==================== block 1
==> src/rtl/bcm_plane_shifter_if.sv <==
// rtl/bcm_plane_shifter_if.sv - frame-buffer read and HUB75 panel signals of the BCM plane shifter
interface bcm_plane_shifter_if #(
  parameter int ADDR_W  = 6,
  parameter int PLANES  = 4,
  parameter int PLANE_W = 2
);
  logic                  in_START;
  logic [PLANE_W-1:0]    in_PLANE;
  logic [ADDR_W-1:0]     out_RD_ADDR;
  logic [6*PLANES-1:0]   in_RD_DATA;
  logic [5:0]            out_RGB;
  logic                  out_SCLK;
  logic                  out_LATCH;
  logic                  out_OE_N;
  logic                  out_BUSY;
  logic                  out_DONE;

  modport master (
    output in_START, in_PLANE, in_RD_DATA,
    input  out_RD_ADDR, out_RGB, out_SCLK, out_LATCH, out_OE_N, out_BUSY, out_DONE
  );

  modport slave (
    input  in_START, in_PLANE, in_RD_DATA,
    output out_RD_ADDR, out_RGB, out_SCLK, out_LATCH, out_OE_N, out_BUSY, out_DONE
  );
endinterface

==> src/rtl/bcm_plane_shifter.sv <==
// rtl/bcm_plane_shifter.sv - shifts one bit-plane of a frame-buffer row to a HUB75 panel
// Three cycles per column (FETCH, LOAD, CLK_HI), then LATCH, POST and a one-cycle DONE.
module bcm_plane_shifter #(
  parameter int COLS    = 64,
  parameter int ADDR_W  = 6,
  parameter int PLANES  = 4,
  parameter int PLANE_W = 2
) (
  input  logic               clk,
  input  logic               rst,
  bcm_plane_shifter_if.slave bus
);

  localparam int B_IDLE   = 0;
  localparam int B_FETCH  = 1;
  localparam int B_LOAD   = 2;
  localparam int B_CLK_HI = 3;
  localparam int B_LATCH  = 4;
  localparam int B_POST   = 5;
  localparam int B_DONE   = 6;

  localparam logic [6:0] S_IDLE   = 7'b0000001;
  localparam logic [6:0] S_FETCH  = 7'b0000010;
  localparam logic [6:0] S_LOAD   = 7'b0000100;
  localparam logic [6:0] S_CLK_HI = 7'b0001000;
  localparam logic [6:0] S_LATCH  = 7'b0010000;
  localparam logic [6:0] S_POST   = 7'b0100000;
  localparam logic [6:0] S_DONE   = 7'b1000000;

  localparam logic [ADDR_W-1:0] LAST_COL = ADDR_W'(COLS - 1);

  logic [6:0]         state;
  logic [ADDR_W-1:0]  col;
  logic [PLANE_W-1:0] plane;
  logic [5:0]         rgb;
  logic [5:0]         rgb_next;
  logic               shown;

  always_comb begin
    rgb_next = rgb;
    for (int c = 0; c < 6; c++) begin
      rgb_next[c] = bus.in_RD_DATA[c*PLANES + int'(plane)];
    end
  end

  always_ff @(posedge clk) begin
    if (rst) begin
      state <= S_IDLE;
      col   <= '0;
      plane <= '0;
      rgb   <= '0;
      shown <= 1'b0;
    end else begin
      case (state)
        S_IDLE: begin
          if (bus.in_START) begin
            plane <= bus.in_PLANE;
            col   <= '0;
            state <= S_FETCH;
          end
        end
        S_FETCH: state <= S_LOAD;
        S_LOAD: begin
          rgb   <= rgb_next;
          state <= S_CLK_HI;
        end
        S_CLK_HI: begin
          if (col == LAST_COL) begin
            state <= S_LATCH;
          end else begin
            col   <= col + ADDR_W'(1);
            state <= S_FETCH;
          end
        end
        S_LATCH: state <= S_POST;
        S_POST: begin
          shown <= 1'b1;
          state <= S_DONE;
        end
        S_DONE:  state <= S_IDLE;
        default: state <= S_IDLE;
      endcase
    end
  end

  // One-hot state bits drive the panel strobes directly, so they cannot glitch.
  assign bus.out_SCLK    = state[B_CLK_HI];
  assign bus.out_LATCH   = state[B_LATCH];
  assign bus.out_DONE    = state[B_DONE];
  assign bus.out_BUSY    = ~state[B_IDLE];
  assign bus.out_OE_N    = ~shown | state[B_LATCH] | state[B_POST];
  assign bus.out_RD_ADDR = col;
  assign bus.out_RGB     = rgb;

  logic unused_ok;
  assign unused_ok = &{1'b0, state[B_FETCH], state[B_LOAD]};

endmodule

==> src/flat_wrapper.sv <==
// flat-port wrapper written by rule: the top's interface ports become plain ports
module bcm_plane_shifter_flat 
#(
  parameter int COLS    = 64,
  parameter int ADDR_W  = 6,
  parameter int PLANES  = 4,
  parameter int PLANE_W = 2
)
  (clk, rst, bus_in_START, bus_in_PLANE, bus_in_RD_DATA, bus_out_RD_ADDR, bus_out_RGB, bus_out_SCLK, bus_out_LATCH, bus_out_OE_N, bus_out_BUSY, bus_out_DONE);
  bcm_plane_shifter_if #(.ADDR_W(ADDR_W), .PLANES(PLANES), .PLANE_W(PLANE_W)) bus_i ();
  input  logic clk;
  input  logic rst;
  input wire logic [$bits(bus_i.in_START)-1:0] bus_in_START;
  input wire logic [$bits(bus_i.in_PLANE)-1:0] bus_in_PLANE;
  input wire logic [$bits(bus_i.in_RD_DATA)-1:0] bus_in_RD_DATA;
  output wire logic [$bits(bus_i.out_RD_ADDR)-1:0] bus_out_RD_ADDR;
  output wire logic [$bits(bus_i.out_RGB)-1:0] bus_out_RGB;
  output wire logic [$bits(bus_i.out_SCLK)-1:0] bus_out_SCLK;
  output wire logic [$bits(bus_i.out_LATCH)-1:0] bus_out_LATCH;
  output wire logic [$bits(bus_i.out_OE_N)-1:0] bus_out_OE_N;
  output wire logic [$bits(bus_i.out_BUSY)-1:0] bus_out_BUSY;
  output wire logic [$bits(bus_i.out_DONE)-1:0] bus_out_DONE;
  assign bus_i.in_START = bus_in_START;
  assign bus_i.in_PLANE = bus_in_PLANE;
  assign bus_i.in_RD_DATA = bus_in_RD_DATA;
  assign bus_out_RD_ADDR = bus_i.out_RD_ADDR;
  assign bus_out_RGB = bus_i.out_RGB;
  assign bus_out_SCLK = bus_i.out_SCLK;
  assign bus_out_LATCH = bus_i.out_LATCH;
  assign bus_out_OE_N = bus_i.out_OE_N;
  assign bus_out_BUSY = bus_i.out_BUSY;
  assign bus_out_DONE = bus_i.out_DONE;
  bcm_plane_shifter #(.COLS(COLS), .ADDR_W(ADDR_W), .PLANES(PLANES), .PLANE_W(PLANE_W)) u_core (.clk(clk), .rst(rst), .bus(bus_i));
endmodule
==> config.mk <==
export PLATFORM = sky130hd
export DESIGN_NAME = bcm_plane_shifter_flat
export DESIGN_NICKNAME = d
export VERILOG_FILES = /design/src/rtl/bcm_plane_shifter_if.sv /design/src/rtl/bcm_plane_shifter.sv /design/src/flat_wrapper.sv
export SDC_FILE = /design/constraint.sdc
export NUM_CORES = 1
export LEC_CHECK = 0
export ABC_AREA = 0
export CORE_MARGIN = 8
export CORE_UTILIZATION = 35
export CTS_BUF_LIST = sky130_fd_sc_hd__clkbuf_4
export DETAILED_ROUTE_END_ITERATION = 6
export HOLD_SLACK_MARGIN = 0.03
export PLACE_DENSITY_LB_ADDON = 0.15
export RECOVER_POWER = 25
export REMOVE_ABC_BUFFERS = 1
export SLEW_MARGIN = 20
export SYNTH_ARGS = -nofsm -noshare
export SYNTH_HDL_FRONTEND = slang
export SYNTH_SLANG_ARGS = --single-unit
==> constraint.sdc <==
create_clock -name clk -period 1.42 [get_ports clk]
set_input_delay 0.284 -clock clk [delete_from_list [all_inputs] [get_ports clk]]
set_output_delay 0.284 -clock clk [all_outputs]
set_load 0.05 [all_outputs]
==================== block 2
## config.mk

```make
export PLATFORM = sky130hd
export DESIGN_NAME = alu_req_arbiter
export DESIGN_NICKNAME = d
export VERILOG_FILES = /design/src/rtl/alu_req_arbiter.sv
export SDC_FILE = /design/constraint.sdc
export NUM_CORES = 1
export LEC_CHECK = 0
export ABC_CLOCK_PERIOD_IN_PS = 4950
export CORE_ASPECT_RATIO = 2
export CORE_MARGIN = 3
export CORE_UTILIZATION = 43
export CTS_BUF_LIST = sky130_fd_sc_hd__clkbuf_8
export DETAILED_ROUTE_END_ITERATION = 10
export PLACE_DENSITY = 0.89
export RECOVER_POWER = 25
export SKIP_CTS_REPAIR_TIMING = 1
export SLEW_MARGIN = 20
export SYNTH_ARGS = -nofsm -noshare
export SYNTH_HDL_FRONTEND = slang
export SYNTH_SLANG_ARGS = --single-unit
```

## constraint.sdc

```tcl
create_clock -name clk -period 4.95 [get_ports clk]
set_input_delay 0.7425 -clock clk [delete_from_list [all_inputs] [get_ports clk]]
set_output_delay 0.7425 -clock clk [all_outputs]
set_load 0.005 [all_outputs]
```

## src/rtl/alu_req_arbiter.sv

```systemverilog
// alu_req_arbiter: round-robin arbiter that accepts add/mul requests from
// NREQ requesters, issues them one at a time to a shared ALU, enforces a
// minimum idle gap after every start, and reports completion to the owner.
module alu_req_arbiter #(
  parameter int NREQ    = 4,
  parameter int OPW     = 8,
  parameter int AW      = 20,
  parameter int MIN_GAP = 2
) (
  input  logic                clk,
  input  logic                rst_n,
  input  logic [NREQ-1:0]     req,
  input  logic [NREQ*OPW-1:0] req_opcode,
  input  logic [NREQ*AW-1:0]  req_addr,
  output logic [NREQ-1:0]     gnt,
  output logic [NREQ-1:0]     rej,
  output logic [NREQ-1:0]     done,
  output logic                busy,
  output logic                alu_start,
  output logic [OPW-1:0]      alu_opcode,
  output logic [AW-1:0]       alu_addr,
  input  logic                alu_ready
);

  localparam int PW = (NREQ > 1) ? $clog2(NREQ) : 1;
  localparam int CW = (MIN_GAP > 1) ? $clog2(MIN_GAP + 1) : 1;
  localparam logic [OPW-1:0] OP_ADD = OPW'(8'h05);
  localparam logic [OPW-1:0] OP_MUL = OPW'(8'h06);

  typedef enum logic [2:0] {IDLE, ISSUE, GAP, WAIT, DONE} state_e;

  state_e          state_q, state_d;
  logic [PW-1:0]   ptr_q, ptr_d;
  logic [CW-1:0]   gapCnt_q, gapCnt_d;
  logic [PW-1:0]   owner_q, owner_d;
  logic [OPW-1:0]  opcode_q, opcode_d;
  logic [AW-1:0]   addr_q, addr_d;

  logic [NREQ-1:0] gnt_q, gnt_d;
  logic [NREQ-1:0] rej_q, rej_d;
  logic [NREQ-1:0] done_q, done_d;
  logic            busy_q, busy_d;
  logic            start_q, start_d;

  logic            found;
  logic [PW-1:0]   winner;
  logic [OPW-1:0]  winOpcode;
  logic [AW-1:0]   winAddr;
  logic            winLegal;
  logic            arbValid;

  function automatic logic [PW-1:0] ptrInc(input logic [PW-1:0] x);
    return PW'((int'(x) + 1) % NREQ);
  endfunction

  // Round-robin search upward from ptr; only meaningful while idle with a ready ALU
  always_comb begin
    found  = 1'b0;
    winner = '0;
    for (int k = 0; k < NREQ; k++) begin
      if (!found && req[(int'(ptr_q) + k) % NREQ]) begin
        found  = 1'b1;
        winner = PW'((int'(ptr_q) + k) % NREQ);
      end
    end
    winOpcode = req_opcode[winner*OPW +: OPW];
    winAddr   = req_addr[winner*AW +: AW];
    winLegal  = (winOpcode == OP_ADD) || (winOpcode == OP_MUL);
    arbValid  = (state_q == IDLE) && alu_ready && found;
  end

  // Next-state logic: arbitration in IDLE, then a fixed ISSUE/GAP/WAIT/DONE walk
  always_comb begin
    state_d  = state_q;
    ptr_d    = ptr_q;
    gapCnt_d = gapCnt_q;
    owner_d  = owner_q;
    opcode_d = opcode_q;
    addr_d   = addr_q;
    case (state_q)
      IDLE: begin
        if (arbValid) begin
          if (winLegal) begin
            state_d  = ISSUE;
            owner_d  = winner;
            opcode_d = winOpcode;
            addr_d   = winAddr;
          end else begin
            ptr_d = ptrInc(winner);
          end
        end
      end
      ISSUE: begin
        ptr_d    = ptrInc(owner_q);
        gapCnt_d = '0;
        state_d  = GAP;
      end
      GAP: begin
        if (gapCnt_q == CW'(MIN_GAP - 1)) begin
          state_d = WAIT;
        end else begin
          gapCnt_d = gapCnt_q + CW'(1);
        end
      end
      WAIT: begin
        if (alu_ready) begin
          state_d = DONE;
        end
      end
      DONE: begin
        state_d = IDLE;
      end
      default: begin
        state_d = IDLE;
      end
    endcase
  end

  // Output values for the coming cycle, derived from the state being entered
  always_comb begin
    gnt_d   = '0;
    rej_d   = '0;
    done_d  = '0;
    start_d = 1'b0;
    busy_d  = (state_d != IDLE);
    if (state_d == ISSUE) begin
      start_d = 1'b1;
      gnt_d   = NREQ'(1) << owner_d;
    end
    if (state_d == DONE) begin
      done_d = NREQ'(1) << owner_q;
    end
    if (arbValid && !winLegal) begin
      rej_d = NREQ'(1) << winner;
    end
  end

  // State, bookkeeping and output registers; reset aborts any operation
  always_ff @(posedge clk or negedge rst_n) begin
    if (!rst_n) begin
      state_q  <= IDLE;
      ptr_q    <= '0;
      gapCnt_q <= '0;
      owner_q  <= '0;
      opcode_q <= '0;
      addr_q   <= '0;
      gnt_q    <= '0;
      rej_q    <= '0;
      done_q   <= '0;
      busy_q   <= 1'b0;
      start_q  <= 1'b0;
    end else begin
      state_q  <= state_d;
      ptr_q    <= ptr_d;
      gapCnt_q <= gapCnt_d;
      owner_q  <= owner_d;
      opcode_q <= opcode_d;
      addr_q   <= addr_d;
      gnt_q    <= gnt_d;
      rej_q    <= rej_d;
      done_q   <= done_d;
      busy_q   <= busy_d;
      start_q  <= start_d;
    end
  end

  assign gnt        = gnt_q;
  assign rej        = rej_q;
  assign done       = done_q;
  assign busy       = busy_q;
  assign alu_start  = start_q;
  assign alu_opcode = opcode_q;
  assign alu_addr   = addr_q;

endmodule

```

==================== block 3
### src/rtl/ad_pingpong_writer.sv
// Write-side initiator for the ping-pong SRAM pair: turns AD samples into SRAM write
// cycles on the CH2 channel and swaps buffers once one is full and the reader is done.
module ad_pingpong_writer #(
    parameter int ADDR_W    = 20,
    parameter int DATA_W    = 16,
    parameter int DEPTH     = 1024,
    parameter int WE_CYCLES = 2
) (
    input  logic              clk,
    input  logic              rst,
    input  logic              en,
    input  logic [DATA_W-1:0] ad_data,
    input  logic              ad_valid,
    output logic              ad_ready,
    input  logic              rd_done,
    output logic [ADDR_W-1:0] addr_CH2,
    output logic [DATA_W-1:0] data_CH2,
    output logic              ce_CH2,
    output logic              oe_CH2,
    output logic              we_CH2,
    output logic              sram_flag,
    output logic              swap,
    output logic              overflow
);

    typedef enum logic [2:0] {
        IDLE,
        SETUP,
        WRITE,
        HOLD,
        WAIT_SWAP
    } state_t;

    localparam int WCW = (WE_CYCLES > 1) ? $clog2(WE_CYCLES) : 1;
    localparam logic [WCW-1:0]    WE_LAST   = WCW'(WE_CYCLES - 1);
    localparam logic [ADDR_W-1:0] ADDR_LAST = ADDR_W'(DEPTH - 1);

    state_t r_state;
    state_t w_next;

    logic [WCW-1:0]    r_weCnt;
    logic [ADDR_W-1:0] r_addr;
    logic [DATA_W-1:0] r_data;
    logic              r_flag;
    logic              r_rdFree;
    logic              r_ovf;

    logic w_ready;
    logic w_accept;
    logic w_swap;
    logic w_ce;
    logic w_we;

    always_ff @(posedge clk) begin
        if (rst) begin
            r_state <= IDLE;
        end else begin
            r_state <= w_next;
        end
    end

    always_comb begin
        w_next = r_state;
        case (r_state)
            IDLE:      if (w_accept) w_next = SETUP;
            SETUP:     w_next = WRITE;
            WRITE:     if (r_weCnt == WE_LAST) w_next = HOLD;
            HOLD:      w_next = (r_addr == ADDR_LAST) ? WAIT_SWAP : IDLE;
            WAIT_SWAP: if (r_rdFree) w_next = IDLE;
            default:   w_next = IDLE;
        endcase
    end

    // ad_ready and swap are gated by rst so both read 0 while reset is held.
    always_comb begin
        w_ready = 1'b0;
        w_ce    = 1'b1;
        w_we    = 1'b1;
        w_swap  = 1'b0;
        case (r_state)
            IDLE:        w_ready = en & ~rst;
            SETUP, HOLD: w_ce = 1'b0;
            WRITE: begin
                w_ce = 1'b0;
                w_we = 1'b0;
            end
            WAIT_SWAP:   w_swap = r_rdFree & ~rst;
            default:     ;
        endcase
    end

    assign w_accept = ad_valid & w_ready;

    always_ff @(posedge clk) begin
        if (rst) begin
            r_weCnt  <= '0;
            r_addr   <= '0;
            r_data   <= '0;
            r_flag   <= 1'b0;
            r_rdFree <= 1'b1;
            r_ovf    <= 1'b0;
        end else begin
            if (w_accept) begin
                r_data <= ad_data;
            end

            if (r_state == WRITE) begin
                r_weCnt <= r_weCnt + WCW'(1);
            end else begin
                r_weCnt <= '0;
            end

            if (w_swap) begin
                r_addr <= '0;
                r_flag <= ~r_flag;
            end else if (r_state == HOLD && r_addr != ADDR_LAST) begin
                r_addr <= r_addr + ADDR_W'(1);
            end

            // A release pulse landing in the swap cycle must not be lost.
            if (rd_done) begin
                r_rdFree <= 1'b1;
            end else if (w_swap) begin
                r_rdFree <= 1'b0;
            end

            if (ad_valid && !w_ready) begin
                r_ovf <= 1'b1;
            end
        end
    end

    assign ad_ready  = w_ready;
    assign addr_CH2  = r_addr;
    assign data_CH2  = r_data;
    assign ce_CH2    = w_ce;
    assign oe_CH2    = 1'b1;
    assign we_CH2    = w_we;
    assign sram_flag = r_flag;
    assign swap      = w_swap;
    assign overflow  = r_ovf;

endmodule

### config.mk
export PLATFORM = sky130hd
export DESIGN_NAME = ad_pingpong_writer
export DESIGN_NICKNAME = d
export VERILOG_FILES = /design/src/rtl/ad_pingpong_writer.sv
export SDC_FILE = /design/constraint.sdc
export NUM_CORES = 1
export LEC_CHECK = 0
export CAP_MARGIN = 20
export CORE_MARGIN = 4
export CORE_UTILIZATION = 49
export DETAILED_ROUTE_END_ITERATION = 7
export PLACE_DENSITY = 0.87
export SETUP_SLACK_MARGIN = 0.1
export SYNTH_ARGS = -nofsm -noshare
export SYNTH_HDL_FRONTEND = slang
export SYNTH_SLANG_ARGS = --single-unit
export TNS_END_PERCENT = 30
### constraint.sdc
create_clock -name clk -period 5.2 [get_ports clk]
set_input_delay 1.04 -clock clk [delete_from_list [all_inputs] [get_ports clk]]
set_output_delay 1.04 -clock clk [all_outputs]
set_load 0.02 [all_outputs]
==================== block 4
File: src/rtl/mem_preload_pkg.sv
// Shared types and default configuration for the boot-time SRAM preload controller.
package mem_preload_pkg;

  typedef enum logic [2:0] {
    IDLE,
    LOAD,
    FLUSH,
    DONE,
    ERR
  } state_t;

  localparam int DFLT_DATA_W       = 64;
  localparam int DFLT_BANK_SEL_LSB = 26;
  localparam int DFLT_NUM_BANKS    = 4;

  // Up to 32 banks; callers cast the result down to their bank count.
  function automatic logic [31:0] onehot_bank(input logic [4:0] sel);
    return 32'd1 << sel;
  endfunction

endpackage

File: src/rtl/mem_preload_wr_stage.sv
// Single-entry SRAM write output register: holds a strobe stable until the bank
// accepts it and can be refilled in the same cycle the previous write retires.
module mem_preload_wr_stage
  import mem_preload_pkg::*;
#(
  parameter int DATA_W       = DFLT_DATA_W,
  parameter int BANK_SEL_LSB = DFLT_BANK_SEL_LSB,
  parameter int NUM_BANKS    = DFLT_NUM_BANKS
) (
  input  logic                    clock,
  input  logic                    reset,
  input  logic                    load,
  input  logic [NUM_BANKS-1:0]    load_en,
  input  logic [BANK_SEL_LSB-1:0] load_addr,
  input  logic [DATA_W-1:0]       load_data,
  input  logic                    mem_ready,
  output logic                    can_load,
  output logic                    wr_done,
  output logic [NUM_BANKS-1:0]    mem_en,
  output logic [DATA_W/8-1:0]     mem_be,
  output logic [BANK_SEL_LSB-1:0] mem_addr,
  output logic [DATA_W-1:0]       mem_wdata
);

  logic pending;

  assign wr_done  = pending & mem_ready;
  assign can_load = ~pending | mem_ready;

  // p0: strobe/control register, dropped asynchronously on reset
  always_ff @(posedge clock or posedge reset) begin
    if (reset) begin
      pending <= 1'b0;
      mem_en  <= '0;
      mem_be  <= '0;
    end else if (load) begin
      pending <= 1'b1;
      mem_en  <= load_en;
      mem_be  <= '1;
    end else if (wr_done) begin
      pending <= 1'b0;
      mem_en  <= '0;
      mem_be  <= '0;
    end
  end

  always_ff @(posedge clock) begin
    if (load) begin
      mem_addr  <= load_addr;
      mem_wdata <= load_data;
    end
  end

endmodule

File: src/rtl/mem_preload_ctrl.sv
// Front-door image loader: streams words into the banked SRAM and holds the
// core in reset until the whole image has been written.
module mem_preload_ctrl
  import mem_preload_pkg::*;
#(
  parameter int DATA_W       = DFLT_DATA_W,
  parameter int BANK_SEL_LSB = DFLT_BANK_SEL_LSB,
  parameter int NUM_BANKS    = DFLT_NUM_BANKS,
  parameter int ADDR_W       = BANK_SEL_LSB + $clog2(NUM_BANKS)
) (
  input  logic                    clock,
  input  logic                    reset,
  input  logic                    start_valid,
  output logic                    start_ready,
  input  logic [ADDR_W-1:0]       start_base,
  input  logic [ADDR_W:0]         start_count,
  input  logic                    in_valid,
  output logic                    in_ready,
  input  logic [DATA_W-1:0]       in_data,
  output logic [NUM_BANKS-1:0]    mem_en,
  output logic [DATA_W/8-1:0]     mem_be,
  output logic [BANK_SEL_LSB-1:0] mem_addr,
  output logic [DATA_W-1:0]       mem_wdata,
  input  logic                    mem_ready,
  output logic                    core_reset,
  output logic                    busy,
  output logic                    done,
  output logic                    err,
  output logic [ADDR_W:0]         words_written
);

  localparam logic [ADDR_W+1:0] LIMIT = (ADDR_W+2)'(NUM_BANKS) << BANK_SEL_LSB;

  state_t                 state, state_nxt;
  logic [ADDR_W-1:0]      addr;
  logic [ADDR_W:0]        remaining;
  logic [ADDR_W+1:0]      cmd_end;
  logic [NUM_BANKS-1:0]   bank_en;
  logic                   cmd_acc, beat_acc, can_load, wr_done;

  assign start_ready = (state == IDLE) || (state == DONE) || (state == ERR);
  assign busy        = (state == LOAD) || (state == FLUSH);
  assign in_ready    = (state == LOAD) && can_load;
  assign cmd_acc     = start_valid && start_ready;
  assign beat_acc    = in_valid && in_ready;
  assign cmd_end     = {2'b00, start_base} + {1'b0, start_count};
  assign bank_en     = NUM_BANKS'(onehot_bank(5'(addr[ADDR_W-1:BANK_SEL_LSB])));

  always_comb begin
    state_nxt = state;
    case (state)
      IDLE, DONE, ERR: begin
        if (cmd_acc) begin
          if (cmd_end > LIMIT)       state_nxt = ERR;
          else if (start_count == '0) state_nxt = DONE;
          else                        state_nxt = LOAD;
        end
      end
      LOAD:    if (beat_acc && (remaining == (ADDR_W+1)'(1))) state_nxt = FLUSH;
      FLUSH:   if (wr_done) state_nxt = DONE;
      default: state_nxt = IDLE;
    endcase
  end

  // Status outputs are registered from the next state so they track it glitch-free.
  always_ff @(posedge clock or posedge reset) begin
    if (reset) begin
      state         <= IDLE;
      core_reset    <= 1'b1;
      done          <= 1'b0;
      err           <= 1'b0;
      words_written <= '0;
    end else begin
      state      <= state_nxt;
      core_reset <= (state_nxt != DONE);
      done       <= (state_nxt == DONE);
      err        <= (state_nxt == ERR);
      if (cmd_acc)      words_written <= '0;
      else if (wr_done) words_written <= words_written + (ADDR_W+1)'(1);
    end
  end

  always_ff @(posedge clock) begin
    if (cmd_acc) begin
      addr      <= start_base;
      remaining <= start_count;
    end else if (beat_acc) begin
      addr      <= addr + ADDR_W'(1);
      remaining <= remaining - (ADDR_W+1)'(1);
    end
  end

  mem_preload_wr_stage #(
    .DATA_W       (DATA_W),
    .BANK_SEL_LSB (BANK_SEL_LSB),
    .NUM_BANKS    (NUM_BANKS)
  ) u_wr_stage (
    .clock     (clock),
    .reset     (reset),
    .load      (beat_acc),
    .load_en   (bank_en),
    .load_addr (addr[BANK_SEL_LSB-1:0]),
    .load_data (in_data),
    .mem_ready (mem_ready),
    .can_load  (can_load),
    .wr_done   (wr_done),
    .mem_en    (mem_en),
    .mem_be    (mem_be),
    .mem_addr  (mem_addr),
    .mem_wdata (mem_wdata)
  );

endmodule

File: config.mk
export PLATFORM = sky130hd
export DESIGN_NAME = mem_preload_ctrl
export DESIGN_NICKNAME = d
export VERILOG_FILES = /design/src/rtl/mem_preload_pkg.sv /design/src/rtl/mem_preload_wr_stage.sv /design/src/rtl/mem_preload_ctrl.sv
export SDC_FILE = /design/constraint.sdc
export NUM_CORES = 1
export LEC_CHECK = 0
export ABC_AREA = 1
export CAP_MARGIN = 0
export CELL_PAD_IN_SITES_DETAIL_PLACEMENT = 1
export CELL_PAD_IN_SITES_GLOBAL_PLACEMENT = 2
export CORE_MARGIN = 2
export CORE_UTILIZATION = 32
export DETAILED_ROUTE_END_ITERATION = 8
export PLACE_DENSITY_LB_ADDON = 0.12
export SYNTH_ARGS = -nofsm -noshare
export SYNTH_HDL_FRONTEND = slang
export SYNTH_HIERARCHICAL = 1
export SYNTH_SLANG_ARGS = --single-unit
File: constraint.sdc
create_clock -name clock -period 7.1 [get_ports clock]
set_input_delay 0.71 -clock clock [delete_from_list [all_inputs] [get_ports clock]]
set_output_delay 0.71 -clock clock [all_outputs]
set_load 0.05 [all_outputs]
==================== block 5
==> src/rtl/pool_window_gen.sv <==
// 2x2 non-overlapping window former for the mean-pooling stage: one pixel per beat in, one packed window out.
// Optional frame resync on an in_sof marker is enabled with `define POOL_SOF_RESYNC_EN.
module pool_window_gen #(
   parameter int DATA_W = 8,
   parameter int IMG_W  = 8,
   parameter int IMG_H  = 8
) (
   input  logic                clock,
   input  logic                reset,
`ifdef POOL_SOF_RESYNC_EN
   input  logic                in_sof,
   output logic                sof_err,
`endif
   input  logic [DATA_W-1:0]   in_data,
   input  logic                in_valid,
   output logic                in_ready,
   output logic [4*DATA_W-1:0] nh_vector,
   output logic                out_valid,
   input  logic                out_ready,
   output logic                out_last
);

   localparam int COL_W = (IMG_W > 2) ? $clog2(IMG_W) : 1;
   localparam int ROW_W = (IMG_H > 2) ? $clog2(IMG_H) : 1;
   localparam logic [COL_W-1:0] COL_LAST = COL_W'(IMG_W - 1);
   localparam logic [ROW_W-1:0] ROW_LAST = ROW_W'(IMG_H - 1);

   logic [COL_W-1:0]  col;
   logic [ROW_W-1:0]  row;
   logic [COL_W-1:0]  eff_col;
   logic [ROW_W-1:0]  eff_row;
   logic [DATA_W-1:0] hold;
   logic [DATA_W-1:0] line_buf [IMG_W];
   logic              accept;
   logic              restart;

   assign in_ready = !out_valid || out_ready;
   assign accept   = in_valid && in_ready;

`ifdef POOL_SOF_RESYNC_EN
   assign restart = in_sof;
`else
   assign restart = 1'b0;
`endif

   // A start-of-frame beat is handled as pixel (0,0) regardless of where the counters were.
   assign eff_col = restart ? '0 : col;
   assign eff_row = restart ? '0 : row;

   always_ff @(posedge clock or negedge reset) begin
      if (!reset) begin
         col <= '0;
         row <= '0;
      end else if (accept) begin
         if (eff_col == COL_LAST) begin
            col <= '0;
            row <= (eff_row == ROW_LAST) ? '0 : eff_row + ROW_W'(1);
         end else begin
            col <= eff_col + COL_W'(1);
            row <= eff_row;
         end
      end
   end

   always_ff @(posedge clock) begin
      if (accept && !eff_row[0])
         line_buf[eff_col] <= in_data;
   end

   // On an odd row the even-column pixel waits in hold until its right-hand neighbour arrives.
   always_ff @(posedge clock or negedge reset) begin
      if (!reset) begin
         hold      <= '0;
         nh_vector <= '0;
         out_valid <= 1'b0;
         out_last  <= 1'b0;
      end else begin
         if (accept && eff_row[0] && !eff_col[0])
            hold <= in_data;
         if (accept && eff_row[0] && eff_col[0]) begin
            nh_vector <= {in_data, hold, line_buf[eff_col], line_buf[eff_col - COL_W'(1)]};
            out_valid <= 1'b1;
            out_last  <= (eff_row == ROW_LAST) && (eff_col == COL_LAST);
         end else if (out_ready) begin
            out_valid <= 1'b0;
         end
      end
   end

`ifdef POOL_SOF_RESYNC_EN
   always_ff @(posedge clock or negedge reset) begin
      if (!reset)
         sof_err <= 1'b0;
      else
         sof_err <= accept && in_sof && ((col != '0) || (row != '0));
   end
`endif

endmodule

==> config.mk <==
export PLATFORM = sky130hd
export DESIGN_NAME = pool_window_gen
export DESIGN_NICKNAME = d
export VERILOG_FILES = /design/src/rtl/pool_window_gen.sv
export SDC_FILE = /design/constraint.sdc
export NUM_CORES = 1
export LEC_CHECK = 0
export ABC_AREA = 1
export CAP_MARGIN = 20
export CORE_UTILIZATION = 60
export CTS_BUF_LIST = sky130_fd_sc_hd__clkbuf_8
export CTS_CLUSTER_SIZE = 12
export DETAILED_ROUTE_END_ITERATION = 10
export GPL_ROUTABILITY_DRIVEN = 0
export PLACE_DENSITY = 0.83
export RECOVER_POWER = 25
export SYNTH_ARGS = -nofsm -noshare
export SYNTH_HDL_FRONTEND = slang
export SYNTH_SLANG_ARGS = --single-unit
==> constraint.sdc <==
create_clock -name clock -period 2 [get_ports clock]
set_input_delay 0.5 -clock clock [delete_from_list [all_inputs] [get_ports clock]]
set_output_delay 0.5 -clock clock [all_outputs]
set_load 0.01 [all_outputs]
Figure 1. Placed cells, one colour a class (block 3).
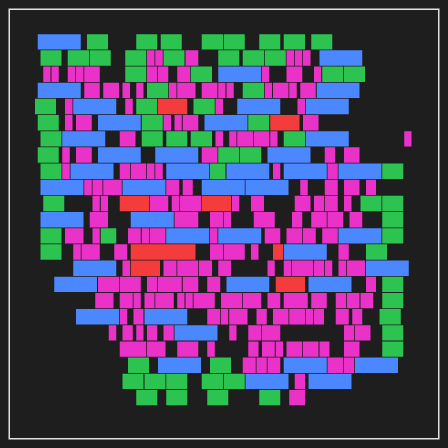
colour	class	cells
green	remaining buffers and delay cells	64
magenta	combinational and other logic	180
red	clock drivers and dummy loads	8
blue	sequential cells	43

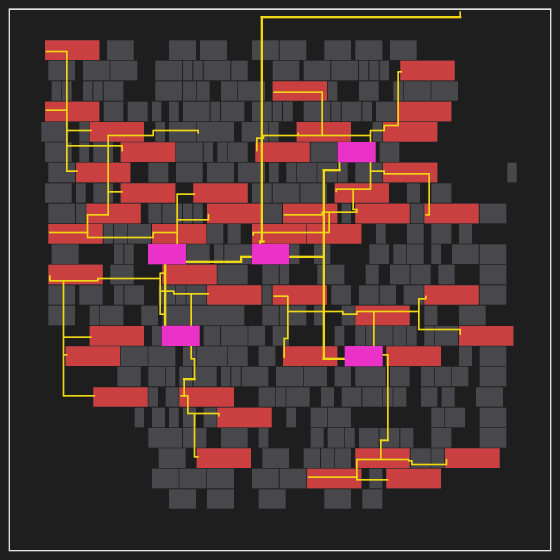
Figure 2: block 3, routed clock nets over the placement.
[magenta] clock drivers | count: 5
[yellow] clock wires | length: 494 um
[red] flip-flops | count: 43
flops lie	all over the die
routed clock nets	6
clock network fraction of total power: 39.4%
Worst-Skew Late Latency: 0.29 ns
Fin Clk Skew: 0.00471 ns

==> results.sh, block 3 <==
# implementation run metrics
export IMPL_status="finished clean"
export IMPL_die_w_um=72
export IMPL_antenna_found_initial=0
export IMPL_yosysTopAreaCell="dfxtp_1"
export IMPL_setup_viol=0
export IMPL_holdCritPathClass="flip-flop to flip-flop"
export IMPL_clock_sinks=43
export IMPL_antenna_cells=0
export IMPL_comb_power_uw=68.7
export IMPL_r2r_cells=5
export IMPL_seq_power_uw=343
export IMPL_core_um2=3970
export IMPL_pg_clk_uw=267
export IMPL_critical_path_slowest_cell="clkdlybuf4s50_1"
export IMPL_rsz0062_at_grt="false"
export IMPL_nonClkBufAreaFrac_pct=23.2
export IMPL_clkSlewWorstSetupHoldPaths_ns=0.08
export IMPL_seqCellArea_um2=861
export IMPL_final_hold_violation_count=0
export IMPL_finalMaxSlewViolations=0
export IMPL_use_met2_pct=32.6
export IMPL_lay_top_cells="62 x clkdlybuf4s50_1, 48 x nand2_1, 43 x dfxtp_1"
export IMPL_top_layer="met4"
export IMPL_cts_root_buffer="clkbuf_8"
export IMPL_die_area_um2=5180
export IMPL_nNetsFinal=316
export IMPL_yosys_cells=241
export IMPL_drcViolationCount=0
export IMPL_path_cells="clkdlybuf4s50_1 > buf_4 > nor3_1 > clkdlybuf4s50_1"
export IMPL_rows=23
export IMPL_busiest_layer="met2"
export IMPL_grt_usage_pct=19.8
export IMPL_critPathMostFrequentCell="clkdlybuf4s50_1"
export IMPL_synthesis_nets=263
export IMPL_slowest_delay_ns=0.63
export IMPL_ys_flops=43
export IMPL_use_met1_pct=25.3
export IMPL_ys_sh_simple_pct=35.2
export IMPL_crit_buf_inv=3
export IMPL_seq_share_pct=31.4
export IMPL_cts_max_path_buffers=2
export IMPL_common_cells="48 x nand2_1, 43 x dfxtp_1, 17 x nand3b_1"
export IMPL_dp_cells=337
export IMPL_area_delta_synth_final_pct=36.7
block 3: worst min path at each step:
stage | depth (start not counted) | slack (ns) | endpoint | from
after detailed placement | 1 | 0.41 | r_weCnt | r_weCnt
after global routing | 1 | 0.46 | r_weCnt | r_weCnt
after global placement | 1 | 0.42 | r_weCnt | r_weCnt
final | 1 | 0.44 | r_weCnt | r_weCnt
after CTS | 1 | 0.43 | r_weCnt | r_weCnt
after floorplan | 1 | 0.40 | r_weCnt | r_weCnt
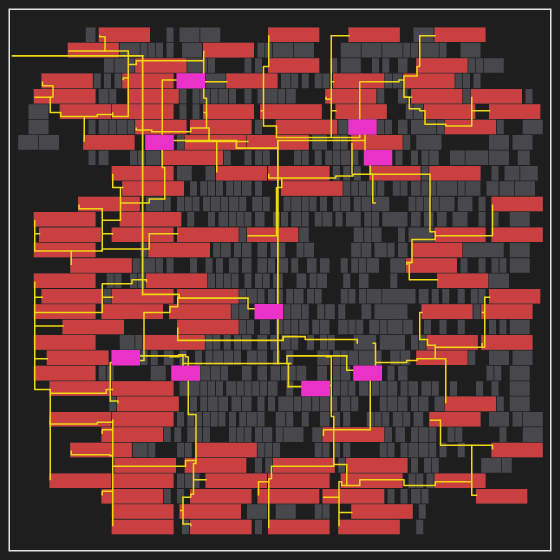
Figure 3: block 5, routed clock nets over the placement.
[yellow] clock wires | length: 1150 um
[magenta] clock drivers | count: 9
[red] flip-flops | count: 112
flops lie	all over the die
routed clock nets	10
Clock net power: 1.22 mW
clock network fraction of total power: 14.4%
Worst-Skew Late Latency: 0.37 ns
Fin Clk Skew: 0.0139 ns

==> results.sh, block 5 <==
# implementation run metrics
export IMPL_wl_met3_um=1120
export IMPL_hold_slack_ns=0.421
export IMPL_status="finished clean"
export IMPL_p_switching_mw=3.47
export IMPL_hold_buffers=0
export IMPL_rows=33
export IMPL_period_used_pct=93.9
export IMPL_arrival_ns=1.38
export IMPL_rsz0062_at_grt="false"
export IMPL_holdCritPathClass="input pin to asynchronous set/reset pin"
export IMPL_signal_buffers=69
export IMPL_vias=4216
export IMPL_nNetsFinal=666
export IMPL_power_leakage_nw=2.90
export IMPL_synthAoiAreaFrac_pct=2.72
export IMPL_yosys_cells=594
export IMPL_finalNonFillerCells=759
export IMPL_power_top_group="combinational logic"
export IMPL_cts_root_buffer="clkbuf_8"
export IMPL_area_delta_synth_final_pct=15.0
export IMPL_clk_share_pct=2.84
export IMPL_lay_top_count="nand2_1"
export IMPL_synth_seq_share_pct=59.5
export IMPL_use_met3_pct=5.82
export IMPL_flops=112
export IMPL_synth_cell_type_count=22
export IMPL_setup_viol=0
export IMPL_largest_register_ffs=64
export IMPL_die_area_um2=9120
export IMPL_cp_end_kind="primary output"
export IMPL_largest_class="flip-flops and latches"
export IMPL_use_met1_pct=41.1
export IMPL_antenna_found_initial=0
export IMPL_grt_pass1_wl_um=18700
export IMPL_ys_flops=112
export IMPL_yosys_area_top_type_share_pct=36.6
export IMPL_grt_max_degree=67
block 5: how the worst max path moves through the flow:
stage	from	to	slack (ns)	cells after the start
2_1_floorplan	col[0]	nh_vector[5]	0.19	10
3_3_place_gp	out_ready	in_ready	-0.14	4
3_5_place_dp	out_ready	in_ready	-0.16	4
4_1_cts	out_ready	in_ready	0.11	4
5_1_grt	out_ready	in_ready	0.06	4
6_report	out_ready	in_ready	0.12	4
block 5: critical path, delay by kind of cell:
family	cells	cell delay [ns]
buffers and inverters	3	0.79
and+or+nand+nor	1	0.08
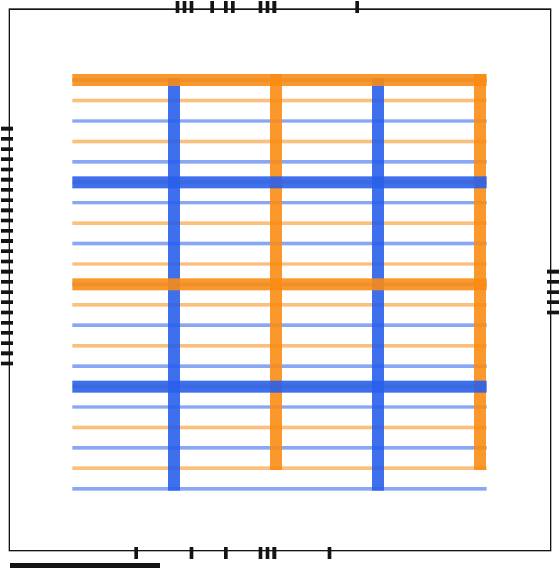
Figure 4: block 1, power grid.
Scale bar: 20 um. Pins as bars on the die edge.
colour	net
blue	VSS
orange	VDD
met4 straps	4
met1 rails	21
rows	20

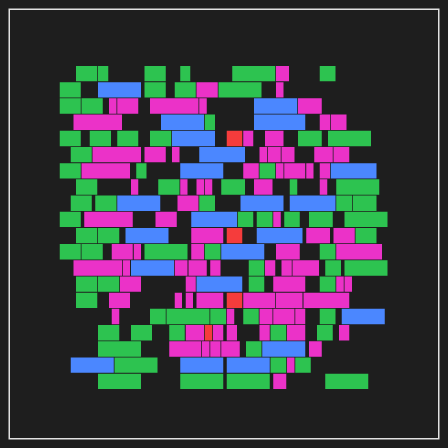
Figure 5: block 1, placed cells, one colour a class.
colour	class	cells
red	clock drivers and dummy loads	4
blue	sequential cells	22
magenta	combinational and other logic	83
green	remaining buffers and delay cells	74
fin util: 67.5%
Core Box Area: 3000 um2
Seq/total area: 22.3%
std cell rows: 20
cell area after layout: 2030 um2

==> results.sh, block 1 <==
# implementation run metrics
export IMPL_status="finished, violations left"
export IMPL_violations="setup timing"
export IMPL_die_w_um=71.9
export IMPL_topCombFamilyByArea="simple AND/OR/NAND/NOR gates"
export IMPL_synth_cell_type_count=33
export IMPL_power_frac_seq_pct=52.4
export IMPL_antenna_left=0
export IMPL_warning_count=27
export IMPL_r2r_end="u_core.plane[1]"
export IMPL_first_global_vias=1179
export IMPL_path_cells="or4_4 > nor4_4 > buf_4 > mux2i_1 > nor2_1"
export IMPL_final_fill_count=225
export IMPL_cts_max_path_buffers=2
export IMPL_cts_buffers=3
export IMPL_power_share_clock_pct=24.3
export IMPL_grt_max_degree=13
export IMPL_fmax_mhz=625
export IMPL_peakVddDrop_mv=0.265
export IMPL_synth_edff_count=0
export IMPL_synth_area_um2=1090
export IMPL_synth_top_cell_by_count="dfxtp_1"
export IMPL_yosys_area_top_type_share_pct=40.3
export IMPL_postLayoutSetupSlackWorst_ns=-0.179
export IMPL_fin_skew_ns=0.00133
export IMPL_nNetsFinal=214
export IMPL_reg2reg_from="u_core.state[2]"
export IMPL_yosys_cells=111
export IMPL_yosysTopAreaCell="dfxtp_1"
export IMPL_drv_cap=0
export IMPL_lay_top_cells="28 x clkdlybuf4s50_1, 23 x buf_4, 15 x nor2_1, 15 x dfxtp_1, 14 x buf_12"
export IMPL_cp_endpoint="u_core.plane[1]"
export IMPL_portBuffers=45
export IMPL_cp_top_family="simple AND/OR/NAND/NOR gates"
export IMPL_grt_ovfl_total=0
export IMPL_synthTopCellsByArea="dfxtp_1 40%, mux4_2 12%, mux2i_1 8.2%"
export IMPL_critical_path_slowest_cell="or4_4"
export IMPL_setup_viol=12
export IMPL_power_leakage_nw=0.816
export IMPL_hold_slack_ns=0.519
export IMPL_arrival_ns=1.82
export IMPL_clock_sinks=22
export IMPL_post_place_ws_ns=-0.287
export IMPL_area_delta_synth_final_pct=85.2
export IMPL_power_density_nw_per_um2=606
## block 1: cell type report
class	instances	area, um2	area share, %
Inverter	2	7.51	0.371
Clock buffer	3	22.5	1.11
Clock inverter	1	3.75	0.185
Multi-Input combinational cell	81	697	34.4
Tap cell	33	41.3	2.04
Timing Repair Buffer	74	802	39.6
Sequential cell	22	452	22.3
## block 1: metal layers
metal	track usage [%]	share of wire, %	vias up
li1	-	-	566
met1	14.6	41	565
met2	22.0	51	39
met3	5.37	7.9	2
met4	4.08	0.40	0
met5	0	0	-
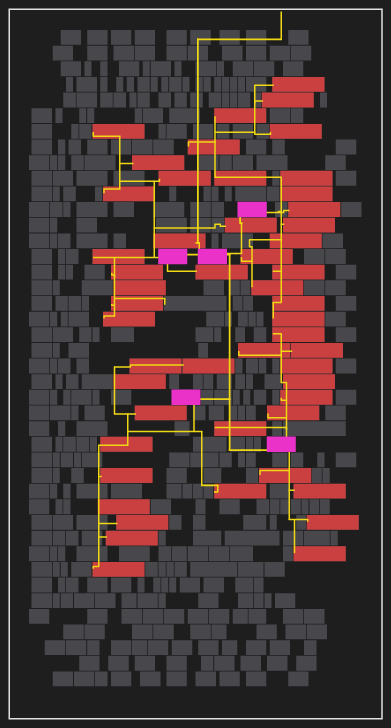
Figure 6: block 2, routed clock nets over the placement.
[red] flip-flops | count: 51
[magenta] clock drivers | count: 5
[yellow] clock wires | length: 507 um
routed clock nets	6

==> results.sh, block 2 <==
# implementation run metrics
export IMPL_lay_top_cells="159 x clkdlybuf4s50_1, 89 x nand2_1, 51 x dfrtp_1"
export IMPL_busiest_layer="met2"
export IMPL_clkbuf_count=5
export IMPL_worst_slew_pin_slew_ns=2.60
export IMPL_status="finished, violations left"
export IMPL_finalMaxSlewViolations=52
export IMPL_violations="capacitance limit, slew limit"
export IMPL_synthesis_nets=437
export IMPL_yosys_cells=317
export IMPL_grt_ovfl_total=0
export IMPL_drt_pass1_iter_count=4
export IMPL_hold_slack_ns=0.489
export IMPL_grt_pass1_wl_um=13300
export IMPL_avgViaCountPerCell=5.21
export IMPL_synth_area_um2=2950
export IMPL_nonClkBufAreaFrac_pct=34.3
export IMPL_worst_path_max_fanout=41
export IMPL_utilization_pct=71.0
export IMPL_drv_cap=1
export IMPL_met1_length_um=2900
## block 2: cell families after synthesis
kind of cell	Yosys count	synth area share (%)
fa+ha+maj	1	0.424
simple gates	153	24.5
flops	51	43.3
mux	31	14.3
compound gates	52	11.9
xor+xnor	3	1.15
buf+inv	26	4.37
## block 2: critical path: cells and delay by family
family | cells | cell delay [ns]
compound gates | 1 | 0.15
buf+inv | 2 | 0.97
mux | 3 | 0.84
simple gates | 3 | 1.10
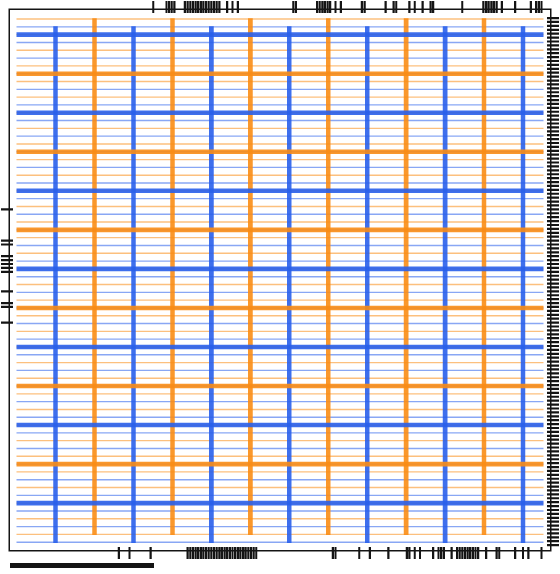
Figure 7: block 4, power grid.
Scale bar: 50 um. Pins as bars on the die edge.
colour	net
orange	VDD
blue	VSS
signal pins	263
met4 straps	13

==> results.sh, block 4 <==
# implementation run metrics
export IMPL_lay_top_cells="360 x nand2_1, 262 x clkdlybuf4s50_1, 183 x inv_1"
export IMPL_warning_count=27
export IMPL_holdCritPathClass="flip-flop to flip-flop"
export IMPL_dpl_hpwl_um=31200
export IMPL_adder_share_pct=3.88
export IMPL_synthesis_nets=1434
export IMPL_crit_buf_inv=3
export IMPL_seq_power_mw=1.95
export IMPL_synth_edff_count=147
export IMPL_crit_cells=19
export IMPL_fmax_mhz=314
export IMPL_core_um2=33400
export IMPL_whs_endpoint="words_written[28]"
export IMPL_cts_buffers=17
export IMPL_rsz0062_at_grt="false"
export IMPL_reg_top3="u_wr_stage/mem_wdata: 64 flops, remaining: 29 flops, words_written: 29 flops"
export IMPL_cp_end_kind="flip-flop"
export IMPL_syn_avg_cell_area_um2=8.51
export IMPL_reg2reg_from="state[2]"
export IMPL_yosys_area_top_type_share_pct=40.7
export IMPL_cts_root_buffer="clkbuf_16"
export IMPL_r2r_end="addr[23]"
export IMPL_comb_power_mw=2.06
export IMPL_cts_tree="yes"
export IMPL_status="finished clean"
export IMPL_setup_viol=0
block 4: layout make-up:
cell class / count / area, um2 / share of cell area, %
clock buffer: 17 / 425 / 2.92
clock inverter: 15 / 176 / 1.21
inverter: 193 / 727 / 4.99
multi-input combinational: 871 / 4590 / 31.5
sequential: 187 / 5420 / 37.2
tap: 448 / 561 / 3.85
timing repair buffer: 268 / 2670 / 18.3
block 4: per-layer routing:
metal | track usage (%) | vias to the layer above | wire, um
met3 | 4.14 | 37 | 1770
met2 | 37.7 | 225 | 18500
met5 | 0 | - | 13
met1 | 27.1 | 4502 | 16700
met4 | 7.00 | 2 | 927
li1 | - | 4708 | -

==> notes/layouts.md <==
Pictures saved along the way, in no particular order.

Routed metal, one colour a layer.
shot_01.png
Scale bar: 50 um.
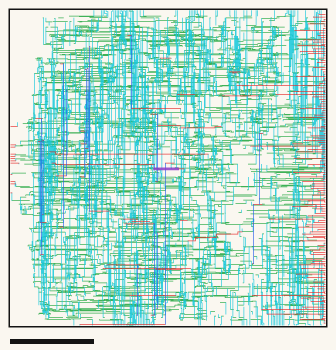
shot_02.png
Scale bar: 20 um.
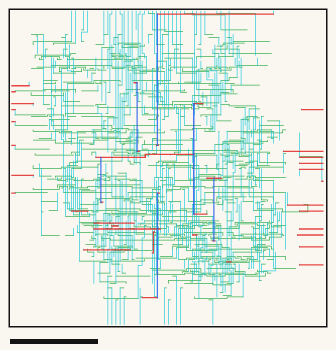
shot_03.png
Scale bar: 20 um.
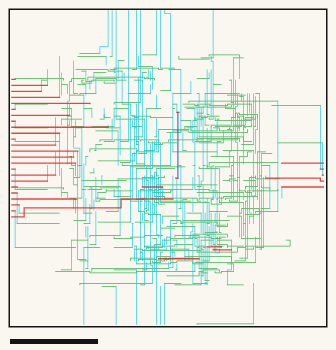
shot_04.png
Scale bar: 20 um.
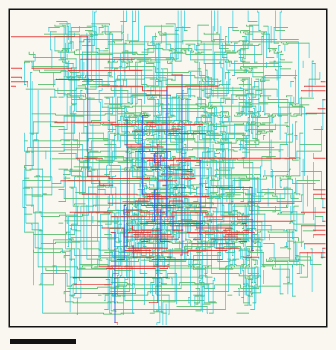
shot_05.png
Scale bar: 20 um.
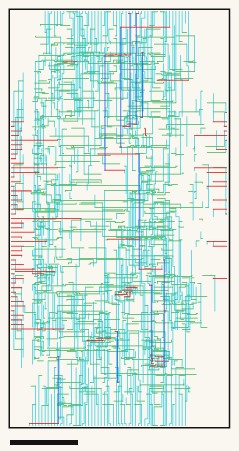
shot_04.png: block 5
shot_02.png: block 3
shot_01.png: block 4
shot_05.png: block 2
shot_03.png: block 1


==================== block 6
Figure 8. Routed metal, one colour a layer (block 6).
Scale bar: 20 um.
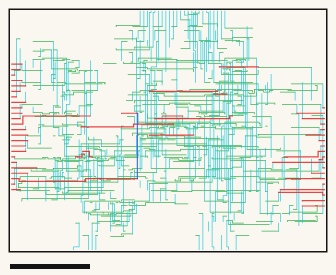

--- config.mk ---
export PLATFORM = sky130hd
export DESIGN_NAME = jtag_tx_arbiter
export DESIGN_NICKNAME = d
export VERILOG_FILES = /design/src/rtl/jtag_arb_pkg.sv /design/src/rtl/jtag_tx_arbiter_rr_pick.sv /design/src/rtl/jtag_tx_arbiter.sv
export SDC_FILE = /design/constraint.sdc
export NUM_CORES = 1
export LEC_CHECK = 0
export CORE_ASPECT_RATIO = 0.75
export CORE_MARGIN = 2
export CORE_UTILIZATION = 35
export CTS_BUF_LIST = sky130_fd_sc_hd__clkbuf_4
export CTS_CLUSTER_DIAMETER = 100
export CTS_CLUSTER_SIZE = 14
export DETAILED_ROUTE_END_ITERATION = 8
export PLACE_DENSITY = 0.8
export SLEW_MARGIN = 20
export SYNTH_ARGS = -nofsm -noshare
export SYNTH_HDL_FRONTEND = slang
export SYNTH_SLANG_ARGS = --single-unit
--- constraint.sdc ---
create_clock -name tck -period 2.37 [get_ports tck]
set_clock_uncertainty 0.05 [all_clocks]
set_input_delay 0.3555 -clock tck [delete_from_list [all_inputs] [get_ports tck]]
set_output_delay 0.3555 -clock tck [all_outputs]
set_load 0.1 [all_outputs]
--- src/rtl/jtag_arb_pkg.sv ---
// Shared types and header layout for the JTAG transmit-FIFO arbiter.
package jtag_arb_pkg;

  localparam int MAX_REQ     = 4;
  localparam int HDR_ID_MSB  = 7;
  localparam int HDR_ID_LSB  = 6;
  localparam int HDR_RSV_MSB = 5;
  localparam int HDR_RSV_LSB = 4;
  localparam int HDR_LEN_MSB = 3;
  localparam int HDR_LEN_LSB = 0;

  typedef enum logic [1:0] {IDLE, HEADER, PAYLOAD} arb_state_e;

  function automatic logic [7:0] make_header(input logic [1:0] id, input logic [3:0] len);
    logic [7:0] h;
    h = '0;
    h[HDR_ID_MSB:HDR_ID_LSB]   = id;
    h[HDR_RSV_MSB:HDR_RSV_LSB] = 2'b00;
    h[HDR_LEN_MSB:HDR_LEN_LSB] = len;
    return h;
  endfunction

endpackage

--- src/rtl/jtag_tx_arbiter_rr_pick.sv ---
// Combinational winner selector: round-robin after last_id, or lowest index
// first when JTAG_ARB_FIXED_PRIO_EN is defined.
module rr_pick
  import jtag_arb_pkg::*;
#(
  parameter int NUM_REQ = 4
) (
  input  logic [NUM_REQ-1:0] req,
  input  logic [1:0]         last_id,
  output logic [1:0]         win,
  output logic               any
);

  logic [1:0] idx;

  always_comb begin
    win = '0;
    idx = '0;
    any = |req;
`ifdef JTAG_ARB_FIXED_PRIO_EN
    for (int i = NUM_REQ - 1; i >= 0; i--) begin
      idx = 2'(i);
      if (req[idx]) win = idx;
    end
`else
    // Walk offsets from farthest to nearest so the entry just after last_id wins.
    for (int i = NUM_REQ; i >= 1; i--) begin
      idx = 2'((int'(last_id) + i) % NUM_REQ);
      if (req[idx]) win = idx;
    end
`endif
  end

endmodule

--- src/rtl/jtag_tx_arbiter.sv ---
// Shares the JTAG transmit FIFO push port between producers, one framed packet
// per grant. Define JTAG_ARB_FIXED_PRIO_EN for fixed priority instead of round-robin.
module jtag_tx_arbiter
  import jtag_arb_pkg::*;
#(
  parameter int NUM_REQ = 4,
  parameter int LEN_W   = 4
) (
  input  logic                 tck,
  input  logic                 aclr_n,
  input  logic [NUM_REQ-1:0]   req,
  input  logic [NUM_REQ*4-1:0] req_len,
  input  logic [NUM_REQ-1:0]   src_valid,
  input  logic [NUM_REQ*8-1:0] src_data,
  output logic [NUM_REQ-1:0]   src_ready,
  output logic [NUM_REQ-1:0]   gnt,
  output logic                 busy,
  output logic                 push_fifo,
  output logic [7:0]           Data_out,
  input  logic                 full_fifo
);

  arb_state_e       state, state_nxt;
  logic [1:0]       id, last_id, win;
  logic [LEN_W-1:0] len, remaining, remaining_nxt;
  logic             any, load;

  rr_pick #(.NUM_REQ(NUM_REQ)) u_pick (
    .req     (req),
    .last_id (last_id),
    .win     (win),
    .any     (any)
  );

  always_comb begin
    state_nxt     = state;
    remaining_nxt = remaining;
    load          = 1'b0;
    push_fifo     = 1'b0;
    Data_out      = 8'h00;
    src_ready     = '0;
    case (state)
      IDLE: begin
        if (any) begin
          load      = 1'b1;
          state_nxt = HEADER;
        end
      end
      HEADER: begin
        push_fifo = !full_fifo;
        Data_out  = make_header(id, len);
        if (!full_fifo) begin
          remaining_nxt = len;
          state_nxt     = (len == '0) ? IDLE : PAYLOAD;
        end
      end
      PAYLOAD: begin
        src_ready[id] = !full_fifo;
        push_fifo     = src_valid[id] & !full_fifo;
        Data_out      = src_data[{id, 3'b000} +: 8];
        if (push_fifo) begin
          remaining_nxt = remaining - 1'b1;
          if (remaining == LEN_W'(1)) state_nxt = IDLE;
        end
      end
      default: state_nxt = IDLE;
    endcase
  end

  always_ff @(posedge tck or negedge aclr_n) begin
    if (!aclr_n) begin
      state <= IDLE;
      gnt   <= '0;
      busy  <= 1'b0;
    end else begin
      state <= state_nxt;
      busy  <= (state_nxt != IDLE);
      if (load)                   gnt <= NUM_REQ'(1) << win;
      else if (state_nxt == IDLE) gnt <= '0;
    end
  end

`ifdef JTAG_ARB_FIXED_PRIO_EN
  assign last_id = '0;
`else
  always_ff @(posedge tck or negedge aclr_n) begin
    if (!aclr_n)                       last_id <= 2'(NUM_REQ - 1);
    else if (state == HEADER && !full_fifo) last_id <= id;
  end
`endif

  // Packet descriptor and byte counter carry no reset; state gates their use.
  always_ff @(posedge tck) begin
    if (load) begin
      id  <= win;
      len <= req_len[{win, 2'b00} +: LEN_W];
    end
    remaining <= remaining_nxt;
  end

endmodule

==================== block 7
### config.mk
export PLATFORM = sky130hd
export DESIGN_NAME = switch_route_allocator
export DESIGN_NICKNAME = d
export VERILOG_FILES = /design/src/rtl/switch_route_allocator.sv
export SDC_FILE = /design/constraint.sdc
export NUM_CORES = 1
export LEC_CHECK = 0
export CAP_MARGIN = 0
export CORE_UTILIZATION = 51
export CTS_CLUSTER_SIZE = 25
export DETAILED_ROUTE_END_ITERATION = 6
export PLACE_DENSITY = 0.78
export SLEW_MARGIN = 20
export SYNTH_ARGS = -nofsm -noshare
export SYNTH_HDL_FRONTEND = slang
export SYNTH_SLANG_ARGS = --single-unit
### constraint.sdc
create_clock -name i_clk -period 2.55 [get_ports i_clk]
set_input_delay 0.765 -clock i_clk [delete_from_list [all_inputs] [get_ports i_clk]]
set_output_delay 0.765 -clock i_clk [all_outputs]
set_load 0.005 [all_outputs]
### src/rtl/switch_route_allocator.sv
// Route-reservation allocator: per-output round-robin arbitration with output locking
// until the owning input relieves it. All outputs come straight from flops.
//
// state  | meaning
// FREE   | output unowned, arbitrates candidates each cycle
// LOCKED | output owned by r_sel, waits for relieve from that owner
module switch_route_allocator #(
    parameter int PORTS         = 5,
    parameter int REQUEST_WIDTH = 3
) (
    input  logic                             i_clk,
    input  logic                             i_rst,
    input  logic [PORTS-1:0]                 i_req_valid,
    input  logic [PORTS*REQUEST_WIDTH-1:0]   i_req_dest,
    input  logic [PORTS-1:0]                 i_relieve,
    output logic [PORTS-1:0]                 o_grant,
    output logic [PORTS-1:0]                 o_in_reserved,
    output logic [PORTS-1:0]                 o_out_busy,
    output logic [PORTS*REQUEST_WIDTH-1:0]   o_out_sel
);

    localparam int RW = REQUEST_WIDTH;

    typedef enum logic {
        FREE   = 1'b0,
        LOCKED = 1'b1
    } state_t;

    state_t          r_state      [PORTS];
    state_t          w_state_next [PORTS];
    logic [RW-1:0]   r_sel        [PORTS];
    logic [RW-1:0]   w_sel_next   [PORTS];
    logic [RW-1:0]   r_ptr        [PORTS];
    logic [RW-1:0]   w_ptr_next   [PORTS];
    logic [PORTS-1:0] r_grant;
    logic [PORTS-1:0] r_in_res;
    logic [PORTS-1:0] w_grant_next;
    logic [PORTS-1:0] w_clr;

    always_ff @(posedge i_clk) begin
        if (i_rst) begin
            for (int o = 0; o < PORTS; o++) begin
                r_state[o] <= FREE;
                r_sel[o]   <= '0;
                r_ptr[o]   <= '0;
            end
            r_grant  <= '0;
            r_in_res <= '0;
        end else begin
            for (int o = 0; o < PORTS; o++) begin
                r_state[o] <= w_state_next[o];
                r_sel[o]   <= w_sel_next[o];
                r_ptr[o]   <= w_ptr_next[o];
            end
            r_grant  <= w_grant_next;
            r_in_res <= (r_in_res & ~w_clr) | w_grant_next;
        end
    end

    always_comb begin
        logic [PORTS-1:0] cand;
        logic             found;
        w_grant_next = '0;
        w_clr        = '0;
        cand         = '0;
        found        = 1'b0;
        for (int o = 0; o < PORTS; o++) begin
            w_state_next[o] = r_state[o];
            w_sel_next[o]   = r_sel[o];
            w_ptr_next[o]   = r_ptr[o];
        end
        for (int o = 0; o < PORTS; o++) begin
            // Reserved inputs are excluded, so a held request is never granted twice.
            for (int i = 0; i < PORTS; i++) begin
                cand[i] = i_req_valid[i] && !r_in_res[i]
                          && (i_req_dest[i*RW +: RW] == RW'(o));
            end
            found = 1'b0;
            case (r_state[o])
                FREE: begin
                    // Two passes give the cyclic search starting at the pointer.
                    for (int i = 0; i < PORTS; i++) begin
                        if (!found && cand[i] && (RW'(i) >= r_ptr[o])) begin
                            found           = 1'b1;
                            w_state_next[o] = LOCKED;
                            w_sel_next[o]   = RW'(i);
                            w_ptr_next[o]   = (i == PORTS-1) ? '0 : RW'(i+1);
                            w_grant_next[i] = 1'b1;
                        end
                    end
                    for (int i = 0; i < PORTS; i++) begin
                        if (!found && cand[i] && (RW'(i) < r_ptr[o])) begin
                            found           = 1'b1;
                            w_state_next[o] = LOCKED;
                            w_sel_next[o]   = RW'(i);
                            w_ptr_next[o]   = (i == PORTS-1) ? '0 : RW'(i+1);
                            w_grant_next[i] = 1'b1;
                        end
                    end
                end
                LOCKED: begin
                    for (int i = 0; i < PORTS; i++) begin
                        if ((r_sel[o] == RW'(i)) && i_relieve[i]) begin
                            w_state_next[o] = FREE;
                            w_sel_next[o]   = '0;
                            w_clr[i]        = 1'b1;
                        end
                    end
                end
                default: w_state_next[o] = FREE;
            endcase
        end
    end

    always_comb begin
        o_out_busy = '0;
        o_out_sel  = '0;
        for (int o = 0; o < PORTS; o++) begin
            o_out_busy[o]           = (r_state[o] == LOCKED);
            o_out_sel[o*RW +: RW]   = r_sel[o];
        end
    end

    assign o_grant       = r_grant;
    assign o_in_reserved = r_in_res;

endmodule
==================== block 8
File: src/rtl/speed_ramp.sv
// Speed ramp controller: slews a registered speed code toward a commanded target,
// one STEP every STEP_DIV cycles, with a level-sensitive emergency stop.
module speed_ramp #(
  parameter int unsigned STEP_DIV  = 1000,
  parameter int unsigned STEP      = 1,
  parameter int unsigned MAX_SPEED = 199
) (
  input  logic       clk,
  input  logic       rst_n,
  input  logic       cmd_valid_i,
  input  logic [7:0] cmd_speed_i,
  output logic       cmd_ready_o,
  input  logic       estop_i,
  output logic [7:0] speed_out_o,
  output logic       busy_o,
  output logic       at_target_o
);

  typedef enum logic [1:0] {
    S_IDLE      = 2'd0,
    S_RAMP_UP   = 2'd1,
    S_RAMP_DOWN = 2'd2,
    S_STOP      = 2'd3
  } state_e;

  localparam logic [9:0] CNT_LAST = 10'(STEP_DIV - 1);
  localparam logic [8:0] STEP9    = 9'(STEP);
  localparam logic [7:0] MAX8     = 8'(MAX_SPEED);

  state_e     state_q, state_d;
  logic [7:0] speed_q, speed_d;
  logic [7:0] target_q, target_d;
  logic [9:0] cnt_q, cnt_d;

  logic       ramping;
  logic       tick;
  logic       cmd_ready;
  logic       accept;
  logic [7:0] cmd_target;
  logic [9:0] cnt_next;
  logic [8:0] sum9;
  logic [8:0] diff9;
  logic [7:0] up_speed;
  logic [7:0] dn_speed;

  assign ramping    = (state_q == S_RAMP_UP) || (state_q == S_RAMP_DOWN);
  assign tick       = ramping && (cnt_q == CNT_LAST);
  assign cmd_ready  = !estop_i && (state_q != S_STOP);
  assign accept     = cmd_valid_i && cmd_ready;
  assign cmd_target = (cmd_speed_i > MAX8) ? MAX8 : cmd_speed_i;
  assign cnt_next   = tick ? 10'd0 : cnt_q + 10'd1;

  // Nine-bit step arithmetic: the carry/borrow bit catches overshoot past MAX or below 0.
  assign sum9     = {1'b0, speed_q} + STEP9;
  assign diff9    = {1'b0, speed_q} - STEP9;
  assign up_speed = (sum9 >= {1'b0, target_q}) ? target_q : sum9[7:0];
  assign dn_speed = (diff9[8] || (diff9 <= {1'b0, target_q})) ? target_q : diff9[7:0];

  // NOTE: sequential state uses non-blocking assignments so every register samples
  // pre-edge values; the whole register set, including target, is reset asynchronously.
  always_ff @(posedge clk or negedge rst_n) begin
    if (!rst_n) begin
      state_q <= S_IDLE;
    end else begin
      state_q <= state_d;
    end
  end

  always_ff @(posedge clk or negedge rst_n) begin
    if (!rst_n) begin
      speed_q  <= 8'd0;
      target_q <= 8'd0;
      cnt_q    <= 10'd0;
    end else begin
      speed_q  <= speed_d;
      target_q <= target_d;
      cnt_q    <= cnt_d;
    end
  end

  // NOTE: every combinational output gets a default first so no latch is inferred.
  always_comb begin
    state_d = state_q;
    if (estop_i) begin
      state_d = S_STOP;
    end else if (state_q == S_STOP) begin
      state_d = S_IDLE;
    end else if (accept) begin
      if (cmd_target > speed_q) begin
        state_d = S_RAMP_UP;
      end else if (cmd_target < speed_q) begin
        state_d = S_RAMP_DOWN;
      end else begin
        state_d = S_IDLE;
      end
    end else if (ramping && (speed_q == target_q)) begin
      state_d = S_IDLE;
    end
  end

  // Datapath next state; an accepted command wins over a coincident tick.
  always_comb begin
    speed_d  = speed_q;
    target_d = target_q;
    cnt_d    = cnt_q;
    if (estop_i) begin
      speed_d  = 8'd0;
      target_d = 8'd0;
      cnt_d    = 10'd0;
    end else if (state_q == S_STOP) begin
      cnt_d = 10'd0;
    end else if (accept) begin
      target_d = cmd_target;
      if ((state_q == S_IDLE) || (state_d == S_IDLE)) begin
        cnt_d = 10'd0;
      end else begin
        cnt_d = cnt_next;
      end
    end else if (ramping) begin
      if (speed_q == target_q) begin
        cnt_d = 10'd0;
      end else begin
        cnt_d = cnt_next;
        if (tick) begin
          speed_d = (state_q == S_RAMP_UP) ? up_speed : dn_speed;
        end
      end
    end
  end

  always_comb begin
    cmd_ready_o = cmd_ready;
    busy_o      = ramping;
    at_target_o = (state_q == S_IDLE) && (speed_q == target_q);
    speed_out_o = speed_q;
  end

endmodule

File: config.mk
export PLATFORM = sky130hd
export DESIGN_NAME = speed_ramp
export DESIGN_NICKNAME = d
export VERILOG_FILES = /design/src/rtl/speed_ramp.sv
export SDC_FILE = /design/constraint.sdc
export NUM_CORES = 1
export LEC_CHECK = 0
export CAP_MARGIN = 20
export CORE_MARGIN = 5
export CORE_UTILIZATION = 53
export DETAILED_ROUTE_END_ITERATION = 8
export GPL_ROUTABILITY_DRIVEN = 0
export PLACE_DENSITY = 0.83
export SLEW_MARGIN = 20
export SYNTH_ARGS = -nofsm -noshare
export SYNTH_HDL_FRONTEND = slang
export SYNTH_SLANG_ARGS = --single-unit
File: constraint.sdc
create_clock -name clk -period 2.9 [get_ports clk]
set_input_delay 0.29 -clock clk [delete_from_list [all_inputs] [get_ports clk]]
set_output_delay 0.29 -clock clk [all_outputs]
set_load 0.05 [all_outputs]
Figure 9. Track usage over the die (block 8).
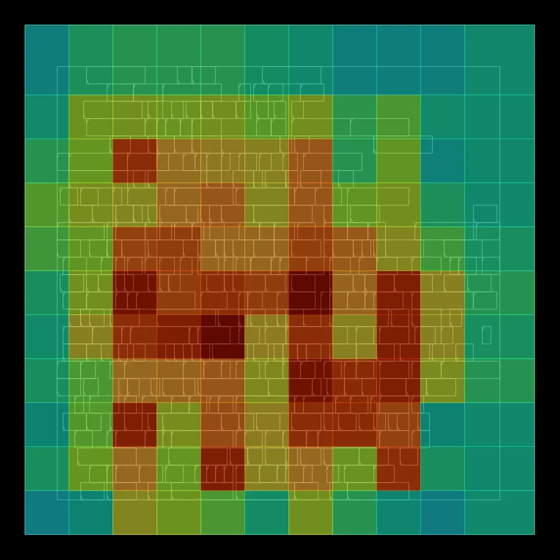
met3 GRT Util: 2.37%
Tot GR Track Use: 22.7%

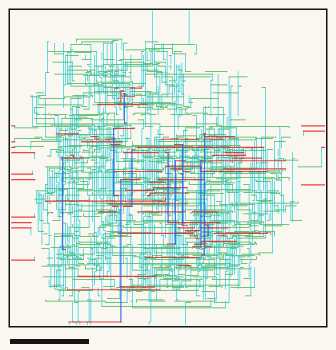
Figure 10: block 8, routed metal, one colour a layer.
Scale bar: 20 um.
colour	layer	wire length
blue	metal 4	212 um
green	metal 1	3140 um
red	metal 3	578 um
cyan	metal 2	3540 um

==> results.sh, block 8 <==
# implementation run metrics
export IMPL_status="finished, violations left"
export IMPL_setup_viol=6
export IMPL_power_density_nw_per_um2=354
export IMPL_crit_type="flip-flop to flip-flop"
export IMPL_io_pins=23
export IMPL_violations="setup timing"
export IMPL_critical_path_slowest_cell="dfrtp_2"
export IMPL_critPathMostFrequentCell="nand4_1"
export IMPL_p_switching_uw=404
export IMPL_yosysWarnings=0
export IMPL_r2r_end="speed_out_o[5]"
export IMPL_die_area_um2=6400
export IMPL_postLayoutSetupSlackWorst_ns=-0.0963
export IMPL_dp_cells=402
export IMPL_synth_cell_type_count=61
block 8: cells in the final DEF, fill, tap and decap left out, types with 4 or more instances in the layout:
cell,n
nand2_1,26
nand4_1,6
a21oi_1,21
and2_1,5
ha_4,5
nor3_1,4
nand3_1,11
buf_4,35
ha_1,24
dfrtp_2,5
and3_1,4
xor2_1,5
nor2b_1,8
clkdlybuf4s50_1,21
a211oi_1,4
xnor2_1,10
nor2_1,13
nand2b_1,6
dfrtp_1,23
o21ai_1,4
o21ai_0,7
inv_1,18
o211ai_1,4
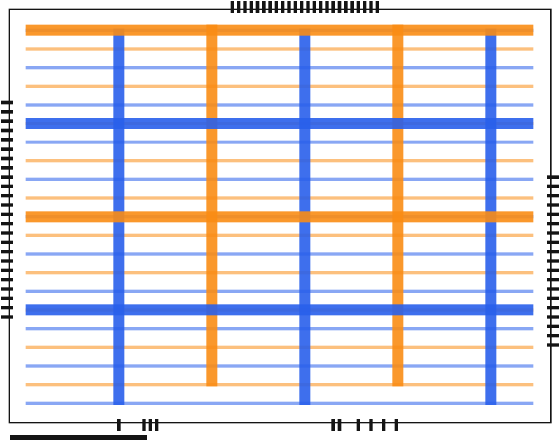
Figure 11: block 6, power grid.
Scale bar: 20 um. Pins as bars on the die edge.
colour	net
blue	VSS
orange	VDD
rows	20
signal pins	77

About Figure 8:
colour	layer	wire length
blue	metal 4	16.3 um
cyan	metal 2	1920 um
red	metal 3	308 um
green	metal 1	1780 um

==> results.sh, block 6 <==
# implementation run metrics
export IMPL_yosys_area_top_type_share_pct=20.5
export IMPL_clkbuf_count=4
export IMPL_combPwrFrac_pct=74.7
export IMPL_finalMaxSlewViolations=0
export IMPL_first_global_vias=1369
export IMPL_warning_count=31
export IMPL_setup_tns_final_ns=0
export IMPL_cts_resized=1
export IMPL_yosysTopAreaCell="edfxtp_1"
export IMPL_reg2reg_from="id[0]"
export IMPL_post_cts_buffers=0
export IMPL_drive_gt1_share_pct=30.4
export IMPL_rows=20
export IMPL_synthArstFlopShare_pct=47.4
export IMPL_nMultiInputCombCells=104
export IMPL_portBuffers=76
export IMPL_power_frac_seq_pct=20.4
export IMPL_status="finished clean"
export IMPL_comb_power_mw=2.60
export IMPL_r2r_end="gnt[0]"
export IMPL_ys_sh_simple_pct=17.1
export IMPL_cts_buffers=3
export IMPL_cp_endpoint="push_fifo"
export IMPL_power_leakage_nw=1.00
export IMPL_insertion_delay_ns=0.29
export IMPL_synth_cell_type_count=41
block 6: metal layers:
| layer | wire, um | global-route usage (%) | vias up | part of all wire (%) |
|---|---|---|---|---|
| li1 | - | - | 699 | - |
| met2 | 1920 | 28.7 | 66 | 48 |
| met5 | 0 | 0 | - | 0 |
| met1 | 1780 | 23.6 | 671 | 44 |
| met4 | 16 | 1.50 | 0 | 0.40 |
| met3 | 307 | 4.23 | 2 | 7.6 |
block 6: worst max-delay path, cell delays in order, from the launching register on:
cell	delay, ns
edfxtp_1	0.39
buf_12	0.18
mux4_2	0.57
a21oi_2	0.21
nor3b_4	0.07
buf_12	0.16
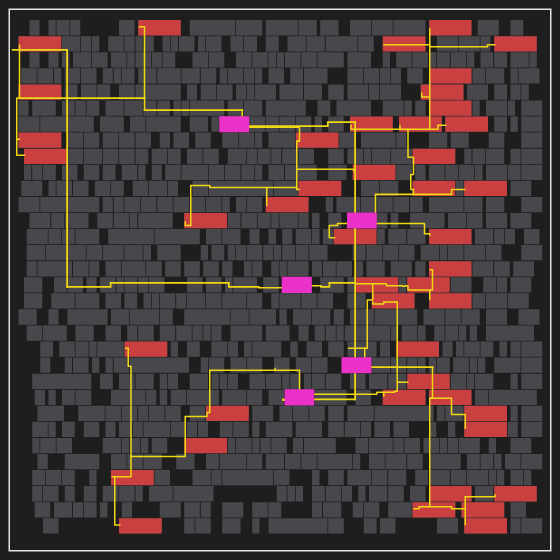
Figure 12: block 7, routed clock nets over the placement.
[magenta] clock drivers | count: 5
[red] flip-flops | count: 45
[yellow] clock wires | length: 666 um
routed clock nets	6
flops lie	all over the die
Fin Clk Skew: 0.00999 ns
Clock net power: 606 uW
Worst-Skew Late Latency: 0.32 ns
clock network fraction of total power: 22.0%

==> results.sh, block 7 <==
# implementation run metrics
export IMPL_arrival_ns=2.82
export IMPL_grt_max_degree=27
export IMPL_drt_pass1_iter_count=5
export IMPL_yosysTopAreaCell="dfxtp_1"
export IMPL_violations="setup timing"
export IMPL_drive_gt1_share_pct=35.9
export IMPL_r2r_setup_slack_ns=0.14
export IMPL_total_power_mw=2.75
export IMPL_reg2reg_from="r_ptr[0][10]"
export IMPL_drcViolationCount=0
export IMPL_topCombFamilyByArea="simple AND/OR/NAND/NOR gates"
export IMPL_hold_buffers=0
export IMPL_worstPathRequired_ns=2.81
export IMPL_ys_flops=45
export IMPL_largest_class="combinational gates"
export IMPL_postLayoutSetupSlackWorst_ns=-0.00888
export IMPL_slowest_delay_ns=0.50
export IMPL_top_layer="met4"
export IMPL_whs_endpoint="r_ptr[0][12]"
export IMPL_p_switching_mw=1.05
export IMPL_fmax_mhz=391
export IMPL_core_um2=7730
export IMPL_setup_viol=1
export IMPL_yosysWarnings=0
export IMPL_status="finished, violations left"
export IMPL_utilization_pct=84.2
export IMPL_use_met3_pct=7.04
block 7: placed cells by master, fill, tap and decap left out, types with 8 or more instances in the layout:
cell type / instances
nand3b_1: 10
a31oi_1: 15
o31ai_1: 8
dlygate4sd2_1: 12
a21oi_1: 24
nor3_1: 14
nand4_1: 12
buf_6: 11
buf_4: 154
nand2_1: 52
nor2b_1: 13
inv_1: 22
nand3_1: 25
clkdlybuf4s50_1: 36
o21ai_0: 20
nor2_1: 44
dfxtp_1: 45
block 7: flip-flops by register name, indices dropped and copies added (netlist names):
signal and flops:
o_in_reserved 5, o_grant 5, r_sel 15, r_state 5, r_ptr 15

==================== block 9
Figure 13. Power grid (block 9).
Scale bar: 20 um. Pins as bars on the die edge.
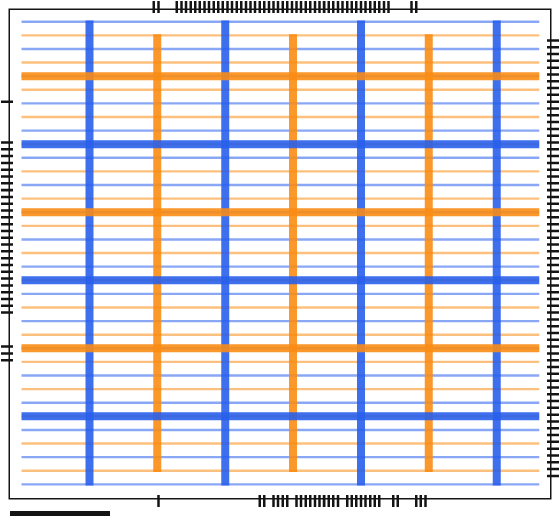

[config.mk]
export PLATFORM = sky130hd
export DESIGN_NAME = buf_req_arbiter
export DESIGN_NICKNAME = d
export VERILOG_FILES = /design/src/rtl/buf_req_arbiter.sv
export SDC_FILE = /design/constraint.sdc
export NUM_CORES = 1
export LEC_CHECK = 0
export ABC_AREA = 1
export CAP_MARGIN = 20
export CORE_ASPECT_RATIO = 0.9
export CORE_MARGIN = 2
export CORE_UTILIZATION = 38
export DETAILED_ROUTE_END_ITERATION = 7
export GPL_TIMING_DRIVEN = 0
export PLACE_DENSITY = 0.83
export SYNTH_ARGS = -nofsm -noshare
export SYNTH_HDL_FRONTEND = slang
export SYNTH_SLANG_ARGS = --single-unit
[constraint.sdc]
create_clock -name clk -period 1.9 [get_ports clk]
set_clock_uncertainty 0.1 [all_clocks]
set_input_delay 0.285 -clock clk [delete_from_list [all_inputs] [get_ports clk]]
set_output_delay 0.285 -clock clk [all_outputs]
set_load 0.03 [all_outputs]
[src/rtl/buf_req_arbiter.sv]
// rtl/buf_req_arbiter.sv - round-robin arbiter sharing one BUF sender port among N four-phase requesters
// Define ARB_TIMEOUT_EN to abort a grant when out_ack never arrives within TIMEOUT cycles.
module buf_req_arbiter #(
  parameter int N       = 4,
  parameter int WIDTH   = 32,
  parameter int IW      = $clog2(N),
  parameter int TIMEOUT = 64
) (
  input  logic               clk,
  input  logic               rst,
  input  logic [N-1:0]       req,
  input  logic [N*WIDTH-1:0] data_in,
  output logic [N-1:0]       ack,
  output logic               out_req,
  output logic [WIDTH-1:0]   out_data,
  input  logic               out_ack,
  output logic               busy,
  output logic [IW-1:0]      grant_idx,
  output logic               err_timeout
);

  typedef enum logic [1:0] {IDLE, REQ, ACKD, DROP} state_t;

  state_t        state;
  logic [IW-1:0] lastPtr;
  logic [IW-1:0] pickIdx;
  logic [IW-1:0] candIdx;
  logic          anyReq;

  if (N < 2 || TIMEOUT < 1) begin : gParamCheck
    $error("buf_req_arbiter: N must be >= 2 and TIMEOUT >= 1");
  end

  // Search starts one past the last completed grant so every requester gets a turn.
  always_comb begin
    pickIdx = lastPtr;
    anyReq  = 1'b0;
    candIdx = '0;
    for (int k = 1; k <= N; k++) begin
      candIdx = IW'((int'(lastPtr) + k) % N);
      if (!anyReq && req[candIdx]) begin
        anyReq  = 1'b1;
        pickIdx = candIdx;
      end
    end
  end

`ifdef ARB_TIMEOUT_EN
  localparam int TW = ($clog2(TIMEOUT + 1) > 8) ? $clog2(TIMEOUT + 1) : 8;
  logic [TW-1:0] timer;
`else
  assign err_timeout = 1'b0;
`endif

  always_ff @(posedge clk or posedge rst) begin
    if (rst) begin
      state     <= IDLE;
      ack       <= '0;
      out_req   <= 1'b0;
      out_data  <= '0;
      busy      <= 1'b0;
      grant_idx <= IW'(N - 1);
      lastPtr   <= IW'(N - 1);
`ifdef ARB_TIMEOUT_EN
      timer       <= '0;
      err_timeout <= 1'b0;
`endif
    end else begin
`ifdef ARB_TIMEOUT_EN
      err_timeout <= 1'b0;
`endif
      case (state)
        IDLE: begin
          if (anyReq) begin
            grant_idx <= pickIdx;
            out_data  <= data_in[int'(pickIdx)*WIDTH +: WIDTH];
            out_req   <= 1'b1;
            busy      <= 1'b1;
            state     <= REQ;
`ifdef ARB_TIMEOUT_EN
            timer     <= '0;
`endif
          end
        end
        REQ: begin
          // A withdrawn req[g] here is ignored; the handshake still completes.
          if (out_ack) begin
            ack[grant_idx] <= 1'b1;
            state          <= ACKD;
          end
`ifdef ARB_TIMEOUT_EN
          else if (timer == TW'(TIMEOUT - 1)) begin
            out_req     <= 1'b0;
            busy        <= 1'b0;
            err_timeout <= 1'b1;
            lastPtr     <= grant_idx;
            state       <= IDLE;
          end else begin
            timer <= timer + 1'b1;
          end
`endif
        end
        ACKD: begin
          if (!req[grant_idx]) begin
            out_req <= 1'b0;
            state   <= DROP;
          end
        end
        DROP: begin
          if (!out_ack) begin
            ack     <= '0;
            lastPtr <= grant_idx;
            busy    <= 1'b0;
            state   <= IDLE;
          end
        end
        default: state <= IDLE;
      endcase
    end
  end

endmodule

==================== block 10
$ cat config.mk
export PLATFORM = sky130hd
export DESIGN_NAME = seq_det_tdm_sched
export DESIGN_NICKNAME = d
export VERILOG_FILES = /design/src/rtl/seq_det_tdm_sched.sv
export SDC_FILE = /design/constraint.sdc
export NUM_CORES = 1
export LEC_CHECK = 0
export ABC_AREA = 1
export CAP_MARGIN = 30
export CELL_PAD_IN_SITES_DETAIL_PLACEMENT = 0
export CELL_PAD_IN_SITES_GLOBAL_PLACEMENT = 1
export CORE_MARGIN = 4
export CORE_UTILIZATION = 44
export CTS_CLUSTER_DIAMETER = 200
export CTS_CLUSTER_SIZE = 28
export DETAILED_ROUTE_END_ITERATION = 8
export GPL_TIMING_DRIVEN = 0
export PLACE_DENSITY = 0.82
export SLEW_MARGIN = 10
export SYNTH_ARGS = -nofsm -noshare
export SYNTH_HDL_FRONTEND = slang
export SYNTH_SLANG_ARGS = --single-unit
$ cat constraint.sdc
create_clock -name clk -period 7.3 [get_ports clk]
set_clock_uncertainty 0.2 [all_clocks]
set_input_delay 0.73 -clock clk [delete_from_list [all_inputs] [get_ports clk]]
set_output_delay 0.73 -clock clk [all_outputs]
set_load 0.005 [all_outputs]
$ cat src/rtl/seq_det_tdm_sched.sv
// +--------------------------------------------------------------------------+
// | seq_det_tdm_sched: round-robin TDM scheduler sharing one MSB-first Mealy |
// | pattern detector across NCH serial channels.       Revision: 1.0         |
// +--------------------------------------------------------------------------+
`default_nettype none

module seq_det_tdm_sched #(
  parameter int              NCH     = 4,
  parameter int              CHW     = 2,
  parameter int              PLEN    = 4,
  parameter logic [PLEN-1:0] PATTERN = 4'b1011,
  parameter bit              OVERLAP = 1'b1,
  parameter int              CNTW    = 16
) (
  input  logic            clk,
  input  logic            rst,
  input  logic [NCH-1:0]  req_valid,
  input  logic [NCH-1:0]  req_bit,
  output logic [NCH-1:0]  req_ready,
  input  logic [NCH-1:0]  ch_clr,
  output logic            match_valid,
  output logic [CHW-1:0]  match_ch,
  input  logic [CHW-1:0]  cnt_sel,
  output logic [CNTW-1:0] cnt_out
);

  localparam int SW    = $clog2(PLEN);
  localparam int PAT_I = int'(PATTERN);

  // Longest prefix of PATTERN (shorter than PLEN) that ends the string formed
  // by the first s pattern bits followed by b.
  function automatic int calc_next(input int s, input int b);
    int seq_v;
    int lim;
    int best;
    seq_v = ((PAT_I >> (PLEN - s)) << 1) | b;
    lim   = (s + 1 < PLEN) ? s + 1 : PLEN - 1;
    best  = 0;
    for (int k = 1; k < PLEN; k++) begin
      if (k <= lim && (seq_v & ((1 << k) - 1)) == (PAT_I >> (PLEN - k))) begin
        best = k;
      end
    end
    return best;
  endfunction

  localparam logic [SW-1:0]   S_LAST        = SW'(PLEN - 1);
  localparam logic [SW-1:0]   S_BORDER      = SW'(calc_next(PLEN - 1, int'(PATTERN[0])));
  localparam logic [SW-1:0]   S_AFTER_MATCH = OVERLAP ? S_BORDER : '0;
  localparam logic [CNTW-1:0] CNT_MAX       = '1;

  logic [SW-1:0] nxt_tab [PLEN][2];

  generate
    for (genvar gs = 0; gs < PLEN; gs++) begin : g_tab_s
      for (genvar gb = 0; gb < 2; gb++) begin : g_tab_b
        assign nxt_tab[gs][gb] = SW'(calc_next(gs, gb));
      end
    end
  endgenerate

  logic [SW-1:0]   state_q [NCH];
  logic [SW-1:0]   state_d [NCH];
  logic [CNTW-1:0] cnt_q   [NCH];
  logic [CNTW-1:0] cnt_d   [NCH];
  logic [CHW-1:0]  ptr_q, ptr_d;
  logic            match_valid_q, match_valid_d;
  logic [CHW-1:0]  match_ch_q, match_ch_d;

  logic            grant_vld;
  logic [CHW-1:0]  grant_ch;
  logic [CHW-1:0]  arb_idx;
  logic            accept;
  logic            hit;
  logic [SW-1:0]   cur_s;
  logic            cur_b;

  // Scan from the farthest offset down so the nearest valid channel to ptr wins.
  always_comb begin
    grant_vld = 1'b0;
    grant_ch  = '0;
    arb_idx   = '0;
    for (int off = NCH - 1; off >= 0; off--) begin
      arb_idx = CHW'((int'(ptr_q) + off) % NCH);
      if (req_valid[arb_idx]) begin
        grant_vld = 1'b1;
        grant_ch  = arb_idx;
      end
    end
  end

  always_comb begin
    req_ready = '0;
    if (!rst && grant_vld) begin
      req_ready[grant_ch] = 1'b1;
    end
  end

  // A clear on the granted channel still consumes the bit but suppresses the match.
  always_comb begin
    accept        = grant_vld & ~rst;
    cur_s         = state_q[grant_ch];
    cur_b         = req_bit[grant_ch];
    hit           = accept & ~ch_clr[grant_ch] & (cur_s == S_LAST) & (cur_b == PATTERN[0]);
    state_d       = state_q;
    cnt_d         = cnt_q;
    ptr_d         = ptr_q;
    match_valid_d = hit;
    match_ch_d    = hit ? grant_ch : match_ch_q;

    if (accept) begin
      state_d[grant_ch] = hit ? S_AFTER_MATCH : nxt_tab[cur_s][cur_b];
      ptr_d = (grant_ch == CHW'(NCH - 1)) ? '0 : grant_ch + 1'b1;
    end
    for (int i = 0; i < NCH; i++) begin
      if (ch_clr[i]) begin
        state_d[i] = '0;
      end
    end
    if (hit && cnt_q[grant_ch] != CNT_MAX) begin
      cnt_d[grant_ch] = cnt_q[grant_ch] + 1'b1;
    end
  end

  always_ff @(posedge clk) begin
    if (rst) begin
      for (int i = 0; i < NCH; i++) begin
        state_q[i] <= '0;
        cnt_q[i]   <= '0;
      end
      ptr_q         <= '0;
      match_valid_q <= 1'b0;
      match_ch_q    <= '0;
    end else begin
      state_q       <= state_d;
      cnt_q         <= cnt_d;
      ptr_q         <= ptr_d;
      match_valid_q <= match_valid_d;
      match_ch_q    <= match_ch_d;
    end
  end

  assign match_valid = match_valid_q;
  assign match_ch    = match_ch_q;

  always_comb begin
    cnt_out = '0;
    if (int'(cnt_sel) < NCH) begin
      cnt_out = cnt_q[cnt_sel];
    end
  end

endmodule

`default_nettype wire

==================== block 11
$ cat config.mk
export PLATFORM = sky130hd
export DESIGN_NAME = sp_ram_param
export DESIGN_NICKNAME = d
export VERILOG_FILES = /design/src/rtl/sp_ram_param.sv
export SDC_FILE = /design/constraint.sdc
export NUM_CORES = 1
export LEC_CHECK = 0
export CORE_MARGIN = 2
export CORE_UTILIZATION = 60
export CTS_BUF_LIST = sky130_fd_sc_hd__clkbuf_4 sky130_fd_sc_hd__clkbuf_8
export DETAILED_ROUTE_END_ITERATION = 10
export HOLD_SLACK_MARGIN = 0.12
export PLACE_DENSITY = 0.8
export SYNTH_ARGS = -nofsm -noshare
export SYNTH_HDL_FRONTEND = slang
export SYNTH_SLANG_ARGS = --single-unit
$ cat constraint.sdc
create_clock -name clk_i -period 4.55 [get_ports clk_i]
set_clock_uncertainty 0.2 [all_clocks]
set_input_delay 0.6825 -clock clk_i [delete_from_list [all_inputs] [get_ports clk_i]]
set_output_delay 0.6825 -clock clk_i [all_outputs]
set_load 0.02 [all_outputs]
$ cat src/rtl/sp_ram_param.sv
// sp_ram_param: parametrised single-port synchronous RAM.
//
// Requests use a valid/ready handshake with per-byte write enables. Reads are
// read-first and respond after RD_LAT (1 or 2) register stages, without
// backpressure. A clear engine zeroes the whole array after reset and on
// clr_req_i. No request is accepted while the clear engine runs.
//
// Optional feature macro: SP_RAM_PARITY_EN. When it is defined, one even-parity
// bit is stored per byte lane and checked on every read. When it is undefined,
// par_inject_i is ignored and parity_err_o is tied to 0. The port list is the
// same in both builds.
//
// Ports:
//   clk_i, rst_ni        clock; asynchronous active-low reset
//   req_valid_i/ready_o  request handshake (ready only while not clearing)
//   req_we_i             1 = write, 0 = read
//   req_be_i             byte enables for writes
//   req_addr_i           word address
//   req_wdata_i          write data
//   rsp_valid_o          one-cycle pulse per accepted read
//   rsp_rdata_o          read data; holds its value between responses
//   clr_req_i            pulse: start a full-array clear
//   init_done_o          array initialised (same as req_ready_o)
//   par_inject_i         store inverted parity on an accepted write
//   parity_err_o         parity mismatch, qualified by rsp_valid_o
module sp_ram_param #(
  parameter int unsigned DATA_W = 8,
  parameter int unsigned ADDR_W = 4,
  parameter int unsigned RD_LAT = 1
) (
  input  logic                clk_i,
  input  logic                rst_ni,
  input  logic                req_valid_i,
  output logic                req_ready_o,
  input  logic                req_we_i,
  input  logic [DATA_W/8-1:0] req_be_i,
  input  logic [ADDR_W-1:0]   req_addr_i,
  input  logic [DATA_W-1:0]   req_wdata_i,
  output logic                rsp_valid_o,
  output logic [DATA_W-1:0]   rsp_rdata_o,
  input  logic                clr_req_i,
  output logic                init_done_o,
  input  logic                par_inject_i,
  output logic                parity_err_o
);

  localparam int unsigned NumBytes = DATA_W / 8;
  localparam int unsigned Depth    = 2 ** ADDR_W;

  if (RD_LAT != 1 && RD_LAT != 2) begin : gen_bad_rd_lat
    $error("sp_ram_param: RD_LAT must be 1 or 2");
  end
  if (DATA_W % 8 != 0 || DATA_W == 0) begin : gen_bad_data_w
    $error("sp_ram_param: DATA_W must be a non-zero multiple of 8");
  end

  typedef enum logic {StInit, StRun} state_e;

  state_e              state_q, state_d;
  logic [ADDR_W-1:0]   cnt_q, cnt_d;

  logic                accept, wr_en, rd_en, init_en;
  logic [DATA_W-1:0]   rd_data;
  logic                rd_err;

  // Clear engine: one word per edge; leaves INIT on the edge that writes the
  // last word.
  always_comb begin
    state_d = state_q;
    cnt_d   = cnt_q;
    unique case (state_q)
      StInit: begin
        cnt_d = cnt_q + 1'b1;
        if (cnt_q == {ADDR_W{1'b1}}) begin
          state_d = StRun;
        end
      end
      StRun: begin
        if (clr_req_i) begin
          state_d = StInit;
          cnt_d   = '0;
        end
      end
    endcase
  end

  always_ff @(posedge clk_i or negedge rst_ni) begin
    if (!rst_ni) begin
      state_q <= StInit;
      cnt_q   <= '0;
    end else begin
      state_q <= state_d;
      cnt_q   <= cnt_d;
    end
  end

  assign req_ready_o = (state_q == StRun);
  assign init_done_o = req_ready_o;
  assign init_en     = (state_q == StInit);
  // A request on the clr_req_i edge is still accepted; a write then gets
  // zeroed by the clear that follows.
  assign accept      = req_valid_i & req_ready_o;
  assign wr_en       = accept & req_we_i;
  assign rd_en       = accept & ~req_we_i;

  // Storage array is not reset; the clear engine initialises it instead.
  logic [DATA_W-1:0] mem_q [Depth];

  always_ff @(posedge clk_i) begin
    if (init_en) begin
      mem_q[cnt_q] <= '0;
    end else if (wr_en) begin
      for (int unsigned i = 0; i < NumBytes; i++) begin
        if (req_be_i[i]) begin
          mem_q[req_addr_i][8*i +: 8] <= req_wdata_i[8*i +: 8];
        end
      end
    end
  end

  // Read-first: the word as it stood before the accepting edge.
  assign rd_data = mem_q[req_addr_i];

`ifdef SP_RAM_PARITY_EN
  logic [NumBytes-1:0] par_q [Depth];
  logic [NumBytes-1:0] rd_par;

  always_ff @(posedge clk_i) begin
    if (init_en) begin
      par_q[cnt_q] <= '0;
    end else if (wr_en) begin
      for (int unsigned i = 0; i < NumBytes; i++) begin
        if (req_be_i[i]) begin
          par_q[req_addr_i][i] <= (^req_wdata_i[8*i +: 8]) ^ par_inject_i;
        end
      end
    end
  end

  always_comb begin
    rd_par = par_q[req_addr_i];
    rd_err = 1'b0;
    for (int unsigned i = 0; i < NumBytes; i++) begin
      rd_err = rd_err | (rd_par[i] ^ (^rd_data[8*i +: 8]));
    end
  end
`else
  logic unused_par_inject;
  assign unused_par_inject = par_inject_i;
  assign rd_err            = 1'b0;
`endif

  // First response stage; the error flag is only ever set alongside valid.
  logic              s1_valid_q, s1_err_q;
  logic [DATA_W-1:0] s1_data_q;

  always_ff @(posedge clk_i or negedge rst_ni) begin
    if (!rst_ni) begin
      s1_valid_q <= 1'b0;
      s1_err_q   <= 1'b0;
      s1_data_q  <= '0;
    end else begin
      s1_valid_q <= rd_en;
      s1_err_q   <= rd_en & rd_err;
      if (rd_en) begin
        s1_data_q <= rd_data;
      end
    end
  end

  if (RD_LAT == 2) begin : gen_lat2
    logic              s2_valid_q, s2_err_q;
    logic [DATA_W-1:0] s2_data_q;

    always_ff @(posedge clk_i or negedge rst_ni) begin
      if (!rst_ni) begin
        s2_valid_q <= 1'b0;
        s2_err_q   <= 1'b0;
        s2_data_q  <= '0;
      end else begin
        s2_valid_q <= s1_valid_q;
        s2_err_q   <= s1_err_q;
        if (s1_valid_q) begin
          s2_data_q <= s1_data_q;
        end
      end
    end

    assign rsp_valid_o  = s2_valid_q;
    assign rsp_rdata_o  = s2_data_q;
    assign parity_err_o = s2_err_q;
  end else begin : gen_lat1
    assign rsp_valid_o  = s1_valid_q;
    assign rsp_rdata_o  = s1_data_q;
    assign parity_err_o = s1_err_q;
  end

endmodule

==================== block 12
## src/rtl/eth_tx_frame_arbiter_if.sv

```systemverilog
// Avalon-ST link used on both sides of the TX frame arbiter.
//   valid   : beat valid (source -> sink)
//   data    : beat payload, DATA_W bits
//   sop/eop : start / end of packet markers
//   error   : beat error flag
//   channel : source index (driven on the arbiter output link only)
//   ready   : sink can accept a beat this cycle (sink -> source)
// master modport : the side that sources beats.
// slave modport  : the side that sinks beats.
interface eth_tx_frame_arbiter_if #(
  parameter int DATA_W = 8
);
  logic              valid;
  logic [DATA_W-1:0] data;
  logic              sop;
  logic              eop;
  logic              error;
  logic              channel;
  logic              ready;

  modport master (
    output valid, data, sop, eop, error, channel,
    input  ready
  );

  modport slave (
    input  valid, data, sop, eop, error,
    output ready
  );
endinterface

```

## src/rtl/eth_tx_frame_arbiter.sv

```systemverilog
// Frame-granular round-robin arbiter feeding one Ethernet MAC TX Avalon-ST
// input from two sources (0: firewall forward path, 1: local/control path).
// A grant is taken on an SOP beat and held until that frame's EOP handshake.
// If the granted source stalls mid-frame for TIMEOUT cycles the frame is
// closed on the output with an error/EOP beat and the rest of the stalled
// frame is discarded.
//
// Ports:
//   Clk          : MAC clock
//   Rst_n        : asynchronous active-low reset
//   S0_avalonST  : source 0 input link (slave)
//   S1_avalonST  : source 1 input link (slave)
//   M_avalonST   : output link to MAC TX (master); channel = granted source
//   abort_pulse  : one-cycle pulse when the abort beat is accepted
//   abort_count  : saturating number of aborted frames
module eth_tx_frame_arbiter #(
  parameter int DATA_W  = 8,
  parameter int TIMEOUT = 1024,
  parameter int CNT_W   = 16
) (
  input  logic                   Clk,
  input  logic                   Rst_n,
  eth_tx_frame_arbiter_if.slave  S0_avalonST,
  eth_tx_frame_arbiter_if.slave  S1_avalonST,
  eth_tx_frame_arbiter_if.master M_avalonST,
  output logic                   abort_pulse,
  output logic [CNT_W-1:0]       abort_count
);

  typedef enum logic [1:0] {
    IDLE,
    SEND,
    ABORT,
    DROP
  } state_t;

  localparam logic [CNT_W-1:0] IDLE_LIMIT = CNT_W'(TIMEOUT - 1);

  state_t            state, state_nxt;
  logic              grant, grant_nxt;
  logic              last_grant, last_grant_nxt;
  logic [CNT_W-1:0]  idle_cnt, idle_cnt_nxt;

  // Granted-source view (zero-latency mux)
  logic              g_valid;
  logic [DATA_W-1:0] g_data;
  logic              g_sop;
  logic              g_eop;
  logic              g_error;
  logic              g_ready;

  logic              req0, req1;
  logic              orphan_rdy0, orphan_rdy1;

  logic              m_valid;
  logic [DATA_W-1:0] m_data;
  logic              m_sop;
  logic              m_eop;
  logic              m_error;
  logic              m_channel;

  always_comb begin
    if (grant) begin
      g_valid = S1_avalonST.valid;
      g_data  = S1_avalonST.data;
      g_sop   = S1_avalonST.sop;
      g_eop   = S1_avalonST.eop;
      g_error = S1_avalonST.error;
    end else begin
      g_valid = S0_avalonST.valid;
      g_data  = S0_avalonST.data;
      g_sop   = S0_avalonST.sop;
      g_eop   = S0_avalonST.eop;
      g_error = S0_avalonST.error;
    end
  end

  assign req0 = S0_avalonST.valid & S0_avalonST.sop;
  assign req1 = S1_avalonST.valid & S1_avalonST.sop;

  // ---------------------------------------------------------------------
  // State register
  // ---------------------------------------------------------------------
  always_ff @(posedge Clk or negedge Rst_n) begin
    if (!Rst_n) begin
      state       <= IDLE;
      grant       <= 1'b0;
      last_grant  <= 1'b1;
      idle_cnt    <= '0;
      abort_count <= '0;
    end else begin
      state      <= state_nxt;
      grant      <= grant_nxt;
      last_grant <= last_grant_nxt;
      idle_cnt   <= idle_cnt_nxt;
      if (abort_pulse && (abort_count != '1)) begin
        abort_count <= abort_count + CNT_W'(1);
      end
    end
  end

  // ---------------------------------------------------------------------
  // Next-state and output logic
  // ---------------------------------------------------------------------
  always_comb begin
    state_nxt      = state;
    grant_nxt      = grant;
    last_grant_nxt = last_grant;
    idle_cnt_nxt   = idle_cnt;
    m_valid        = 1'b0;
    m_data         = '0;
    m_sop          = 1'b0;
    m_eop          = 1'b0;
    m_error        = 1'b0;
    m_channel      = 1'b0;
    g_ready        = 1'b0;
    orphan_rdy0    = 1'b0;
    orphan_rdy1    = 1'b0;
    abort_pulse    = 1'b0;

    unique case (state)
      IDLE: begin
        idle_cnt_nxt = '0;
        // Beats without SOP outside a frame are swallowed so a source that
        // lost sync cannot block the link.
        orphan_rdy0  = S0_avalonST.valid & ~S0_avalonST.sop;
        orphan_rdy1  = S1_avalonST.valid & ~S1_avalonST.sop;
        if (req0 || req1) begin
          grant_nxt = (req0 && req1) ? ~last_grant : req1;
          state_nxt = SEND;
        end
      end

      SEND: begin
        m_valid   = g_valid;
        m_data    = g_data;
        m_sop     = g_sop;
        m_eop     = g_eop;
        m_error   = g_error;
        m_channel = grant;
        g_ready   = M_avalonST.ready;
        if (g_valid) begin
          // Sink backpressure is not a source stall: the counter only runs
          // while the granted source itself has nothing to offer.
          idle_cnt_nxt = '0;
          if (M_avalonST.ready && g_eop) begin
            last_grant_nxt = grant;
            state_nxt      = IDLE;
          end
        end else if (idle_cnt == IDLE_LIMIT) begin
          state_nxt = ABORT;
        end else begin
          idle_cnt_nxt = idle_cnt + CNT_W'(1);
        end
      end

      ABORT: begin
        m_valid   = 1'b1;
        m_eop     = 1'b1;
        m_error   = 1'b1;
        m_channel = grant;
        if (M_avalonST.ready) begin
          abort_pulse    = 1'b1;
          last_grant_nxt = grant;
          state_nxt      = DROP;
        end
      end

      DROP: begin
        idle_cnt_nxt = '0;
        // A fresh SOP means the stalled frame will never finish; leave it
        // unconsumed so it is arbitrated as a normal new frame.
        g_ready = ~(g_valid & g_sop);
        if (g_valid) begin
          if (g_sop || g_eop) begin
            state_nxt = IDLE;
          end
        end
      end

      default: begin
        state_nxt = IDLE;
      end
    endcase
  end

  assign M_avalonST.valid   = m_valid;
  assign M_avalonST.data    = m_data;
  assign M_avalonST.sop     = m_sop;
  assign M_avalonST.eop     = m_eop;
  assign M_avalonST.error   = m_error;
  assign M_avalonST.channel = m_channel;

  // Readies are gated by reset so an orphan beat is not consumed while the
  // block is held in reset.
  assign S0_avalonST.ready = Rst_n & (orphan_rdy0 | (g_ready & ~grant));
  assign S1_avalonST.ready = Rst_n & (orphan_rdy1 | (g_ready &  grant));

endmodule

```

## src/flat_wrapper.sv

```systemverilog
// flat-port wrapper written by rule: the top's interface ports become plain ports
module eth_tx_frame_arbiter_flat 
#(
  parameter int DATA_W  = 8,
  parameter int TIMEOUT = 1024,
  parameter int CNT_W   = 16
)
  (Clk, Rst_n, abort_pulse, abort_count, S0_avalonST_valid, S0_avalonST_data, S0_avalonST_sop, S0_avalonST_eop, S0_avalonST_error, S0_avalonST_ready, S1_avalonST_valid, S1_avalonST_data, S1_avalonST_sop, S1_avalonST_eop, S1_avalonST_error, S1_avalonST_ready, M_avalonST_valid, M_avalonST_data, M_avalonST_sop, M_avalonST_eop, M_avalonST_error, M_avalonST_channel, M_avalonST_ready);
  eth_tx_frame_arbiter_if #(.DATA_W(DATA_W)) S0_avalonST_i ();
  eth_tx_frame_arbiter_if #(.DATA_W(DATA_W)) S1_avalonST_i ();
  eth_tx_frame_arbiter_if #(.DATA_W(DATA_W)) M_avalonST_i ();
  input  logic Clk;
  input  logic Rst_n;
  output logic abort_pulse;
  output logic [CNT_W-1:0] abort_count;
  input wire logic [$bits(S0_avalonST_i.valid)-1:0] S0_avalonST_valid;
  input wire logic [$bits(S0_avalonST_i.data)-1:0] S0_avalonST_data;
  input wire logic [$bits(S0_avalonST_i.sop)-1:0] S0_avalonST_sop;
  input wire logic [$bits(S0_avalonST_i.eop)-1:0] S0_avalonST_eop;
  input wire logic [$bits(S0_avalonST_i.error)-1:0] S0_avalonST_error;
  output wire logic [$bits(S0_avalonST_i.ready)-1:0] S0_avalonST_ready;
  input wire logic [$bits(S1_avalonST_i.valid)-1:0] S1_avalonST_valid;
  input wire logic [$bits(S1_avalonST_i.data)-1:0] S1_avalonST_data;
  input wire logic [$bits(S1_avalonST_i.sop)-1:0] S1_avalonST_sop;
  input wire logic [$bits(S1_avalonST_i.eop)-1:0] S1_avalonST_eop;
  input wire logic [$bits(S1_avalonST_i.error)-1:0] S1_avalonST_error;
  output wire logic [$bits(S1_avalonST_i.ready)-1:0] S1_avalonST_ready;
  output wire logic [$bits(M_avalonST_i.valid)-1:0] M_avalonST_valid;
  output wire logic [$bits(M_avalonST_i.data)-1:0] M_avalonST_data;
  output wire logic [$bits(M_avalonST_i.sop)-1:0] M_avalonST_sop;
  output wire logic [$bits(M_avalonST_i.eop)-1:0] M_avalonST_eop;
  output wire logic [$bits(M_avalonST_i.error)-1:0] M_avalonST_error;
  output wire logic [$bits(M_avalonST_i.channel)-1:0] M_avalonST_channel;
  input wire logic [$bits(M_avalonST_i.ready)-1:0] M_avalonST_ready;
  assign S0_avalonST_i.valid = S0_avalonST_valid;
  assign S0_avalonST_i.data = S0_avalonST_data;
  assign S0_avalonST_i.sop = S0_avalonST_sop;
  assign S0_avalonST_i.eop = S0_avalonST_eop;
  assign S0_avalonST_i.error = S0_avalonST_error;
  assign S0_avalonST_ready = S0_avalonST_i.ready;
  assign S1_avalonST_i.valid = S1_avalonST_valid;
  assign S1_avalonST_i.data = S1_avalonST_data;
  assign S1_avalonST_i.sop = S1_avalonST_sop;
  assign S1_avalonST_i.eop = S1_avalonST_eop;
  assign S1_avalonST_i.error = S1_avalonST_error;
  assign S1_avalonST_ready = S1_avalonST_i.ready;
  assign M_avalonST_valid = M_avalonST_i.valid;
  assign M_avalonST_data = M_avalonST_i.data;
  assign M_avalonST_sop = M_avalonST_i.sop;
  assign M_avalonST_eop = M_avalonST_i.eop;
  assign M_avalonST_error = M_avalonST_i.error;
  assign M_avalonST_channel = M_avalonST_i.channel;
  assign M_avalonST_i.ready = M_avalonST_ready;
  eth_tx_frame_arbiter #(.DATA_W(DATA_W), .TIMEOUT(TIMEOUT), .CNT_W(CNT_W)) u_core (.Clk(Clk), .Rst_n(Rst_n), .S0_avalonST(S0_avalonST_i), .S1_avalonST(S1_avalonST_i), .M_avalonST(M_avalonST_i), .abort_pulse(abort_pulse), .abort_count(abort_count));
endmodule
```

## config.mk

```make
export PLATFORM = sky130hd
export DESIGN_NAME = eth_tx_frame_arbiter_flat
export DESIGN_NICKNAME = d
export VERILOG_FILES = /design/src/rtl/eth_tx_frame_arbiter_if.sv /design/src/rtl/eth_tx_frame_arbiter.sv /design/src/flat_wrapper.sv
export SDC_FILE = /design/constraint.sdc
export NUM_CORES = 1
export LEC_CHECK = 0
export CAP_MARGIN = 30
export CORE_MARGIN = 5
export CORE_UTILIZATION = 40
export CTS_CLUSTER_DIAMETER = 30
export DETAILED_ROUTE_END_ITERATION = 10
export GPL_TIMING_DRIVEN = 0
export HOLD_SLACK_MARGIN = 0.03
export PLACE_DENSITY = 0.66
export REMOVE_ABC_BUFFERS = 1
export SYNTH_ARGS = -nofsm -noshare
export SYNTH_HDL_FRONTEND = slang
export SYNTH_SLANG_ARGS = --single-unit
```

## constraint.sdc

```tcl
create_clock -name Clk -period 5.1 [get_ports Clk]
set_input_delay 1.02 -clock Clk [delete_from_list [all_inputs] [get_ports Clk]]
set_output_delay 1.02 -clock Clk [all_outputs]
set_load 0.02 [all_outputs]
```


==> layout pictures side by side <==
Routed metal, one colour a layer.
Scale bar: 20 um.
Plate I
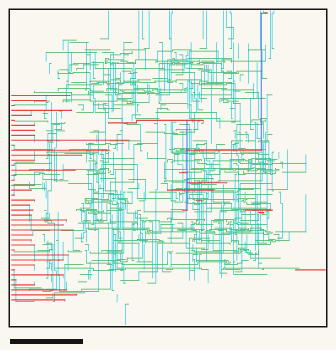
Plate II
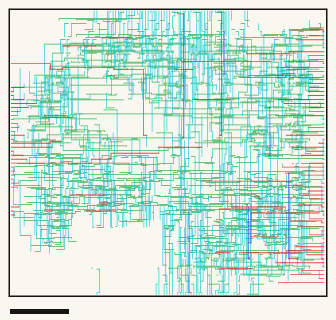
Plate III
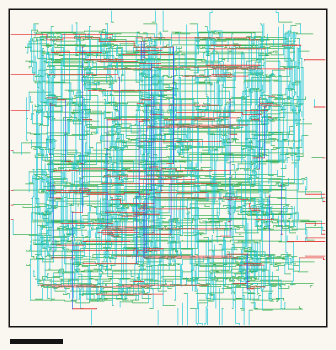
Plate IV
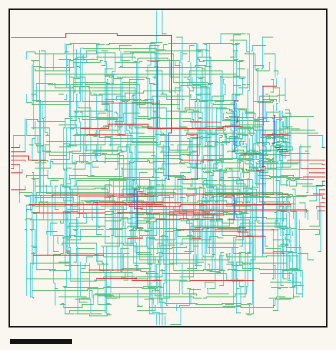
For block 9, see Plate II.
For block 11, see Plate IV.
For block 10, see Plate III.
For block 12, see Plate I.

Key to Plate II:
colour	layer	wire length
red	metal 3	976 um
blue	metal 4	222 um
cyan	metal 2	5980 um
green	metal 1	5220 um

Figure 14. Track usage over the die (block 10).
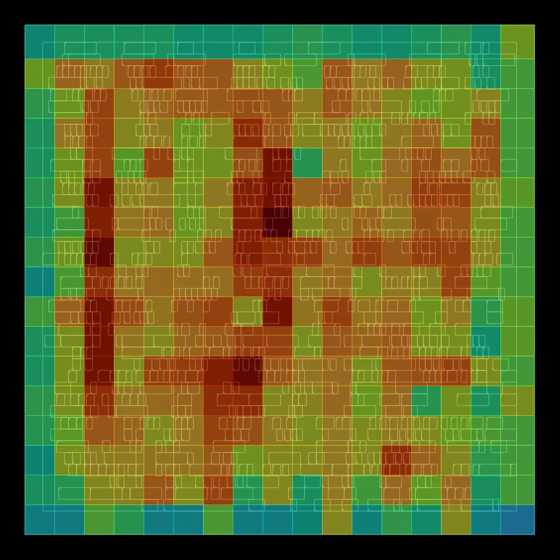
WL per Instance: 18.4 um
GRT busiest layer: met2
fin util: 51.7%

==> results.sh, block 10 <==
# implementation run metrics
export IMPL_clkbuf_count=11
export IMPL_synth_cell_type_count=36
export IMPL_post_cts_buffers=0
export IMPL_wl_met2_um=9080
export IMPL_rsz0062_at_grt="false"
export IMPL_synthTopCellsByArea="dfxtp_1 29%, nand2_1 21%, nand3_1 9.4%"
export IMPL_htree_levels=3
export IMPL_grt_pass1_wl_um=31200
export IMPL_whs_endpoint="cnt_q[34]"
export IMPL_period_used_pct=71.2
export IMPL_rows=40
export IMPL_setup_viol=0
export IMPL_ys_sh_simple_pct=43.6
export IMPL_antenna_found_initial=0
export IMPL_cp_endpoint="req_ready[3]"
export IMPL_place_gp_congestion=0.962
export IMPL_synth_seq_share_pct=28.8
export IMPL_fin_crit_ns=5.20
export IMPL_synthesis_nets=928
export IMPL_cp_top_family="buffers and inverters"
export IMPL_portBuffers=36
export IMPL_synth_top_cell_by_count="nand2_1"
export IMPL_nNetsFinal=975
export IMPL_die_h_um=118
export IMPL_clock_sinks=77
export IMPL_topCombFamilyByArea="simple AND/OR/NAND/NOR gates"
export IMPL_finalNonFillerCells=1105
export IMPL_core_um2=12000
export IMPL_worst_slew_pin_slew_ns=0.886
export IMPL_largest_class="combinational gates"
export IMPL_crit_type="input pin to primary output"
export IMPL_io_pins=39
export IMPL_postLayoutSetupSlackWorst_ns=2.10
export IMPL_status="finished clean"
export IMPL_r2r_end="cnt_q[33]"
[block 10: state kept, by name, indices dropped and copies added (netlist names)]
| register | flops |
|---|---|
| cnt_q | 64 |
| match_ch | 2 |
| match_valid | 1 |
| ptr_q | 2 |
| state_q | 8 |
[block 10: report_power, final]
group / total, mW / internal [mW] / switching [mW]
logic: 1.81 / 0.501 / 1.31
registers: 0.450 / 0.439 / 0.0112
clock network: 0.458 / 0.272 / 0.186
total: 2.72 / 1.21 / 1.50
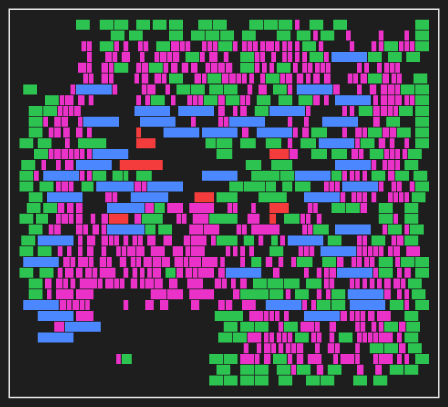
Figure 15: block 9, placed cells, one colour a class.
colour	class	cells
blue	sequential cells	44
green	remaining buffers and delay cells	215
red	clock drivers and dummy loads	8
magenta	combinational and other logic	506
cell area after layout: 5960 um2
Seq/total area: 18.5%

About Figure 13:
colour	net
orange	VDD
blue	VSS
rows	34
signal pins	176

==> results.sh, block 9 <==
# implementation run metrics
export IMPL_status="finished, violations left"
export IMPL_violations="setup timing"
export IMPL_finalNonFillerCells=899
export IMPL_topCombFamilyByArea="simple AND/OR/NAND/NOR gates"
export IMPL_rsz0062_at_grt="true"
export IMPL_post_place_ws_ns=-0.505
export IMPL_initCoreUtil_pct=38.6
export IMPL_setup_viol=35
export IMPL_placed_area_um2=5640
export IMPL_fmax_mhz=474
export IMPL_postLayoutSetupSlackWorst_ns=-0.209
export IMPL_cp_endpoint="out_data[8]"
export IMPL_synth_cells=583
export IMPL_final_fill_count=890
export IMPL_drt_pass1_iter_count=5
export IMPL_setup_tns_final_ns=-5.51
export IMPL_ys_flops=44
export IMPL_synth_seq_share_pct=29.9
export IMPL_crit_cells=16
export IMPL_io_pins=176
export IMPL_antenna_cells=0
export IMPL_synth_top_cell_by_count="nand2_1"
export IMPL_drt_wirelength_per_cell_um=13.8
## block 9: layer usage
metal / part of all wire (%) / global-route usage [%] / vias to the layer above
met3: 7.9 / 4.63 / 18
met4: 1.8 / 7.10 / 0
met2: 48 / 38.2 / 178
li1: - / - / 2185
met1: 42 / 29.3 / 2032
met5: 0 / 0 / -
## block 9: where the power goes
part           total [mW]  switching (mW)  internal [mW]
Sequential           1.72           0.279           1.44
Clock               0.713           0.322          0.391
Combinational        10.1            5.95           4.14
## block 9: flip-flops by register name, indices dropped and copies added (netlist names)
name / count
out_data: 32
ack: 4
grant_idx: 2
lastPtr: 2
state: 2
busy: 1
out_req: 1
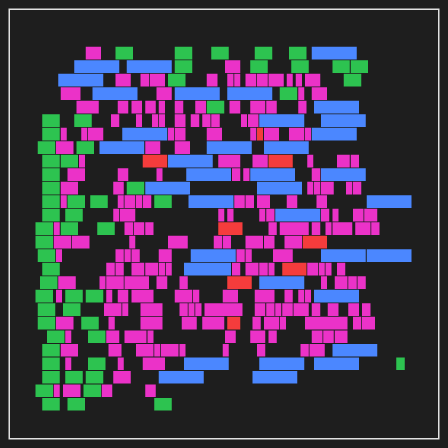
Figure 16: block 12, placed cells, one colour a class.
colour	class	cells
red	clock drivers and dummy loads	8
green	remaining buffers and delay cells	58
blue	sequential cells	36
magenta	combinational and other logic	209

==> results.sh, block 12 <==
# implementation run metrics
export IMPL_common_cells="35 x dfrtp_1, 31 x nor2_1, 24 x nand2_1"
export IMPL_r2r_end="u_core.idle_cnt[11]"
export IMPL_yosysTopAreaCell="dfrtp_1"
export IMPL_htree_levels=2
export IMPL_synth_top_cell_by_count="dfrtp_1"
export IMPL_status="finished clean"
export IMPL_clk_share_pct=3.10
export IMPL_wl_met2_um=2400
export IMPL_r2r_cells=4
export IMPL_wl_met3_um=467
export IMPL_arrival_ns=3.12
export IMPL_postLayoutSetupSlackWorst_ns=0.960
export IMPL_p_switching_uw=369
export IMPL_synth_area_um2=2320
export IMPL_drt_pass1_iter_count=4
export IMPL_worst_slew_pin_slew_ns=0.898
export IMPL_setup_tns_final_ns=0
export IMPL_cp_endpoint="S0_avalonST_ready"
export IMPL_ys_area_um2=2320
export IMPL_placed_area_um2=2930
export IMPL_min_from="u_core.idle_cnt[7]"
export IMPL_grt_ovfl_total=0
export IMPL_power_share_clock_pct=21.1
export IMPL_combAreaFraction_pct=44.2
export IMPL_busiest_layer="met2"
export IMPL_drcViolationCount=0
export IMPL_switching_share_pct=37.6
export IMPL_die_h_um=86.2
export IMPL_fin_crit_ns=4.14
export IMPL_synth_edff_count=0
export IMPL_drive_gt1_share_pct=8.36
export IMPL_drv_cap=0
export IMPL_nonClkBufAreaFrac_pct=19.0
export IMPL_internal_power_uw=613
export IMPL_post_cts_buffers=0
export IMPL_flop_cell="dfrtp_1"
export IMPL_met1_length_um=2440
export IMPL_yosys_area_top_type_share_pct=37.7
-- block 12: flip-flops by register name (all words and copies together), names as in the netlist, named ones only --
signal / count
u_core.abort_count: 16
u_core.grant: 1
u_core.idle_cnt: 16
u_core.last_grant: 1
u_core.state: 1
-- block 12: critical path, cell delays in order --
cell             delay [ns]
clkdlybuf4s50_1        0.60
nand2_1                0.13
o211ai_1               0.22
a21boi_0               0.30
o22ai_1                0.11
and2_1                 0.19
clkdlybuf4s50_1        0.55
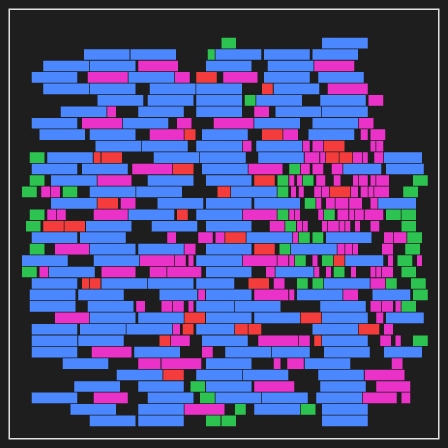
Figure 17: block 11, placed cells, one colour a class.
colour	class	cells
magenta	combinational and other logic	145
blue	sequential cells	142
red	clock drivers and dummy loads	32
green	remaining buffers and delay cells	47

==> results.sh, block 11 <==
# implementation run metrics
export IMPL_dp_cells=463
export IMPL_ys_sh_simple_pct=5.26
export IMPL_io_pins=31
export IMPL_synthTopCellsByArea="edfxtp_1 67%, mux4_2 6.3%, dfrtp_1 6.1%"
export IMPL_die_w_um=102
export IMPL_peakVddDrop_mv=0.451
export IMPL_use_met3_pct=6.35
export IMPL_relSlewSlack_pct=36.0
export IMPL_utilization_pct=70.9
export IMPL_hold_slack_ns=0.298
export IMPL_drv_cap=0
export IMPL_yosys_area_top_type_share_pct=67.1
export IMPL_synth_cells=303
export IMPL_status="finished clean"
export IMPL_combAreaFraction_pct=21.7
export IMPL_cp_end_kind="flip-flop"
export IMPL_grt_pass1_wl_um=17200
export IMPL_clkSlewWorstSetupHoldPaths_ns=0.08
export IMPL_area_delta_synth_final_pct=14.4
export IMPL_die_area_um2=10300
export IMPL_crit_cells=6
export IMPL_drcViolationCount=0
export IMPL_hold_buffers=0
block 11: cell usage after synthesis (8+ instances only):
cell and count:
mux2i_1 13, o211ai_1 9, dfrtp_1 14, buf_2 8
nor2_1 22, edfxtp_1 128, nand2_1 10, mux4_1 13
and2_1 8, mux4_2 16
block 11: where the power goes:
| part | switching [mW] | internal, mW | total [mW] |
|---|---|---|---|
| logic | 0.407 | 0.305 | 0.711 |
| registers | 0.105 | 1.69 | 1.80 |
| clock network | 0.472 | 0.398 | 0.870 |


==> screenshots <==
Placed cells, one colour a class.
image #1
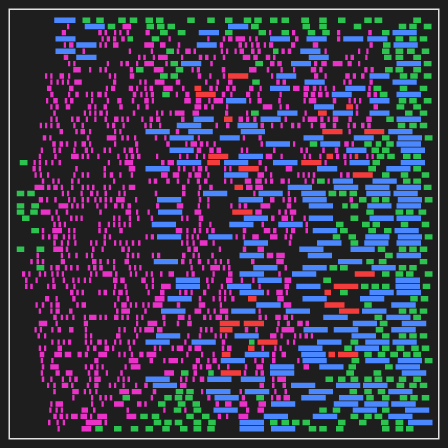
image #2
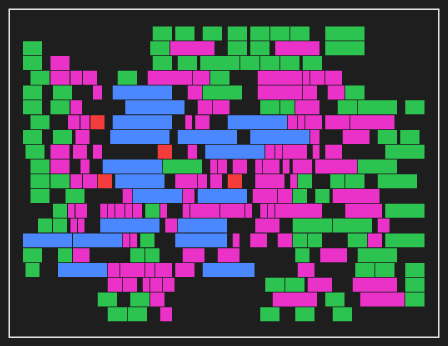
image #3
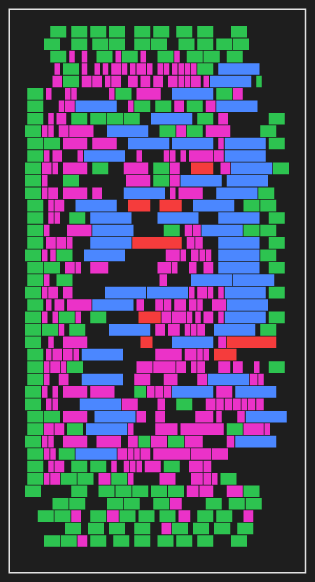
image #4
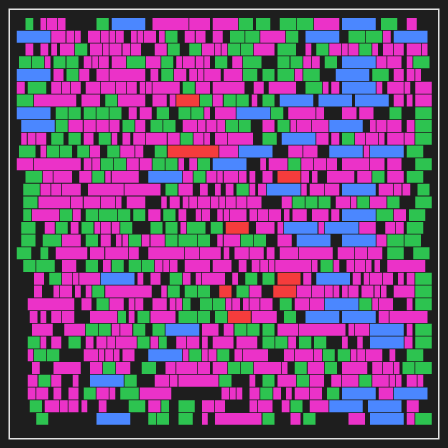
image #5
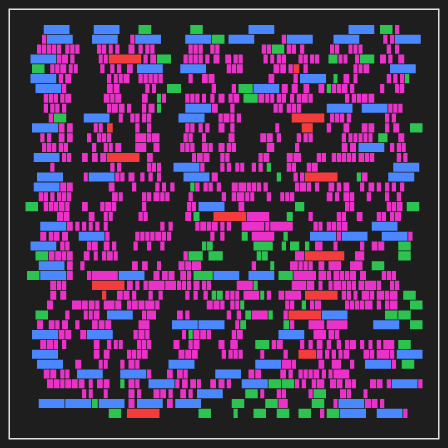
image #6
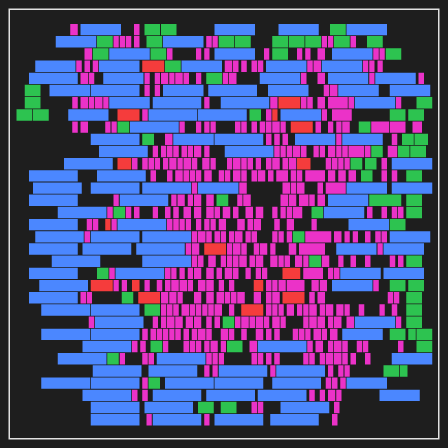
- block 6 = image #2
- block 5 = image #6
- block 2 = image #3
- block 10 = image #5
- block 7 = image #4
- block 4 = image #1
Of these, most cells: image #1
Of these, fewest cells: image #2

Key to image #4:
colour	class	cells
magenta	combinational and other logic	478
red	clock drivers and dummy loads	8
green	remaining buffers and delay cells	223
blue	sequential cells	45


## Gallery

Routed clock nets over the placement.
panel A
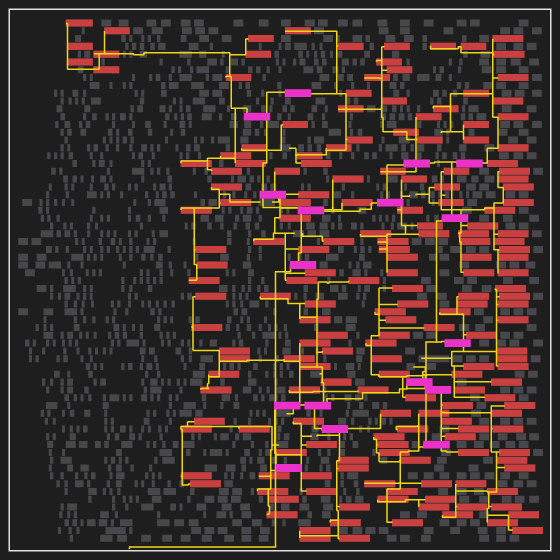
panel B
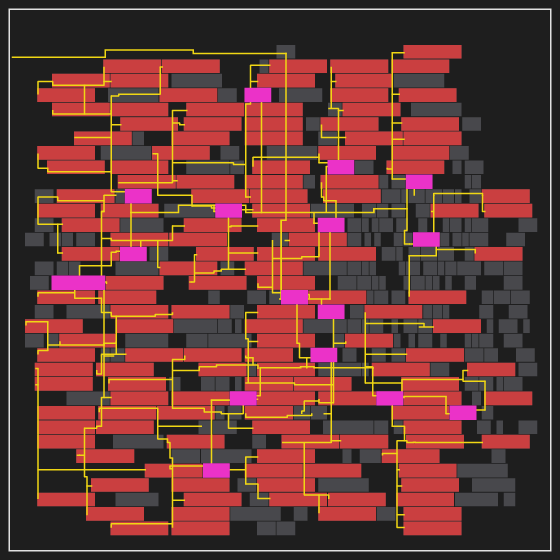
panel C
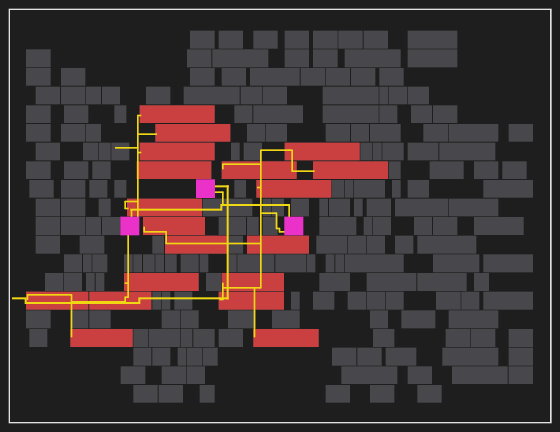
panel D
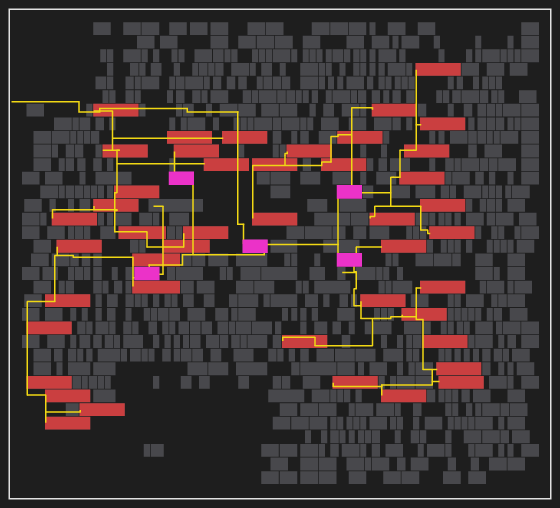
panel E
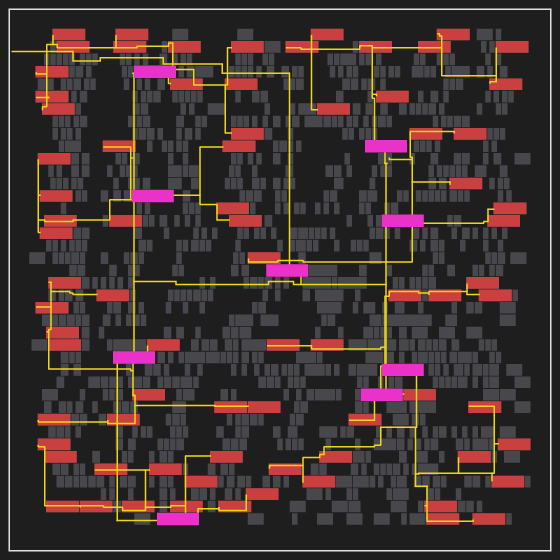
panel F
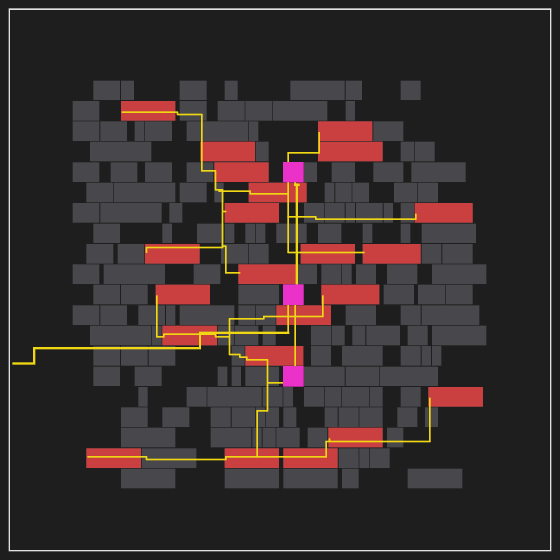
For block 9, see panel D.
For block 10, see panel E.
For block 1, see panel F.
For block 4, see panel A.
For block 11, see panel B.
For block 6, see panel C.

Key to panel A:
[magenta] clock drivers | count: 17
[red] flip-flops | count: 187
[yellow] clock wires | length: 2450 um
routed clock nets	18

Power is estimated from default activity; no workload was simulated.
